# block 1

block_1/gate_families.png
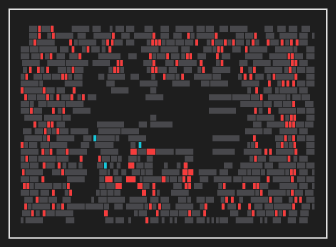

==> src/rtl/wb2axi.sv <==
// wb2axi: Wishbone classic slave to single-beat 32-bit AXI4 master bridge; ports: i_clk, i_rst_n (sync active-low), Wishbone i_wb_*/o_wb_*, AXI aw/w/b/ar/r channels; define WB2AXI_ERR_EN to turn SLVERR/DECERR into o_wb_err
module wb2axi #(
  parameter int AW = 16,
  parameter int IW = 5,
  parameter int AXI_ID = 0
) (
  input  logic          i_clk,
  input  logic          i_rst_n,
  input  logic [AW-1:2] i_wb_adr,
  input  logic [31:0]   i_wb_dat,
  input  logic [3:0]    i_wb_sel,
  input  logic          i_wb_we,
  input  logic          i_wb_cyc,
  input  logic          i_wb_stb,
  output logic [31:0]   o_wb_rdt,
  output logic          o_wb_ack,
  output logic          o_wb_err,
  output logic [AW-1:0] o_awaddr,
  output logic [IW-1:0] o_awid,
  output logic          o_awvalid,
  input  logic          i_awready,
  output logic [31:0]   o_wdata,
  output logic [3:0]    o_wstrb,
  output logic          o_wlast,
  output logic          o_wvalid,
  input  logic          i_wready,
  input  logic [IW-1:0] i_bid,
  input  logic [1:0]    i_bresp,
  input  logic          i_bvalid,
  output logic          o_bready,
  output logic [AW-1:0] o_araddr,
  output logic [IW-1:0] o_arid,
  output logic          o_arvalid,
  input  logic          i_arready,
  input  logic [31:0]   i_rdata,
  input  logic [IW-1:0] i_rid,
  input  logic [1:0]    i_rresp,
  input  logic          i_rlast,
  input  logic          i_rvalid,
  output logic          o_rready
);
  typedef enum logic [2:0] {IDLE, WRITE, WRESP, READ, RDATA, ACK} state_t;
  state_t state;
  logic [AW-1:2] adr;
  logic abort, bad_b, bad_r, fin, unused;
`ifdef WB2AXI_ERR_EN
  assign bad_b = i_bresp[1];
  assign bad_r = i_rresp[1];
`else
  assign bad_b = 1'b0;
  assign bad_r = 1'b0;
`endif
  assign unused = ^{i_bid, i_rid, i_rlast, i_bresp, i_rresp};
  assign o_awaddr = {adr, 2'b00};
  assign o_araddr = {adr, 2'b00};
  assign o_awid = IW'(AXI_ID);
  assign o_arid = IW'(AXI_ID);
  assign o_wlast = 1'b1;
  // the response is only reported while the master still owns the cycle
  assign fin = i_wb_cyc && !abort;
  always_ff @(posedge i_clk) begin
    if (!i_rst_n) begin
      state <= IDLE;
      adr <= '0;
      o_wdata <= '0;
      o_wstrb <= '0;
      o_awvalid <= 1'b0;
      o_wvalid <= 1'b0;
      o_bready <= 1'b0;
      o_arvalid <= 1'b0;
      o_rready <= 1'b0;
      o_wb_ack <= 1'b0;
      o_wb_err <= 1'b0;
      o_wb_rdt <= '0;
      abort <= 1'b0;
    end else begin
      if (state != IDLE && state != ACK && !i_wb_cyc) abort <= 1'b1;
      case (state)
        IDLE: if (i_wb_cyc && i_wb_stb) begin
          adr <= i_wb_adr;
          o_wdata <= i_wb_dat;
          o_wstrb <= i_wb_sel;
          o_awvalid <= i_wb_we;
          o_wvalid <= i_wb_we;
          o_arvalid <= !i_wb_we;
          state <= i_wb_we ? WRITE : READ;
        end
        WRITE: begin
          if (i_awready) o_awvalid <= 1'b0;
          if (i_wready) o_wvalid <= 1'b0;
          // address and data channels retire independently; wait for both
          if ((!o_awvalid || i_awready) && (!o_wvalid || i_wready)) begin
            o_bready <= 1'b1;
            state <= WRESP;
          end
        end
        WRESP: if (i_bvalid) begin
          o_bready <= 1'b0;
          o_wb_ack <= fin && !bad_b;
          o_wb_err <= fin && bad_b;
          state <= ACK;
        end
        READ: if (i_arready) begin
          o_arvalid <= 1'b0;
          o_rready <= 1'b1;
          state <= RDATA;
        end
        RDATA: if (i_rvalid) begin
          o_wb_rdt <= i_rdata;
          o_rready <= 1'b0;
          o_wb_ack <= fin && !bad_r;
          o_wb_err <= fin && bad_r;
          state <= ACK;
        end
        ACK: begin
          o_wb_ack <= 1'b0;
          o_wb_err <= 1'b0;
          abort <= 1'b0;
          state <= IDLE;
        end
        default: state <= IDLE;
      endcase
    end
  end
endmodule

==> config.mk <==
export PLATFORM = sky130hd
export DESIGN_NAME = wb2axi
export DESIGN_NICKNAME = d
export VERILOG_FILES = /design/src/rtl/wb2axi.sv
export SDC_FILE = /design/constraint.sdc
export NUM_CORES = 1
export LEC_CHECK = 0
export CAP_MARGIN = 20
export CORE_ASPECT_RATIO = 0.7
export CORE_MARGIN = 4
export CORE_UTILIZATION = 37
export CTS_CLUSTER_SIZE = 28
export DETAILED_ROUTE_END_ITERATION = 12
export PLACE_DENSITY = 0.83
export SYNTH_ARGS = -nofsm -noshare
export SYNTH_HDL_FRONTEND = slang
export SYNTH_SLANG_ARGS = --single-unit
==> constraint.sdc <==
create_clock -name i_clk -period 1.8 [get_ports i_clk]
set_clock_uncertainty 0.05 [all_clocks]
set_input_delay 0.18 -clock i_clk [delete_from_list [all_inputs] [get_ports i_clk]]
set_output_delay 0.18 -clock i_clk [all_outputs]
set_load 0.01 [all_outputs]
# block 2

## src/rtl/serial_borrow_subtractor.sv

```systemverilog
// -----------------------------------------------------------------------------
// serial_borrow_subtractor
//
// Bit-serial subtractor that computes DIFF = A - B - BIn, LSB first. It uses one
// full-subtractor cell and a borrow flip-flop, so an operation takes WIDTH clocks.
// A start/busy/done handshake controls it. It sits beside the carry-select adder
// in the ALU datapath.
//
// Parameters
//   WIDTH   operand/result width in bits (>= 2)
//
// Ports
//   clk     in   1      rising-edge clock
//   rst     in   1      asynchronous, active-high reset
//   start   in   1      request; only sampled in IDLE or DONE
//   A       in   WIDTH  minuend, captured when start is accepted
//   B       in   WIDTH  subtrahend, captured when start is accepted
//   BIn     in   1      borrow-in, captured when start is accepted
//   DIFF    out  WIDTH  registered result; holds until the next completion
//   BOut    out  1      registered borrow-out (unsigned A < B + BIn)
//   OVF     out  1      registered two's-complement overflow
//   busy    out  1      high while bits are being processed
//   done    out  1      one-cycle pulse; results are valid from this cycle
//
// state  | meaning
// -------+-------------------------------------------------------------
// IDLE   | waiting for start; results hold the last completed operation
// SHIFT  | one bit per clock through the full-subtractor cell
// DONE   | one-cycle completion pulse; start here reloads without a gap
// -----------------------------------------------------------------------------
module serial_borrow_subtractor #(
  parameter int WIDTH = 4
) (
  input  logic             clk,
  input  logic             rst,
  input  logic             start,
  input  logic [WIDTH-1:0] A,
  input  logic [WIDTH-1:0] B,
  input  logic             BIn,
  output logic [WIDTH-1:0] DIFF,
  output logic             BOut,
  output logic             OVF,
  output logic             busy,
  output logic             done
);

  localparam int CW = (WIDTH > 1) ? $clog2(WIDTH) : 1;
  localparam logic [CW-1:0] CNT_LAST = CW'(WIDTH - 1);

  typedef enum logic [1:0] {
    S_IDLE  = 2'd0,
    S_SHIFT = 2'd1,
    S_DONE  = 2'd2
  } state_t;

  state_t state, state_nxt;

  // Operand shift registers, the partial result and the bit counter.
  logic [WIDTH-1:0] a_sr;
  logic [WIDTH-1:0] b_sr;
  // Only WIDTH-1 result bits are held here. The final bit comes straight from
  // the cell on the completing edge.
  logic [WIDTH-2:0] d_sr;
  logic             br;
  logic [CW-1:0]    cnt;
  // Operand sign bits. They are kept for the overflow flag, because the
  // operand registers have shifted out by the time the result lands.
  logic             a_msb;
  logic             b_msb;

  logic             load;
  logic             last_bit;
  logic             bit_a;
  logic             bit_b;
  logic             bit_d;
  logic             br_nxt;
  logic [WIDTH-1:0] d_full;
  logic             ovf_nxt;

  // Start is accepted only in IDLE or DONE. A start during SHIFT is dropped.
  assign load     = start && ((state == S_IDLE) || (state == S_DONE));
  assign last_bit = (state == S_SHIFT) && (cnt == CNT_LAST);

  // Full-subtractor cell
  assign bit_a  = a_sr[0];
  assign bit_b  = b_sr[0];
  assign bit_d  = bit_a ^ bit_b ^ br;
  assign br_nxt = (~bit_a & bit_b) | (~(bit_a ^ bit_b) & br);

  // The result fills from the MSB end, so after WIDTH shifts bit 0 is the LSB.
  assign d_full = {bit_d, d_sr};

  // Signed overflow: the operands have different signs and the result sign
  // differs from the minuend sign. BIn counts as part of the subtrahend.
  assign ovf_nxt = (a_msb != b_msb) && (bit_d != a_msb);

  // ---------------------------------------------------------------------------
  // FSM: state register
  // ---------------------------------------------------------------------------
  always_ff @(posedge clk or posedge rst) begin
    if (rst) begin
      state <= S_IDLE;
    end else begin
      state <= state_nxt;
    end
  end

  // ---------------------------------------------------------------------------
  // FSM: next-state logic
  // ---------------------------------------------------------------------------
  always_comb begin
    state_nxt = state;
    unique case (state)
      S_IDLE: begin
        if (start) state_nxt = S_SHIFT;
      end
      S_SHIFT: begin
        if (cnt == CNT_LAST) state_nxt = S_DONE;
      end
      S_DONE: begin
        state_nxt = start ? S_SHIFT : S_IDLE;
      end
      default: state_nxt = S_IDLE;
    endcase
  end

  // ---------------------------------------------------------------------------
  // FSM: outputs
  // ---------------------------------------------------------------------------
  always_comb begin
    busy = 1'b0;
    done = 1'b0;
    unique case (state)
      S_SHIFT: busy = 1'b1;
      S_DONE:  done = 1'b1;
      default: begin
        busy = 1'b0;
        done = 1'b0;
      end
    endcase
  end

  // ---------------------------------------------------------------------------
  // Datapath: operand capture and bit-serial shift
  // ---------------------------------------------------------------------------
  always_ff @(posedge clk or posedge rst) begin
    if (rst) begin
      a_sr  <= '0;
      b_sr  <= '0;
      d_sr  <= '0;
      br    <= 1'b0;
      cnt   <= '0;
      a_msb <= 1'b0;
      b_msb <= 1'b0;
    end else if (load) begin
      a_sr  <= A;
      b_sr  <= B;
      d_sr  <= '0;
      br    <= BIn;
      cnt   <= '0;
      a_msb <= A[WIDTH-1];
      b_msb <= B[WIDTH-1];
    end else if (state == S_SHIFT) begin
      a_sr <= a_sr >> 1;
      b_sr <= b_sr >> 1;
      d_sr <= d_full[WIDTH-1:1];
      br   <= br_nxt;
      cnt  <= cnt + CW'(1);
    end
  end

  // ---------------------------------------------------------------------------
  // Result registers. They update only on the completing edge, so they hold
  // the previous result for the whole of SHIFT.
  // ---------------------------------------------------------------------------
  always_ff @(posedge clk or posedge rst) begin
    if (rst) begin
      DIFF <= '0;
      BOut <= 1'b0;
      OVF  <= 1'b0;
    end else if (last_bit) begin
      DIFF <= d_full;
      BOut <= br_nxt;
      OVF  <= ovf_nxt;
    end
  end

endmodule

```

## config.mk

```make
export PLATFORM = sky130hd
export DESIGN_NAME = serial_borrow_subtractor
export DESIGN_NICKNAME = d
export VERILOG_FILES = /design/src/rtl/serial_borrow_subtractor.sv
export SDC_FILE = /design/constraint.sdc
export NUM_CORES = 1
export LEC_CHECK = 0
export CORE_ASPECT_RATIO = 1.5
export CORE_MARGIN = 4
export CORE_UTILIZATION = 25
export DETAILED_ROUTE_END_ITERATION = 8
export HOLD_SLACK_MARGIN = 0.08
export RECOVER_POWER = 100
export SKIP_LAST_GASP = 1
export SLEW_MARGIN = 20
export SYNTH_ARGS = -nofsm -noshare
export SYNTH_HDL_FRONTEND = slang
export SYNTH_SLANG_ARGS = --single-unit
```

## constraint.sdc

```tcl
create_clock -name clk -period 3 [get_ports clk]
set_input_delay 0.9 -clock clk [delete_from_list [all_inputs] [get_ports clk]]
set_output_delay 0.9 -clock clk [all_outputs]
set_load 0.01 [all_outputs]
```

# block 3

===== config.mk =====
export PLATFORM = sky130hd
export DESIGN_NAME = game_tick_generator
export DESIGN_NICKNAME = d
export VERILOG_FILES = /design/src/rtl/game_timing_pkg.sv /design/src/rtl/tick_channel.sv /design/src/rtl/game_tick_generator.sv
export SDC_FILE = /design/constraint.sdc
export NUM_CORES = 1
export LEC_CHECK = 0
export CAP_MARGIN = 20
export CORE_UTILIZATION = 45
export CTS_BUF_LIST = sky130_fd_sc_hd__clkbuf_8
export DETAILED_ROUTE_END_ITERATION = 7
export HOLD_SLACK_MARGIN = 0.15
export PLACE_DENSITY = 0.59
export SLEW_MARGIN = 20
export SYNTH_ARGS = -nofsm -noshare
export SYNTH_HDL_FRONTEND = slang
export SYNTH_HIERARCHICAL = 1
export SYNTH_SLANG_ARGS = --single-unit

===== constraint.sdc =====
create_clock -name clk -period 5.8 [get_ports clk]
set_input_delay 1.16 -clock clk [delete_from_list [all_inputs] [get_ports clk]]
set_output_delay 1.16 -clock clk [all_outputs]
set_load 0.02 [all_outputs]

===== src/rtl/game_timing_pkg.sv =====
// Shared timing constants and helpers for the game tick generator.
package game_timing_pkg;

  localparam int unsigned CLK_HZ      = 50_000_000;
  localparam int unsigned DEFAULT_DIV = 1_048_576;

  function automatic int unsigned hz_to_div(input int unsigned hz);
    return (hz == 0) ? 0 : CLK_HZ / hz;
  endfunction

  // Difficulty presets for enemy/player movement rates.
  localparam int unsigned DIV_SLOW   = hz_to_div(30);
  localparam int unsigned DIV_NORMAL = hz_to_div(60);
  localparam int unsigned DIV_FAST   = hz_to_div(120);

endpackage


===== src/rtl/tick_channel.sv =====
// One programmable-period tick channel: divisor register, phase counter and
// registered tick. Priority: clr > load > hold > free-running wrap.
module tick_channel #(
  parameter int unsigned         CNT_W   = 24,
  parameter logic [CNT_W-1:0]    RST_DIV = CNT_W'(1)
) (
  input  logic             clk,
  input  logic             clr,
  input  logic             load,
  input  logic [CNT_W-1:0] div_in,
  input  logic             hold,
  input  logic             force_tick,
  output logic             tick
);

  logic [CNT_W-1:0] div_q, div_d;
  logic [CNT_W-1:0] cnt_q, cnt_d;
  logic             tick_q, tick_d;
  logic [CNT_W-1:0] eff_m1;

  // A divisor of 0 behaves as 1, so the wrap point is never below 0.
  assign eff_m1 = (div_q == '0) ? '0 : div_q - CNT_W'(1);

  always_comb begin
    div_d  = div_q;
    cnt_d  = cnt_q;
    tick_d = 1'b0;
    if (clr) begin
      div_d = RST_DIV;
      cnt_d = '0;
    end else if (load) begin
      div_d = div_in;
      cnt_d = '0;
    end else if (hold) begin
      tick_d = force_tick;
    end else if (cnt_q == eff_m1) begin
      cnt_d  = '0;
      tick_d = 1'b1;
    end else begin
      cnt_d = cnt_q + CNT_W'(1);
    end
  end

  always_ff @(posedge clk) begin
    div_q  <= div_d;
    cnt_q  <= cnt_d;
    tick_q <= tick_d;
  end

  assign tick = tick_q;

endmodule


===== src/rtl/game_tick_generator.sv =====
// Multi-channel game tick generator with run-time divisors, global pause,
// single-step and a frame counter clocked by channel 0 ticks.
module game_tick_generator #(
  parameter int unsigned NUM_CH      = 3,
  parameter int unsigned CNT_W       = 24,
  parameter int unsigned DEFAULT_DIV = game_timing_pkg::DEFAULT_DIV,
  parameter int unsigned FRAME_W     = 16,
  parameter int unsigned SEL_W       = 3
) (
  input  logic               clk,
  input  logic               rst,
  input  logic               pause,
  input  logic               step,
  input  logic               div_load,
  input  logic [SEL_W-1:0]   ch_sel,
  input  logic [CNT_W-1:0]   div_in,
  output logic [NUM_CH-1:0]  tick,
  output logic [FRAME_W-1:0] frame_cnt,
  output logic               busy_paused
);

  import game_timing_pkg::*;

  logic [NUM_CH-1:0]  load_vec;
  logic               force_tick;
  logic [FRAME_W-1:0] frame_cnt_q, frame_cnt_d;
  logic               busy_paused_q, busy_paused_d;

  // Out-of-range ch_sel never matches, so such loads are dropped.
  always_comb begin
    load_vec = '0;
    for (int i = 0; i < NUM_CH; i++)
      load_vec[i] = div_load && (ch_sel == SEL_W'(i));
  end

  assign force_tick = pause & step;

  for (genvar g = 0; g < NUM_CH; g++) begin : g_ch
    tick_channel #(
      .CNT_W   (CNT_W),
      .RST_DIV (CNT_W'(DEFAULT_DIV))
    ) u_ch (
      .clk        (clk),
      .clr        (rst),
      .load       (load_vec[g]),
      .div_in     (div_in),
      .hold       (pause),
      .force_tick (force_tick),
      .tick       (tick[g])
    );
  end

  always_comb begin
    frame_cnt_d   = frame_cnt_q;
    busy_paused_d = pause;
    if (rst) begin
      frame_cnt_d   = '0;
      busy_paused_d = 1'b0;
    end else if (tick[0]) begin
      frame_cnt_d = frame_cnt_q + FRAME_W'(1);
    end
  end

  always_ff @(posedge clk) begin
    frame_cnt_q   <= frame_cnt_d;
    busy_paused_q <= busy_paused_d;
  end

  assign frame_cnt   = frame_cnt_q;
  assign busy_paused = busy_paused_q;

endmodule


# block 4

`src/rtl/pc_pkg.sv`:
```
// Shared defaults and next-PC source encoding
// for the fetch-stage PC generator.
package pc_pkg;

  localparam int          XLEN_D         = 32;
  localparam logic [31:0] RESET_VECTOR_D = 32'h0000_0000;
  localparam int          ALIGN_D        = 2;
  localparam int          RAS_DEPTH_D    = 4;

  typedef enum logic [2:0] {
    SRC_SEQ,
    SRC_RAS,
    SRC_REDIRECT,
    SRC_TRAP,
    SRC_HOLD
  } pc_src_e;

  function automatic int ras_cnt_w(input int depth);
    return $clog2(depth + 1);
  endfunction

endpackage

```
`src/rtl/ras_stack.sv`:
```
// Circular return-address stack with saturating
// count; a full push overwrites the oldest entry.
module ras_stack #(
  parameter int DEPTH = 4,
  parameter int XLEN  = 32
) (
  input  logic                       clk,
  input  logic                       rst_n,
  input  logic                       push,
  input  logic                       pop,
  input  logic [XLEN-1:0]            data,
  output logic [XLEN-1:0]            top,
  output logic [$clog2(DEPTH+1)-1:0] count
);

  localparam int PW = $clog2(DEPTH);
  localparam int CW = $clog2(DEPTH + 1);

  logic [XLEN-1:0] mem [DEPTH];
  logic [PW-1:0]   ptr;
  logic [CW-1:0]   cnt;
  logic            empty;
  logic            full;
  logic            both;
  logic            push_only;
  logic            pop_only;
  logic [PW-1:0]   waddr;

  always_comb begin
    empty     = (cnt == '0);
    full      = (cnt == CW'(DEPTH));
    both      = push & pop & ~empty;
    push_only = push & ~both;
    pop_only  = pop & ~push & ~empty;
    waddr     = both ? ptr : ptr + PW'(1);
  end

  always_ff @(posedge clk or negedge rst_n) begin
    if (!rst_n) begin
      ptr <= '0;
      cnt <= '0;
    end else begin
      if (push_only) begin
        ptr <= ptr + PW'(1);
        if (!full) cnt <= cnt + CW'(1);
      end else if (pop_only) begin
        ptr <= ptr - PW'(1);
        cnt <= cnt - CW'(1);
      end
    end
  end

  // Entry contents need no reset; count gates their use.
  always_ff @(posedge clk) begin
    if (push) mem[waddr] <= data;
  end

  assign top   = mem[ptr];
  assign count = cnt;

endmodule

```
`src/rtl/pc_unit.sv`:
```
// Fetch-stage program counter: priority next-PC
// mux, alignment forcing and RAS prediction.
module pc_unit
  import pc_pkg::*;
#(
  parameter int              XLEN         = XLEN_D,
  parameter logic [XLEN-1:0] RESET_VECTOR = XLEN'(RESET_VECTOR_D),
  parameter int              RAS_DEPTH    = RAS_DEPTH_D,
  parameter int              ALIGN        = ALIGN_D
) (
  input  logic                           CLK,
  input  logic                           RST_N,
  input  logic                           PC_EN,
  input  logic                           TRAP_VALID,
  input  logic [XLEN-1:0]                TRAP_VEC,
  input  logic                           REDIRECT_VALID,
  input  logic [XLEN-1:0]                REDIRECT_PC,
  input  logic                           RAS_PUSH,
  input  logic                           RAS_POP,
  output logic [XLEN-1:0]                PC_OUT,
  output logic [XLEN-1:0]                PC_PLUS4,
  output logic                           MISALIGNED,
  output logic [$clog2(RAS_DEPTH+1)-1:0] RAS_COUNT
);

  localparam logic [XLEN-1:0] LOW_MASK =
    (XLEN'(1) << ALIGN) - XLEN'(1);

  logic [XLEN-1:0] pc_q;
  logic            mis_q;
  logic [XLEN-1:0] ras_top;
  logic            ras_push;
  logic            ras_pop;
  pc_src_e         src;
  logic [XLEN-1:0] raw;
  logic [XLEN-1:0] pc_d;
  logic            mis_d;

  assign PC_PLUS4 = pc_q + XLEN'(4);

  // Traps drop RAS ops; stalls freeze the stack.
  assign ras_push = RAS_PUSH & PC_EN & ~TRAP_VALID;
  assign ras_pop  = RAS_POP & PC_EN & ~TRAP_VALID;

  ras_stack #(
    .DEPTH (RAS_DEPTH),
    .XLEN  (XLEN)
  ) u_ras (
    .clk   (CLK),
    .rst_n (RST_N),
    .push  (ras_push),
    .pop   (ras_pop),
    .data  (PC_PLUS4),
    .top   (ras_top),
    .count (RAS_COUNT)
  );

  always_comb begin
    src = SRC_SEQ;
    if (TRAP_VALID)
      src = SRC_TRAP;
    else if (REDIRECT_VALID)
      src = SRC_REDIRECT;
    else if (!PC_EN)
      src = SRC_HOLD;
    else if (RAS_POP && RAS_COUNT != '0)
      src = SRC_RAS;
  end

  always_comb begin
    raw   = PC_PLUS4;
    mis_d = 1'b0;
    pc_d  = pc_q;
    unique case (src)
      SRC_TRAP:     raw = TRAP_VEC;
      SRC_REDIRECT: raw = REDIRECT_PC;
      SRC_RAS:      raw = ras_top;
      default:      raw = PC_PLUS4;
    endcase
    if (src == SRC_TRAP || src == SRC_REDIRECT)
      mis_d = |(raw & LOW_MASK);
    if (src != SRC_HOLD)
      pc_d = raw & ~LOW_MASK;
  end

  always_ff @(posedge CLK or negedge RST_N) begin
    if (!RST_N) begin
      pc_q  <= RESET_VECTOR;
      mis_q <= 1'b0;
    end else begin
      pc_q  <= pc_d;
      mis_q <= mis_d;
    end
  end

  assign PC_OUT     = pc_q;
  assign MISALIGNED = mis_q;

endmodule

```
`config.mk`:
```
export PLATFORM = sky130hd
export DESIGN_NAME = pc_unit
export DESIGN_NICKNAME = d
export VERILOG_FILES = /design/src/rtl/pc_pkg.sv /design/src/rtl/ras_stack.sv /design/src/rtl/pc_unit.sv
export SDC_FILE = /design/constraint.sdc
export NUM_CORES = 1
export LEC_CHECK = 0
export CORE_MARGIN = 10
export CORE_UTILIZATION = 30
export DETAILED_ROUTE_END_ITERATION = 8
export DONT_BUFFER_PORTS = 1
export SLEW_MARGIN = 15
export SYNTH_ARGS = -nofsm -noshare
export SYNTH_HDL_FRONTEND = slang
export SYNTH_SLANG_ARGS = --single-unit
```
`constraint.sdc`:
```
create_clock -name CLK -period 9.5 [get_ports CLK]
set_input_delay 1.9 -clock CLK [delete_from_list [all_inputs] [get_ports CLK]]
set_output_delay 1.9 -clock CLK [all_outputs]
set_load 0.05 [all_outputs]
```
block_4/gate_families.png
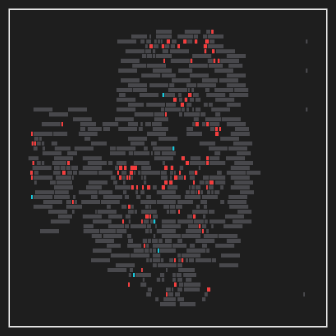
| colour | family | cells |
|---|---|---|
| cyan | inverters | 6 |
| red | NAND gates | 81 |

==> results.txt, block 4 <==
Item: results of the latest flow run.

- The flow ran to the end, and the final reports show no timing, DRC or antenna violations.
- After synthesis, the largest family of logic cells by area is simple AND/OR/NAND/NOR gates.
- Yosys attributes the largest share of cell area to edfxtp_1 49%, dfrtp_1 12%, mux4_2 9.2%, xnor2_1 2.7%, nand2_1 1.8%.
- Per the GRT log, the top usage layer is met2.
- The largest contributor to cell area by class is sequential cells.
- The finished layout cell area is 8470 um^2.
- Setup repair after global routing left no endpoint under its margin.
- The synthesized-area fraction occupied by adder cells is 0.442%.
- The met3 routing resource usage after global routing is 5.27%.
- In this run the maximum-capacitance check reported violations numbering 0.
- The stage delay of the slowest cell on the critical path is 750 ps.
- Counting flops with a built-in enable in the synthesized netlist gives 120.
- The completed layout was analyzed and its total power is 2.19 mW.
- The library cell contributing the largest single delay on the critical path is dfrtp_1.
- Per the final report, the share of cell area in clock cells is 7.02%.
- According to the cell report, the number of logic gates is 329.
- The met1 global-route usage is 16.8%.
- The inserted tap cell count is 324.
- The library cell with the largest summed area after synthesis is edfxtp_1.
- The count of buffers not belonging to the clock network in the layout is 17.
- The buffering overhead is 1.51%.
- Looking at the VDD voltage map, the peak drop is 119 uV.
- The count of antenna diodes in the layout is 2.
- The power report attributes to the combinational group a share of 23.4%.
- The leakage component of the power was reported as 2.86 nW.
- Routing resource usage on met2 recorded by global route was 24.5%.
- The number of fill cells in the layout is 2350.
- The first-pass GRT wire length is 33500 um.
- In the final run the clock tree shows a worst skew of 16.3 ps.
## block 4: how the worst max path moves through the flow
stage | end | cells past startpoint | start
final | PC_PLUS4[22] | 5 | PC_OUT[2]
after global routing | PC_PLUS4[22] | 5 | PC_OUT[2]
after CTS | PC_PLUS4[22] | 5 | PC_OUT[2]
after detailed placement | PC_PLUS4[22] | 5 | PC_OUT[2]
after global placement | PC_PLUS4[22] | 5 | PC_OUT[2]
after floorplan | u_ras.mem[1][10] | 5 | PC_EN
block_1/final_clocks.png
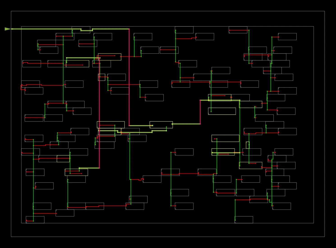
final-layout clock buffer total: 11
CTS Sinks: 92

## Picture notes: block_1/gate_families.png
| colour | family | cells |
|---|---|---|
| cyan | inverters | 3 |
| red | NAND gates | 184 |

==> results.txt, block 1 <==
Item: results of the latest flow run.

- Routing resource usage on met3 recorded by global route was 8.39%.
- The commonest cells after synthesis are 170 x nand2_1, 92 x dfxtp_1, 90 x a21oi_1.
- The flow ran to the end, and the final reports show no timing, DRC or antenna violations.
- Switching power as a fraction of the total was reported as 27.6%.
- The initial antenna violation count is 0.
- STA reports a reg2reg setup slack of 210 ps.
- The cell type that accounts for the most area after synthesis is dfxtp_1.
- After global routing the overflow that remains totals 0.
- CTS added clock buffers totalling 9.
- The source of the worst hold timing path is i_rdata[2].
- The met2 track demand over resource is 30.4%.
- The area fraction of the dominant cell type after synthesis is 51.2%.
- Cells fill 63.0% of the core in the end.
- The stage logs contain a warning count of 41.
- The number of search-and-repair iterations in the first detailed-routing pass is 4.
- The gate-level netlist out of Yosys references 33 unique cell types.
- The sequential fraction of design power is 39.2%.
- The type of the setup path with the least slack is reg -> reg.
- Dividing the detail-routed wire length by the instance count gives 14.0 um.
-- block 1: critical path, stage by stage, from the launching register on --
cell	delay, ps
dfxtp_1	410
nor3_2	300
and3_2	240
buf_12	220
nand3_1	140
a21oi_1	150
-- block 1: routing by layer --
layer	share of wire, %	wire [um]
met5	0	0
met4	1.3	142
met3	10	1080
met2	47	4930
met1	42	4400
-- block 1: metrics by stage --
step                      worst slack, ps  instances
after global placement                223        739
after CTS                             172        754
after floorplan                       500        473
after global routing                 62.7        754
final                                 206        754
after detailed placement              165        739
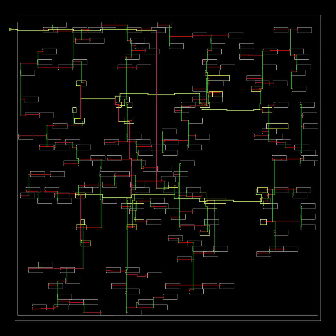
block_3/final_clocks.png
final clock skew: 11.1 ps
flip-flop and latch count: 164
clock network latency to the later pin of the worst-skew pair: 470 ps

block_3/met1.png
Supply wires on this layer in grey.
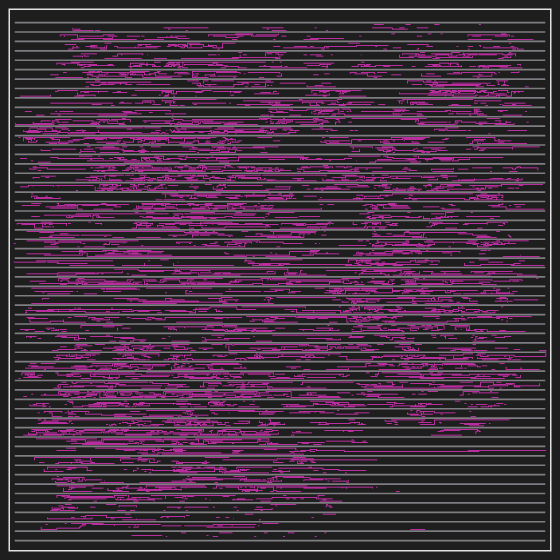
nets with wire on the layer: 1197
longest straight run: 46.0 um
main direction: horizontal
wire length on this layer: 13400 um
Total Wirelength: 27500 um
Vias: 9113
met1 Usage GRT: 32.8%

==> results.txt, block 3 <==
Item: results of the latest flow run.

- The combined buffer and inverter count along the critical path is 2.
- The final setup TNS is 0 ps.
- The run finished with clean final reports.
- Between the synthesized netlist and the finished layout, the area growth was recorded as 9.09%.
- Hold is met by 544 ps.
- The type of destination of the critical path is a flip-flop.
- In this run the tools logged warnings totalling 26.
- The final critical path takes up 75.7% of the cycle.
- The cell type that accounts for the most area after synthesis is dfxtp_1.
- Hold-check failures listed in the final report amount to 0.
- The met1 routed wirelength after detailed routing is 13400 um.
- Global routing finished with a remaining overflow of 0.
- The finished layout cell area is 11600 um^2.
- The endpoint of the most critical register-to-register path is g_ch[2].u_ch/cnt_q[2].
- Per the post-synthesis report, the number of cells in the design is 1248.
- According to the floorplan log, the row count is 55.
- Hold analysis shows the worst path with a depth of 2.
- The final antenna diode tally reported by the flow is 0.
- The critical path goes through inv_1 > ha_1 > or4b_1 > nor4_1 > nand2_1 > mux2i_1 > a2111oi_4 > nand4_2 > o41ai_4 > buf_4 > nor2_1.
- The post-CTS hold buffer count recorded in the log is 0.
- The chip area is 24300 um^2.
- The number of nets in the final layout is 1287.
## block 3: where the power goes
part           leakage, nW  internal [mW]  switching, mW
sequential            1.33           1.14         0.0301
clock                0.204          0.447          0.444
combinational         2.61          0.185          0.263
## block 3: cells by family after synthesis
logic type,Yosys count,synth area share [%]
AOI/OAI and AO/OA,178,14.5
xor gates and xnor gates,130,11.4
adders and majority gates,7,0.821
buffers and inverters,106,5.10
DFF,164,30.8
muxes,76,7.17
and+or+nand+nor,587,30.1
block_2/pdn.png
Pins as bars on the die edge.
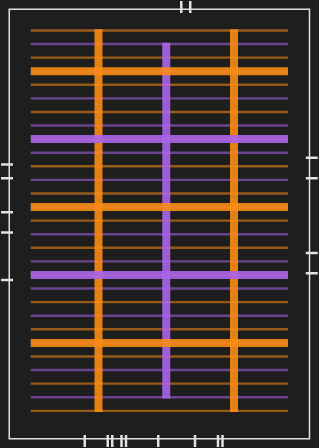
| colour | net |
|---|---|
| purple | VDD |
| orange | VSS |
met1 rails: 29
rows: 28
signal pins: 20
met5 straps: 5
die height: 85.7 um
worst ir drop on vdd: 321 uV
horizontal extent of the die: 59.8 um

==> results.txt, block 2 <==
Item: results of the latest flow run.

- The flow ran to the end, and the final reports show no timing, DRC or antenna violations.
- The placed instance count is 138.
- Looking at the reg2reg group, the worst path starts from state[1].
- The routed layout reports a DRC error count of 0.
- The number of warnings the tools reported is 26.
- Setup repair after global routing left no endpoint under its margin.
- The path class of the tightest hold or removal check is reg -> reg.
- Looking at the critical path, the highest net fanout was 14.
- The number of instances on the worst hold path is 2.
- STA classifies the critical path startpoint as a flip-flop.
- In the final layout, non-clock buffers account for 15.9% of the cell area.
- The number of sequential cells reported for the layout is 24.
- The last timing report of the flow puts the setup violation total at 0.
- According to the finish report, the design has a final net count of 112.
- TritonCTS built the clock tree.
- The area fraction of the dominant cell type after synthesis is 59.7%.
- The final cycle utilization of the critical path is 89.3%.
- The script logs the mean routed wire length per placed instance as 13.1 um.
- Per the post-synthesis stats, the area per cell is 13.6 um^2.
- 42 cells are multi-input combinational gates.
- For hold timing, the worst endpoint is OVF.
- The area fraction of clock buffers and clock inverters is 3.26%.
- The region available for standard cell placement spans 3920 um^2.
- The part of the total power dissipated in combinational logic is 43.2%.
- The post-route antenna net violation count is 0.
- Looking at the worst setup and hold paths, the clock pins of their registers show a slew of 80 ps.
- The simple logic cell fraction of the synthesized area is 7.21%.
- The instance area after placement is 1250 um^2.
- The number of hold buffers added after CTS was 0.
- Clock tree synthesis selected as its root buffer the cell clkbuf_8.
[block 2: power groups by stage]
stage          Clock (mW)  Sequential [mW]  Combinational (mW)
2_1_floorplan           0            0.562               0.418
3_3_place_gp            0            0.559               0.592
3_5_place_dp            0            0.566               0.601
4_1_cts             0.192            0.559               0.607
5_1_grt             0.203            0.571               0.627
6_report            0.180            0.554               0.557
[block 2: Yosys cell counts, drive strengths merged]
cell	instances
dfrtp	24
a22o	11
mux2	7
a21o	5
inv	5
buf	3
nor2	3
a221o	2
nand2	2
nor2b	2
o21ai	2
a21oi	1
and3b	1
fa	1
ha	1
nand2b	1
nand3b	1
nor3	1
o21bai	1

# block 5

block_5/pdn.png
Pins as bars on the die edge.
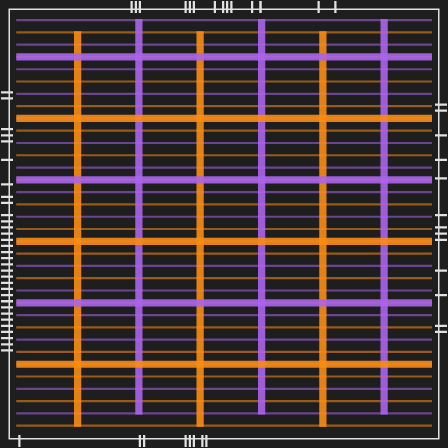

`config.mk`:
```
export PLATFORM = sky130hd
export DESIGN_NAME = tlc_multi_approach
export DESIGN_NICKNAME = d
export VERILOG_FILES = /design/src/rtl/tlc_multi_approach.sv
export SDC_FILE = /design/constraint.sdc
export NUM_CORES = 1
export LEC_CHECK = 0
export ABC_AREA = 1
export CAP_MARGIN = 10
export CORE_MARGIN = 1
export CORE_UTILIZATION = 29
export CTS_CLUSTER_DIAMETER = 50
export DETAILED_ROUTE_END_ITERATION = 6
export PLACE_DENSITY = 0.63
export SLEW_MARGIN = 40
export SYNTH_ARGS = -nofsm -noshare
export SYNTH_HDL_FRONTEND = slang
export SYNTH_SLANG_ARGS = --single-unit
```
`constraint.sdc`:
```
create_clock -name clock -period 2.25 [get_ports clock]
set_input_delay 0.5625 -clock clock [delete_from_list [all_inputs] [get_ports clock]]
set_output_delay 0.5625 -clock clock [all_outputs]
set_load 0.05 [all_outputs]
```
`src/rtl/tlc_multi_approach.sv`:
```
`default_nettype none
// ============================================================================
// Module      : tlc_multi_approach
// Description : Round-robin N-approach traffic light controller with tick-based
//               countdown, green override and 2-digit seven-segment display.
//               Optional pedestrian walk phase enabled by macro PED_WALK_EN.
// Revision    : 1.0 - initial release
// ============================================================================
module tlc_multi_approach #(
  parameter int N_APPR   = 4,
  parameter int TW       = 6,
  parameter int YELLOW_T = 10,
  parameter int ALLRED_T = 10,
  parameter int WALK_T   = 15
) (
  input  logic                 clock,
  input  logic                 reset,
  input  logic                 tick,
  input  logic                 hold,
  input  logic [N_APPR*TW-1:0] green_time,
  input  logic                 load_valid,
  input  logic [TW-1:0]        load_value,
  input  logic                 ped_req,
  output logic [N_APPR-1:0]    red,
  output logic [N_APPR-1:0]    yellow,
  output logic [N_APPR-1:0]    green,
  output logic                 walk,
  output logic [2:0]           active_idx,
  output logic                 phase_done,
  output logic [13:0]          display
);

  typedef enum logic [1:0] {
    S_ALL_RED = 2'd0,
    S_GREEN   = 2'd1,
    S_YELLOW  = 2'd2
`ifdef PED_WALK_EN
    , S_WALK  = 2'd3
`endif
  } state_t;

  localparam logic [TW-1:0] c_yellow_t = TW'(YELLOW_T);
  localparam logic [TW-1:0] c_allred_t = TW'(ALLRED_T);
  localparam logic [TW-1:0] c_one      = TW'(1);
  localparam logic [TW-1:0] c_ten      = TW'(10);
  localparam logic [6:0]    c_dash     = 7'b0000001;

  state_t          r_state, w_state_nxt;
  logic [2:0]      r_idx, w_idx_nxt;
  logic [TW-1:0]   r_timer, w_timer_nxt;
  logic            w_pd;
  logic [TW-1:0]   w_green_sel;
  logic [N_APPR-1:0] w_red, w_yellow, w_green;
  logic [TW-1:0]   w_tens_full, w_units_full;
  logic            w_ped_pend;
  logic            w_walk_enter;

  function automatic logic [TW-1:0] clamp1(input logic [TW-1:0] v);
    return (v == '0) ? c_one : v;
  endfunction

  function automatic logic [6:0] seg7(input logic [3:0] d);
    case (d)
      4'd0:    seg7 = 7'h7E;
      4'd1:    seg7 = 7'h30;
      4'd2:    seg7 = 7'h6D;
      4'd3:    seg7 = 7'h79;
      4'd4:    seg7 = 7'h33;
      4'd5:    seg7 = 7'h5B;
      4'd6:    seg7 = 7'h5F;
      4'd7:    seg7 = 7'h70;
      4'd8:    seg7 = 7'h7F;
      4'd9:    seg7 = 7'h7B;
      default: seg7 = c_dash;
    endcase
  endfunction

  assign w_green_sel  = green_time[int'(r_idx)*TW +: TW];
  assign w_tens_full  = r_timer / c_ten;
  assign w_units_full = r_timer % c_ten;

  always_comb begin
    w_state_nxt  = r_state;
    w_idx_nxt    = r_idx;
    w_timer_nxt  = r_timer;
    w_pd         = 1'b0;
    w_walk_enter = 1'b0;
    // An override in GREEN takes priority over a tick, even an expiring one.
    if (load_valid && (r_state == S_GREEN)) begin
      w_timer_nxt = clamp1(load_value);
    end else if (tick && !hold) begin
      if (r_timer > c_one) begin
        w_timer_nxt = r_timer - c_one;
      end else begin
        w_pd = 1'b1;
        case (r_state)
          S_ALL_RED: begin
            w_state_nxt = S_GREEN;
            w_timer_nxt = clamp1(w_green_sel);
          end
          S_GREEN: begin
            w_state_nxt = S_YELLOW;
            w_timer_nxt = c_yellow_t;
          end
          S_YELLOW: begin
            w_idx_nxt   = (r_idx == 3'(N_APPR-1)) ? 3'd0 : r_idx + 3'd1;
            w_state_nxt = S_ALL_RED;
            w_timer_nxt = c_allred_t;
`ifdef PED_WALK_EN
            if (w_ped_pend) begin
              w_state_nxt  = S_WALK;
              w_timer_nxt  = TW'(WALK_T);
              w_walk_enter = 1'b1;
            end
`endif
          end
          default: begin
            w_state_nxt = S_ALL_RED;
            w_timer_nxt = c_allred_t;
          end
        endcase
      end
    end
  end

  // Lamps are registered from the next state so they line up with r_state.
  always_comb begin
    w_red    = '0;
    w_yellow = '0;
    w_green  = '0;
    for (int i = 0; i < N_APPR; i++) begin
      w_green[i]  = (w_state_nxt == S_GREEN)  && (w_idx_nxt == 3'(i));
      w_yellow[i] = (w_state_nxt == S_YELLOW) && (w_idx_nxt == 3'(i));
      w_red[i]    = !(w_green[i] || w_yellow[i]);
    end
  end

  always_ff @(posedge clock or posedge reset) begin
    if (reset) begin
      r_state    <= S_ALL_RED;
      r_idx      <= 3'd0;
      r_timer    <= c_allred_t;
      red        <= '1;
      yellow     <= '0;
      green      <= '0;
      phase_done <= 1'b0;
      display    <= {c_dash, c_dash};
    end else begin
      r_state    <= w_state_nxt;
      r_idx      <= w_idx_nxt;
      r_timer    <= w_timer_nxt;
      red        <= w_red;
      yellow     <= w_yellow;
      green      <= w_green;
      phase_done <= w_pd;
      display    <= hold ? {c_dash, c_dash}
                         : {seg7(w_units_full[3:0]), seg7(w_tens_full[3:0])};
    end
  end

  assign active_idx = r_idx;

`ifdef PED_WALK_EN
  logic r_ped_prev, r_ped_pend;

  assign w_ped_pend = r_ped_pend;

  always_ff @(posedge clock or posedge reset) begin
    if (reset) begin
      r_ped_prev <= 1'b0;
      r_ped_pend <= 1'b0;
      walk       <= 1'b0;
    end else begin
      r_ped_prev <= ped_req;
      r_ped_pend <= (r_ped_pend && !w_walk_enter) || (ped_req && !r_ped_prev);
      walk       <= (w_state_nxt == S_WALK);
    end
  end
`else
  logic w_unused_ped;

  assign w_ped_pend   = 1'b0;
  assign w_unused_ped = ped_req ^ w_ped_pend ^ w_walk_enter;
  assign walk         = 1'b0;
`endif

endmodule
`default_nettype wire

```
# block 6

### src/rtl/tl_conflict_monitor.sv
// ---------------------------------------------------------------------------
// tl_conflict_monitor
//
// Receive-side safety monitor for the 12-bit four-way traffic-light bus.
// Bus layout: W[11:9] S[8:6] E[5:3] N[2:0]. Each field is one-hot:
// 001 = GREEN, 010 = YELLOW, 100 = RED.
//
// The monitor sits between the signal controller and the lamp drivers.
// It checks encoding, conflicts, colour sequence and dwell time, and passes
// the bus through one register stage. Any violation latches a fault. While
// the fault is latched, every lamp flashes red until the fault is cleared.
//
// Parameters
//   MIN_GREEN   minimum consecutive GREEN samples before a field may leave GREEN
//   MIN_YELLOW  minimum consecutive YELLOW samples before leaving YELLOW
//   FLASH_HALF  length of each flash half-period in clk cycles (>= 1)
//   MAX_HOLD    watchdog limit, in cycles of an unchanged bus
//
// Optional feature macro
//   TLM_WATCHDOG_EN  when defined, an unchanged bus held for MAX_HOLD cycles
//                    (outside emergency mode) latches fault code 5.
//
// Ports
//   clk         in   clock, rising edge
//   rst         in   asynchronous active-high reset
//   tl_in       in   light bus from the controller
//   emg         in   emergency mode (N may jump to GREEN, others may drop to RED)
//   clr_fault   in   level request to clear a latched fault
//   lamp_out    out  registered lamp drive (flashing all-red while faulted)
//   fault       out  fault latched
//   fault_code  out  0 none, 1 encoding, 2 conflict, 3 illegal step,
//                    4 dwell, 5 watchdog
//   active_dir  out  direction that is not RED: 0 N, 1 E, 2 S, 3 W
//   dir_valid   out  exactly one direction is non-RED (qualifies active_dir)
// ---------------------------------------------------------------------------
module tl_conflict_monitor #(
  parameter int unsigned MIN_GREEN  = 1,
  parameter int unsigned MIN_YELLOW = 1,
  parameter int unsigned FLASH_HALF = 4,
  parameter int unsigned MAX_HOLD   = 16
) (
  input  logic        clk,
  input  logic        rst,
  input  logic [11:0] tl_in,
  input  logic        emg,
  input  logic        clr_fault,
  output logic [11:0] lamp_out,
  output logic        fault,
  output logic [2:0]  fault_code,
  output logic [1:0]  active_dir,
  output logic        dir_valid
);

  localparam logic [2:0]  L_GREEN   = 3'b001;
  localparam logic [2:0]  L_YELLOW  = 3'b010;
  localparam logic [2:0]  L_RED     = 3'b100;
  localparam logic [11:0] L_ALL_RED = 12'h924;
  localparam logic [11:0] L_ALL_OFF = 12'h000;

  // Dwell thresholds are compared against the 8-bit run counters, so
  // values above 255 are not meaningful.
  localparam logic [7:0]  L_MIN_G      = 8'(MIN_GREEN);
  localparam logic [7:0]  L_MIN_Y      = 8'(MIN_YELLOW);
  localparam logic [15:0] L_FLASH_LAST = 16'(FLASH_HALF - 1);

  typedef enum logic {
    ST_NORMAL,
    ST_FAULT
  } state_t;

  state_t      r_state;
  logic [2:0]  r_code;
  logic [11:0] r_lamp;
  logic [1:0]  r_active_dir;
  logic        r_dir_valid;
  logic [11:0] r_prev;
  logic        r_prev_valid;
  logic [15:0] r_flash_cnt;
  logic        r_flash_off;
  logic [7:0]  r_cnt [4];

  logic [2:0]  w_cur [4];
  logic [2:0]  w_prv [4];
  logic [7:0]  w_cnt_next [4];
  logic [3:0]  w_field_bad;
  logic [3:0]  w_field_live;
  logic [3:0]  w_field_change;
  logic [3:0]  w_exempt;
  logic [3:0]  w_field_step;
  logic [3:0]  w_field_dwell;
  logic        w_conflict;
  logic        w_single;
  logic [1:0]  w_dir;
  logic        w_wd_trip;
  logic [2:0]  w_code;
  logic        w_clear;

  // Per-field decode of the current sample against the previous one.
  // In emergency mode N may jump straight to GREEN and the other three
  // may drop straight to RED; those steps skip both step and dwell checks.
  genvar g;
  generate
    for (g = 0; g < 4; g++) begin : g_field
      assign w_cur[g] = tl_in[3*g +: 3];
      assign w_prv[g] = r_prev[3*g +: 3];

      assign w_field_bad[g]    = !((w_cur[g] == L_GREEN) || (w_cur[g] == L_YELLOW) ||
                                   (w_cur[g] == L_RED));
      assign w_field_live[g]   = (w_cur[g] != L_RED);
      assign w_field_change[g] = (w_cur[g] != w_prv[g]);

      assign w_exempt[g] = emg && ((g == 0) ? (w_cur[g] == L_GREEN) : (w_cur[g] == L_RED));

      assign w_field_step[g] = r_prev_valid && !w_exempt[g] &&
                               (((w_prv[g] == L_GREEN)  && (w_cur[g] == L_RED))    ||
                                ((w_prv[g] == L_YELLOW) && (w_cur[g] == L_GREEN))  ||
                                ((w_prv[g] == L_RED)    && (w_cur[g] == L_YELLOW)));

      assign w_field_dwell[g] = r_prev_valid && !w_exempt[g] &&
                                (((w_prv[g] == L_GREEN)  && (w_cur[g] != L_GREEN)  &&
                                  (r_cnt[g] < L_MIN_G)) ||
                                 ((w_prv[g] == L_YELLOW) && (w_cur[g] != L_YELLOW) &&
                                  (r_cnt[g] < L_MIN_Y)));

      // Run counter: 1 on a colour change (or clear), otherwise saturating +1.
      assign w_cnt_next[g] = (w_clear || w_field_change[g]) ? 8'd1 :
                             (r_cnt[g] == 8'hFF)             ? 8'hFF :
                                                               r_cnt[g] + 8'd1;
    end
  endgenerate

  // More than one live field: clearing the lowest set bit leaves something.
  assign w_conflict = ((w_field_live & (w_field_live - 4'd1)) != 4'd0);
  assign w_single   = (w_field_live != 4'd0) && !w_conflict;

  // Index of the single live field; only meaningful when w_single is set.
  always_comb begin
    w_dir = 2'd0;
    case (w_field_live)
      4'b0010: w_dir = 2'd1;
      4'b0100: w_dir = 2'd2;
      4'b1000: w_dir = 2'd3;
      default: w_dir = 2'd0;
    endcase
  end

`ifdef TLM_WATCHDOG_EN
  localparam logic [16:0] L_MAX_HOLD = 17'(MAX_HOLD);

  logic [15:0] r_hold;
  logic        w_same;

  assign w_same = (tl_in == r_prev);

  // Trips on the held cycle that would bring the count up to MAX_HOLD.
  assign w_wd_trip = !emg && w_same && (({1'b0, r_hold} + 17'd1) >= L_MAX_HOLD);

  // Hold counter: reloads on clear or any bus change, freezes during an
  // emergency so a long emergency hold never trips it.
  always_ff @(posedge clk or posedge rst) begin
    if (rst) begin
      r_hold <= 16'd0;
    end else if (w_clear) begin
      r_hold <= 16'd0;
    end else if (emg) begin
      r_hold <= r_hold;
    end else if (!w_same) begin
      r_hold <= 16'd0;
    end else if (r_hold != 16'hFFFF) begin
      r_hold <= r_hold + 16'd1;
    end
  end
`else
  assign w_wd_trip = 1'b0;
`endif

  // Lowest-numbered violation wins when several occur together.
  always_comb begin
    w_code = 3'd0;
    if (|w_field_bad) begin
      w_code = 3'd1;
    end else if (w_conflict) begin
      w_code = 3'd2;
    end else if (|w_field_step) begin
      w_code = 3'd3;
    end else if (|w_field_dwell) begin
      w_code = 3'd4;
    end else if (w_wd_trip) begin
      w_code = 3'd5;
    end
  end

  // A clear is honoured only on a completely clean sample, so any fresh
  // violation in the same cycle keeps the fault latched.
  assign w_clear = (r_state == ST_FAULT) && clr_fault && (w_code == 3'd0);

  // Fault state machine with registered outputs. The flash phase counter
  // starts at the fault-raising edge with the lamps ON (all RED).
  always_ff @(posedge clk or posedge rst) begin
    if (rst) begin
      r_state      <= ST_NORMAL;
      r_code       <= 3'd0;
      r_lamp       <= L_ALL_RED;
      r_active_dir <= 2'd0;
      r_dir_valid  <= 1'b0;
      r_prev       <= L_ALL_RED;
      r_prev_valid <= 1'b0;
      r_flash_cnt  <= 16'd0;
      r_flash_off  <= 1'b0;
      for (int i = 0; i < 4; i++) begin
        r_cnt[i] <= 8'd0;
      end
    end else begin
      r_prev       <= tl_in;
      r_prev_valid <= !w_clear;
      r_active_dir <= w_dir;
      for (int i = 0; i < 4; i++) begin
        r_cnt[i] <= w_cnt_next[i];
      end

      case (r_state)
        ST_NORMAL: begin
          if (w_code != 3'd0) begin
            r_state     <= ST_FAULT;
            r_code      <= w_code;
            r_lamp      <= L_ALL_RED;
            r_dir_valid <= 1'b0;
            r_flash_cnt <= 16'd0;
            r_flash_off <= 1'b0;
          end else begin
            r_lamp      <= tl_in;
            r_dir_valid <= w_single;
          end
        end

        ST_FAULT: begin
          if (w_clear) begin
            r_state     <= ST_NORMAL;
            r_code      <= 3'd0;
            r_lamp      <= tl_in;
            r_dir_valid <= w_single;
            r_flash_cnt <= 16'd0;
            r_flash_off <= 1'b0;
          end else begin
            r_dir_valid <= 1'b0;
            if (r_flash_cnt == L_FLASH_LAST) begin
              r_flash_cnt <= 16'd0;
              r_flash_off <= !r_flash_off;
              r_lamp      <= r_flash_off ? L_ALL_RED : L_ALL_OFF;
            end else begin
              r_flash_cnt <= r_flash_cnt + 16'd1;
              r_lamp      <= r_flash_off ? L_ALL_OFF : L_ALL_RED;
            end
          end
        end

        default: begin
          r_state <= ST_NORMAL;
        end
      endcase
    end
  end

  assign lamp_out   = r_lamp;
  assign fault      = (r_state == ST_FAULT);
  assign fault_code = r_code;
  assign active_dir = r_active_dir;
  assign dir_valid  = r_dir_valid;

endmodule

### config.mk
export PLATFORM = sky130hd
export DESIGN_NAME = tl_conflict_monitor
export DESIGN_NICKNAME = d
export VERILOG_FILES = /design/src/rtl/tl_conflict_monitor.sv
export SDC_FILE = /design/constraint.sdc
export NUM_CORES = 1
export LEC_CHECK = 0
export CAP_MARGIN = 20
export CELL_PAD_IN_SITES_DETAIL_PLACEMENT = 1
export CELL_PAD_IN_SITES_GLOBAL_PLACEMENT = 2
export CORE_ASPECT_RATIO = 1.5
export CORE_MARGIN = 2
export CORE_UTILIZATION = 40
export DETAILED_ROUTE_END_ITERATION = 10
export PLACE_DENSITY = 0.91
export SLEW_MARGIN = 20
export SYNTH_ARGS = -nofsm -noshare
export SYNTH_HDL_FRONTEND = slang
export SYNTH_SLANG_ARGS = --single-unit
### constraint.sdc
create_clock -name clk -period 8.8 [get_ports clk]
set_input_delay 2.2 -clock clk [delete_from_list [all_inputs] [get_ports clk]]
set_output_delay 2.2 -clock clk [all_outputs]
set_load 0.1 [all_outputs]
block_6/final_clocks.png
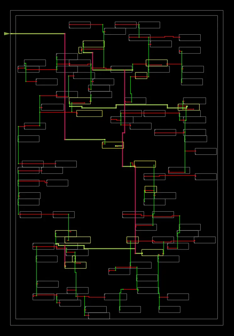
flip-flop and latch count: 81
final clock skew: 7.50 ps

==> results.txt, block 6 <==
Item: results of the latest flow run.

- The number of logic gates is 364.
- The repair_antennas step left the layout with diodes totalling 0.
- The iteration-0 DRC count of the detailed router is 129.
- The post-placement cell area is 5040 um^2.
- In this run the number of cells on the critical path is 8.
- The count of nets left with antenna violations once routing finished came out at 0.
- The run finished with clean final reports.
- The synthesis area per yosys is 4610 um^2.
- The top cell type by instance count after synthesis is dfrtp_1.
- The worst hold-check path type is reg -> reg.
- In the synthesized netlist, the cells that appear most often are 73 x dfrtp_1, 38 x nor2_1, 34 x a21oi_1.
- The number of search-and-repair iterations in the first detailed-routing pass is 4.
- Per the layout report, the design carries 18 non-clock inverters.
- Looking at the cell usage after synthesis, the top flip-flop cell is dfrtp_1.
- Combinational logic is responsible for 17.7% of the overall power.
- The final cycle utilization of the critical path is 66.8%.
- The worst register-to-register path depth is 7.
- Across all register-to-register paths, the minimum setup slack is 5220 ps.
- The fraction of layout cells with a size suffix above 1 is 7.59%.
- The stage delay of the slowest cell on the critical path is 750 ps.
- After global routing the overflow that remains totals 0.
- The net switching fraction of the power is 29.0%.
- Per the post-synthesis report, the number of cells in the design is 487.
- The area fraction in xor and xnor cells is 6.27%.
- Across the run, the number of max-cap violations was 0.
- The yosys synthesis warning count is 0.
- The average wire per standard cell is 18.6 um.
- The number of nets handed over by synthesis was 512.
- Sorting the Yosys area breakdown by cell type puts at the top dfrtp_1.
==> block 6: routing by layer <==
layer  global-route usage (%)  wire (um)
met1                     24.5       5010
met2                     38.3       6660
met3                     4.45        334
met4                     8.50        321
met5                        0          0
==> block 6: power by group through the flow <==
| stage | sequential, mW | combinational [mW] | clock, mW |
|---|---|---|---|
| global route | 0.427 | 0.194 | 0.447 |
| finish | 0.423 | 0.181 | 0.422 |
| floorplan | 0.499 | 0.0647 | 0 |
| CTS | 0.423 | 0.182 | 0.429 |
| global placement | 0.427 | 0.179 | 0 |
| detailed placement | 0.429 | 0.182 | 0 |
block_5/final_clocks.png
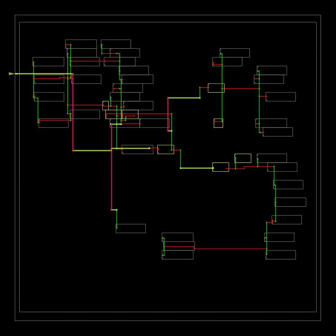
CTS Sinks: 38
clock network latency to the later pin of the worst-skew pair: 290 ps

block_5/met1.png
Supply wires on this layer in grey.
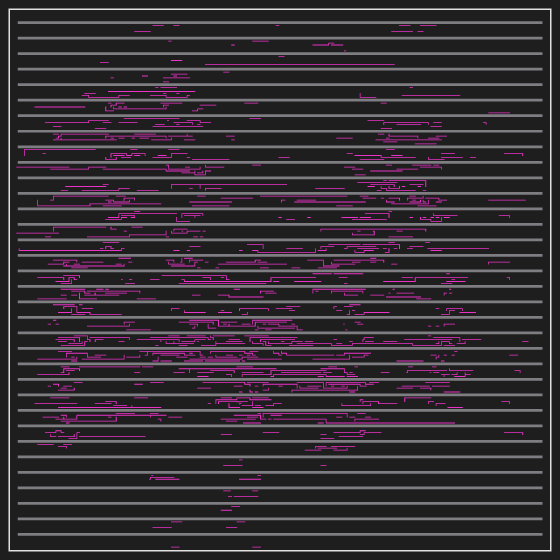
longest straight run: 33.1 um
main direction: horizontal
wire length on this layer: 2290 um
nets with wire on the layer: 374

## Picture notes: block_5/pdn.png
| colour | net |
|---|---|
| orange | VSS |
| purple | VDD |
rows: 33
met1 rails: 34
met4 straps: 6
met5 straps: 6
signal pins: 67
horizontal extent of the die: 94.7 um
worst ir drop on vdd: 542 uV
die height: 94.7 um
core region area: 8260 um^2

==> results.txt, block 5 <==
Item: results of the latest flow run.

- The run finished with clean final reports.
- The category of cells accounting for the largest share of critical-path delay is buffers and inverters.
- The commonest register cell is dfrtp_1.
- The total clock buffers created by CTS is 5.
- Before antenna repair, the detailed router went through 6 iterations.
- The post-synth count of flops with an enable pin is 0.
- The STA report counts the stages on the worst setup path as 1.
- The clock-pin slew of the registers on the worst-case setup and hold paths is 80 ps.
- The library cell with the largest summed area after synthesis is dfrtp_1.
- Measured against the total synthesized area, the mux share comes to 0%.
- The final sequential cell count is 38.
- The number of cells on the worst reg-to-reg path is 16.
- In the floorplan report the effective utilization is 30.2%.
- The routed design shows a via density per instance of 4.51.
- The final layout reports a setup TNS of 0 ps.
- The cell count after synthesis is 307.
- The startpoint kind of the worst setup timing path is a flip-flop.
- STA reports a reg2reg setup slack of 110 ps.
- Per the detail_route report, the via count comes to 2271.
- After detailed routing, the average wire length per cell comes to 11.0 um.
- The cell resize tally after clock tree synthesis is 1.
- The initial antenna violation count was 0.
- The stat command in Yosys gives a chip area of 2490 um^2.
- The number of register bits inferred by synthesis is 38.
- Setup slack closes at 78.1 ps.
- The number of hold buffers added after CTS is 0.
- The overall power after layout is 5.60 mW.
- The synthesized-area fraction occupied by ao, oa, aoi and oai cells is 15.2%.
## block 5: kinds of logic after synthesis
family,count (synthesis)
AND-OR/OR-AND,60
buffers and inverters,48
XOR/XNOR,2
AND/OR/NAND/NOR,141
other,1
flip-flops,38
adder cells (fa/ha/maj),17
## block 5: where the power goes
| group | total (mW) | leakage [nW] | switching [mW] | internal (mW) |
|---|---|---|---|---|
| logic | 4.03 | 1.17 | 2.47 | 1.55 |
| registers | 1.09 | 0.463 | 0.163 | 0.924 |
| clock network | 0.492 | 0.0472 | 0.246 | 0.246 |

==> layout pictures side by side <==
Sequential cells grouped by signal name.
(a)
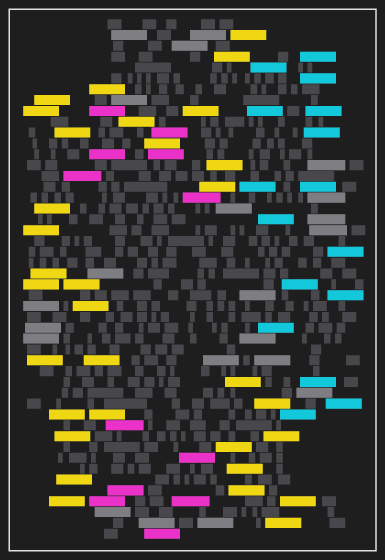
(b)
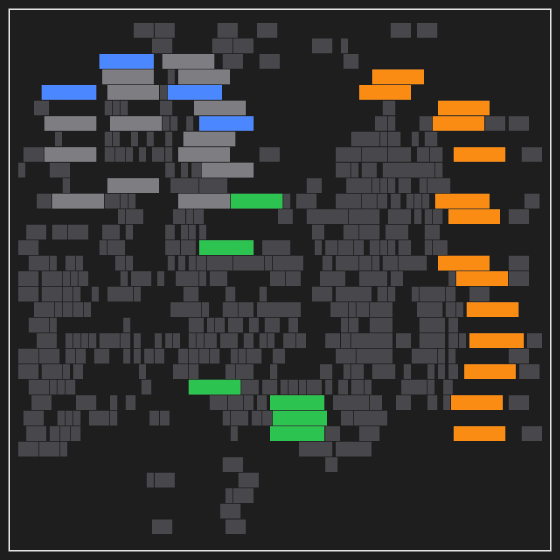
Block 6 is (a).
Block 5 is (b).
The one with the most cells is (a).

Key to (b):
| colour | name in the netlist | flops |
|---|---|---|
| green | r_timer | 6 |
| orange | display | 14 |
| blue | red | 4 |
not coloured: 14


# block 7

block_7/pdn.png
Pins as bars on the die edge.
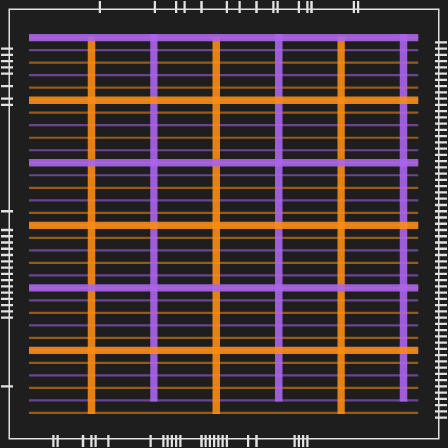
block_7/final_clocks.png
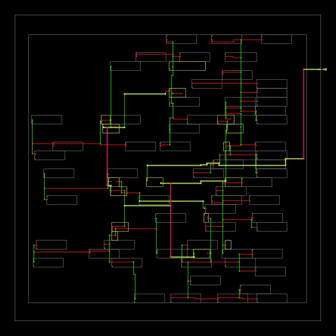
[src/rtl/boot_loader_ctrl_pkg.sv]
// Shared definitions for the boot path: loader state encoding and the
// default bus widths used by the bios, instruction-memory and loader blocks.
package cpu_boot_pkg;

  localparam int BOOT_ADDR_W = 26;
  localparam int BOOT_DATA_W = 32;

  typedef enum logic [2:0] {
    ST_IDLE,
    ST_WAIT,
    ST_WRITE,
    ST_DONE,
    ST_ERROR
  } boot_state_t;

  // States in which a start request launches a fresh copy.
  function automatic logic is_launch_state(input boot_state_t s);
    return (s == ST_IDLE) || (s == ST_DONE) || (s == ST_ERROR);
  endfunction

endpackage

[src/rtl/boot_loader_ctrl_if.sv]
// Disk read port and instruction-memory write port seen by the boot loader.
import cpu_boot_pkg::*;

interface boot_loader_ctrl_if #(
  parameter int ADDR_W = BOOT_ADDR_W,
  parameter int DATA_W = BOOT_DATA_W
);

  logic              disk_rd_req;
  logic [ADDR_W-1:0] disk_addr;
  logic              disk_rd_ack;
  logic [DATA_W-1:0] disk_rd_data;
  logic              imem_we;
  logic [ADDR_W-1:0] imem_addr;
  logic [DATA_W-1:0] imem_wdata;

  modport master (
    output disk_rd_req,
    output disk_addr,
    input  disk_rd_ack,
    input  disk_rd_data,
    output imem_we,
    output imem_addr,
    output imem_wdata
  );

  modport slave (
    input  disk_rd_req,
    input  disk_addr,
    output disk_rd_ack,
    output disk_rd_data,
    input  imem_we,
    input  imem_addr,
    input  imem_wdata
  );

endinterface

[src/rtl/boot_loader_ctrl_timeout_ctr.sv]
// Loadable down-counter with synchronous clear; expired is high while the
// count sits at zero, so a load of N-1 expires on the N-th counted cycle.
import cpu_boot_pkg::*;

module boot_timeout_ctr #(
  parameter int WIDTH = 8
) (
  input  logic             clock,
  input  logic             reset_n,
  input  logic             clear,
  input  logic             load,
  input  logic [WIDTH-1:0] load_val,
  input  logic             dec,
  output logic             expired
);

  logic [WIDTH-1:0] count;

  always_ff @(posedge clock or negedge reset_n) begin
    if (!reset_n) begin
      count <= '0;
    end else if (clear) begin
      count <= '0;
    end else if (load) begin
      count <= load_val;
    end else if (dec && (count != '0)) begin
      count <= count - WIDTH'(1);
    end
  end

  assign expired = (count == '0);

endmodule

[src/rtl/boot_loader_ctrl.sv]
// Copies PROG_WORDS words from disk into instruction memory at boot and
// hands CPU fetch from BIOS to instruction memory once the image is loaded.
import cpu_boot_pkg::*;

module boot_loader_ctrl #(
  parameter int ADDR_W     = BOOT_ADDR_W,
  parameter int DATA_W     = BOOT_DATA_W,
  parameter int PROG_WORDS = 100,
  parameter int DISK_BASE  = 0,
  parameter int TIMEOUT    = 255
) (
  input  logic                clock,
  input  logic                reset_n,
  input  logic                start,
  boot_loader_ctrl_if.master  bus,
  output logic                bios_sel,
  output logic                busy,
  output logic                done,
  output logic                error
);

  localparam int CNT_W = $clog2(PROG_WORDS + 1);
  localparam int TMR_W = $clog2(TIMEOUT + 1);
  localparam logic [CNT_W-1:0] LAST_CNT = CNT_W'(PROG_WORDS - 1);
  localparam logic [TMR_W-1:0] TMR_LOAD = TMR_W'(TIMEOUT - 1);
  localparam logic [ADDR_W-1:0] BASE_ADDR = ADDR_W'(DISK_BASE);

  if (PROG_WORDS < 1) begin : g_bad_prog_words
    $error("boot_loader_ctrl: PROG_WORDS must be at least 1");
  end
  if (TIMEOUT < 1) begin : g_bad_timeout
    $error("boot_loader_ctrl: TIMEOUT must be at least 1");
  end

  boot_state_t      state;
  logic [CNT_W-1:0] cnt;
  logic [CNT_W-1:0] cnt_inc;
  logic             timer_clear;
  logic             timer_load;
  logic             timer_dec;
  logic             timer_expired;

  assign cnt_inc = cnt + CNT_W'(1);

  // The timer is reloaded every time WAIT is entered, so each word gets a
  // fresh TIMEOUT-cycle budget; an ack always wins over expiry.
  assign timer_load  = (start && is_launch_state(state)) ||
                       ((state == ST_WRITE) && (cnt != LAST_CNT));
  assign timer_clear = (state == ST_WAIT) && bus.disk_rd_ack;
  assign timer_dec   = (state == ST_WAIT) && !bus.disk_rd_ack;

  boot_timeout_ctr #(
    .WIDTH (TMR_W)
  ) u_timeout (
    .clock    (clock),
    .reset_n  (reset_n),
    .clear    (timer_clear),
    .load     (timer_load),
    .load_val (TMR_LOAD),
    .dec      (timer_dec),
    .expired  (timer_expired)
  );

  // Handshake outputs are set together with the state they belong to;
  // status flags are registered decodes of the current state, one cycle later.
  always_ff @(posedge clock or negedge reset_n) begin
    if (!reset_n) begin
      state            <= ST_IDLE;
      cnt              <= '0;
      bus.disk_rd_req  <= 1'b0;
      bus.disk_addr    <= '0;
      bus.imem_we      <= 1'b0;
      bus.imem_addr    <= '0;
      bus.imem_wdata   <= '0;
      busy             <= 1'b0;
      done             <= 1'b0;
      error            <= 1'b0;
      bios_sel         <= 1'b1;
    end else begin
      bus.imem_we <= 1'b0;
      busy        <= (state == ST_WAIT) || (state == ST_WRITE);
      done        <= (state == ST_DONE);
      error       <= (state == ST_ERROR);
      bios_sel    <= (state != ST_DONE);

      case (state)
        ST_IDLE, ST_DONE, ST_ERROR: begin
          if (start) begin
            cnt             <= '0;
            state           <= ST_WAIT;
            bus.disk_rd_req <= 1'b1;
            bus.disk_addr   <= BASE_ADDR;
          end
        end

        ST_WAIT: begin
          if (bus.disk_rd_ack) begin
            state           <= ST_WRITE;
            bus.disk_rd_req <= 1'b0;
            bus.imem_we     <= 1'b1;
            bus.imem_addr   <= ADDR_W'(cnt);
            bus.imem_wdata  <= bus.disk_rd_data;
          end else if (timer_expired) begin
            state           <= ST_ERROR;
            bus.disk_rd_req <= 1'b0;
          end
        end

        ST_WRITE: begin
          if (cnt == LAST_CNT) begin
            state <= ST_DONE;
          end else begin
            cnt             <= cnt_inc;
            state           <= ST_WAIT;
            bus.disk_rd_req <= 1'b1;
            bus.disk_addr   <= BASE_ADDR + ADDR_W'(cnt_inc);
          end
        end

        default: begin
          state           <= ST_IDLE;
          bus.disk_rd_req <= 1'b0;
        end
      endcase
    end
  end

endmodule

[src/flat_wrapper.sv]
// flat-port wrapper written by rule: the top's interface ports become plain ports
module boot_loader_ctrl_flat 
#(
  parameter int ADDR_W     = BOOT_ADDR_W,
  parameter int DATA_W     = BOOT_DATA_W,
  parameter int PROG_WORDS = 100,
  parameter int DISK_BASE  = 0,
  parameter int TIMEOUT    = 255
)
  (clock, reset_n, start, bios_sel, busy, done, error, bus_disk_rd_req, bus_disk_addr, bus_disk_rd_ack, bus_disk_rd_data, bus_imem_we, bus_imem_addr, bus_imem_wdata);
  boot_loader_ctrl_if #(.ADDR_W(ADDR_W), .DATA_W(DATA_W)) bus_i ();
  input  logic clock;
  input  logic reset_n;
  input  logic start;
  output logic bios_sel;
  output logic busy;
  output logic done;
  output logic error;
  output wire logic [$bits(bus_i.disk_rd_req)-1:0] bus_disk_rd_req;
  output wire logic [$bits(bus_i.disk_addr)-1:0] bus_disk_addr;
  input wire logic [$bits(bus_i.disk_rd_ack)-1:0] bus_disk_rd_ack;
  input wire logic [$bits(bus_i.disk_rd_data)-1:0] bus_disk_rd_data;
  output wire logic [$bits(bus_i.imem_we)-1:0] bus_imem_we;
  output wire logic [$bits(bus_i.imem_addr)-1:0] bus_imem_addr;
  output wire logic [$bits(bus_i.imem_wdata)-1:0] bus_imem_wdata;
  assign bus_disk_rd_req = bus_i.disk_rd_req;
  assign bus_disk_addr = bus_i.disk_addr;
  assign bus_i.disk_rd_ack = bus_disk_rd_ack;
  assign bus_i.disk_rd_data = bus_disk_rd_data;
  assign bus_imem_we = bus_i.imem_we;
  assign bus_imem_addr = bus_i.imem_addr;
  assign bus_imem_wdata = bus_i.imem_wdata;
  boot_loader_ctrl #(.ADDR_W(ADDR_W), .DATA_W(DATA_W), .PROG_WORDS(PROG_WORDS), .DISK_BASE(DISK_BASE), .TIMEOUT(TIMEOUT)) u_core (.clock(clock), .reset_n(reset_n), .start(start), .bus(bus_i), .bios_sel(bios_sel), .busy(busy), .done(done), .error(error));
endmodule
[config.mk]
export PLATFORM = sky130hd
export DESIGN_NAME = boot_loader_ctrl_flat
export DESIGN_NICKNAME = d
export VERILOG_FILES = /design/src/rtl/boot_loader_ctrl_pkg.sv /design/src/rtl/boot_loader_ctrl_if.sv /design/src/rtl/boot_loader_ctrl_timeout_ctr.sv /design/src/rtl/boot_loader_ctrl.sv /design/src/flat_wrapper.sv
export SDC_FILE = /design/constraint.sdc
export NUM_CORES = 1
export LEC_CHECK = 0
export CAP_MARGIN = 20
export CORE_MARGIN = 4
export CORE_UTILIZATION = 43
export DETAILED_ROUTE_END_ITERATION = 7
export PLACE_DENSITY = 0.86
export SYNTH_ARGS = -nofsm -noshare
export SYNTH_HDL_FRONTEND = slang
export SYNTH_HIERARCHICAL = 1
export SYNTH_SLANG_ARGS = --single-unit
[constraint.sdc]
create_clock -name clock -period 2.44 [get_ports clock]
set_input_delay 0.244 -clock clock [delete_from_list [all_inputs] [get_ports clock]]
set_output_delay 0.244 -clock clock [all_outputs]
set_load 0.03 [all_outputs]
==> results.txt <==
Item: results of the latest flow run.

- The run finished with clean final reports.
- Post-CTS timing repair inserted 0 buffers for setup.
- TritonCTS reports the number of clock sinks as 63.
- The global routing report lists met3 layer usage as 5.87%.
- After layout, the setup clock skew is reported as 7.85 ps.
- The top cell type in the final layout, fill and taps aside, is clkdlybuf4s50_1.
- At the end of the flow the core is filled with cells to 60.6%.
- The overall die height is 93.1 um.
- After synthesis, the netlist uses 51 different library cells.
- The final antenna diode tally reported by the flow is 0.
- Sequential cells account for 33.3% of the total power.
- For reference, simple AND, OR, NAND and NOR cells occupy 12.4% of the area reported after synthesis.
- The final report gives the standard cell area, fillers excluded, as 4190 um^2.
- The power drawn by the combinational cells is 2.73 mW.
- Sequential cells consume a total of 1.80 mW.
- The library cell contributing the largest single delay on the critical path is dfrtp_1.
- The pin count of the biggest net entering global routing is 38.
- The wire-length estimate of the detail-placed layout is 5050 um.
- The post-route antenna net violation count is 0.
- The highest layer touched by signal routing is met4.
- The sequential standard cell area is 1580 um^2.
- The timing report notes that buffer and inverter cells on the critical path total 0.
- STA reports a reg2reg setup slack of 390 ps.
- Yosys instantiated no cell more often than dfrtp_1.
- The main logic family after synthesis is multiplexers.
- The yosys synthesis warning count is 6.
- Per the timing report, the most critical flop-to-flop path originates at u_core/state[2].
About block_7/pdn.png:
| colour | net |
|---|---|
| orange | VSS |
| purple | VDD |
met1 rails: 31
rows: 30
signal pins: 126
met4 straps: 6

About block_7/final_clocks.png:
Clock Power: 0.871 mW
number of CTS-inserted buffers: 9
flip-flop and latch count: 63
clock network latency to the later pin of the worst-skew pair: 330 ps

[registers in the layout, indices dropped and copies added (netlist names)]
register                count
u_core/bus.disk_rd_req      1
u_core/bus.disk_addr        7
u_core/bus.imem_we          1
u_core/bus.imem_wdata      32
u_core/done                 1
u_core/state                3
u_core/busy                 1
u_core/bus.imem_addr        7
u_core/bios_sel             1
u_core/error                1
u_core/u_timeout/count      8
[layout make-up]
class,count,area share [%]
well taps,96,2.87
flip-flops and latches,63,37.7
clock inverters,6,1.46
repair buffers,98,22.7
clock buffers,10,3.05
inverters,9,0.807
multi-input cells,185,31.4


==> notes/layouts.md <==
Pictures saved along the way, in no particular order.

PDN straps and rails.
Pins as bars on the die edge.
shot_01.png
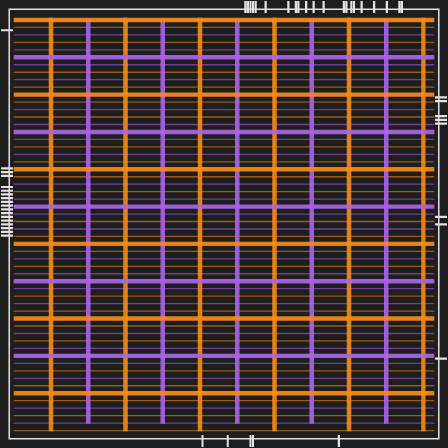
shot_02.png
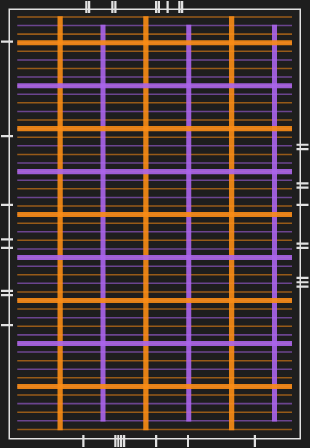
shot_03.png
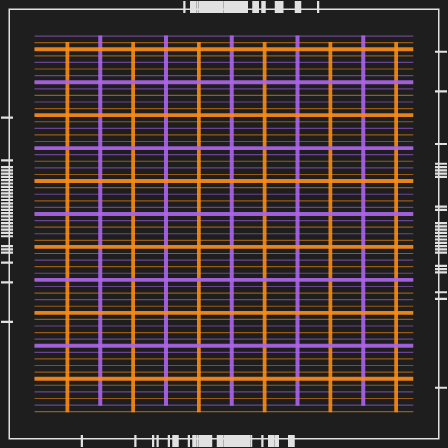
shot_04.png
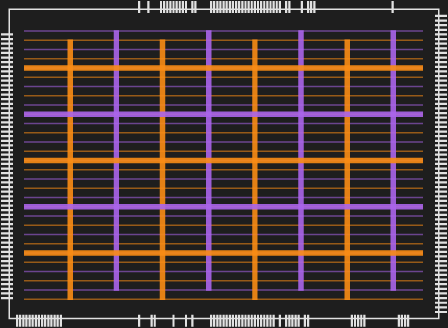
shot_02.png comes from block 6.
shot_04.png comes from block 1.
shot_03.png comes from block 4.
shot_01.png comes from block 3.

Key to shot_02.png:
| colour | net |
|---|---|
| orange | VSS |
| purple | VDD |
met5 straps: 9
met4 straps: 6


==> gallery <==
Sequential cells grouped by signal name.
image #1
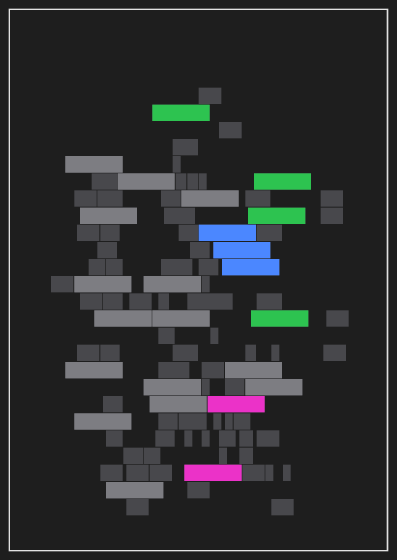
image #2
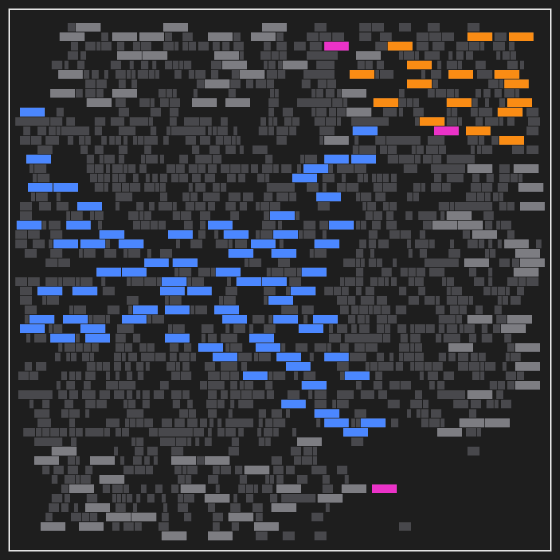
image #3
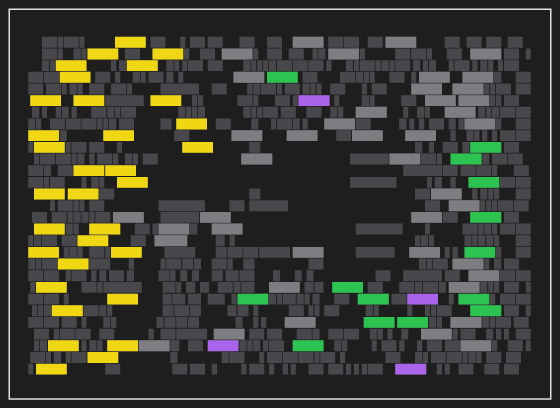
image #4
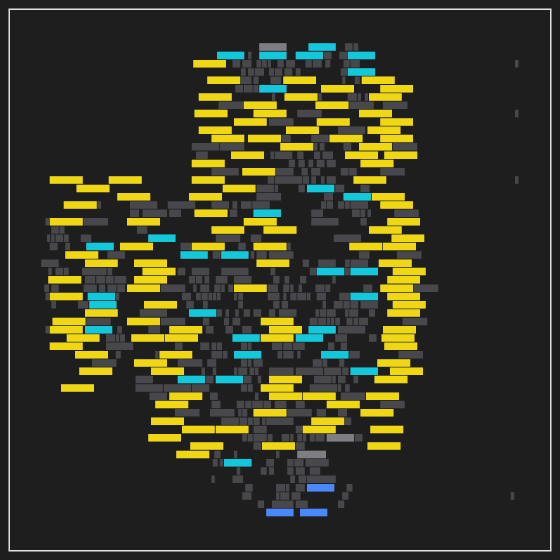
image #5
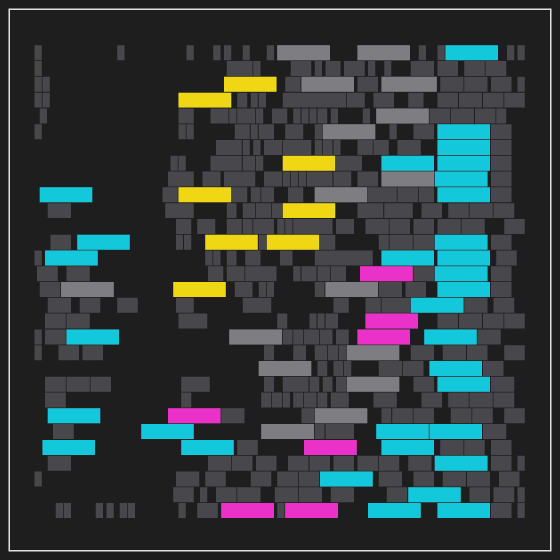
- most cells: image #2
| from | picture |
|---|---|
| block 3 | image #2 |
| block 4 | image #4 |
| block 2 | image #1 |
| block 7 | image #5 |
| block 1 | image #3 |

Power and IR drop assume default switching activity.
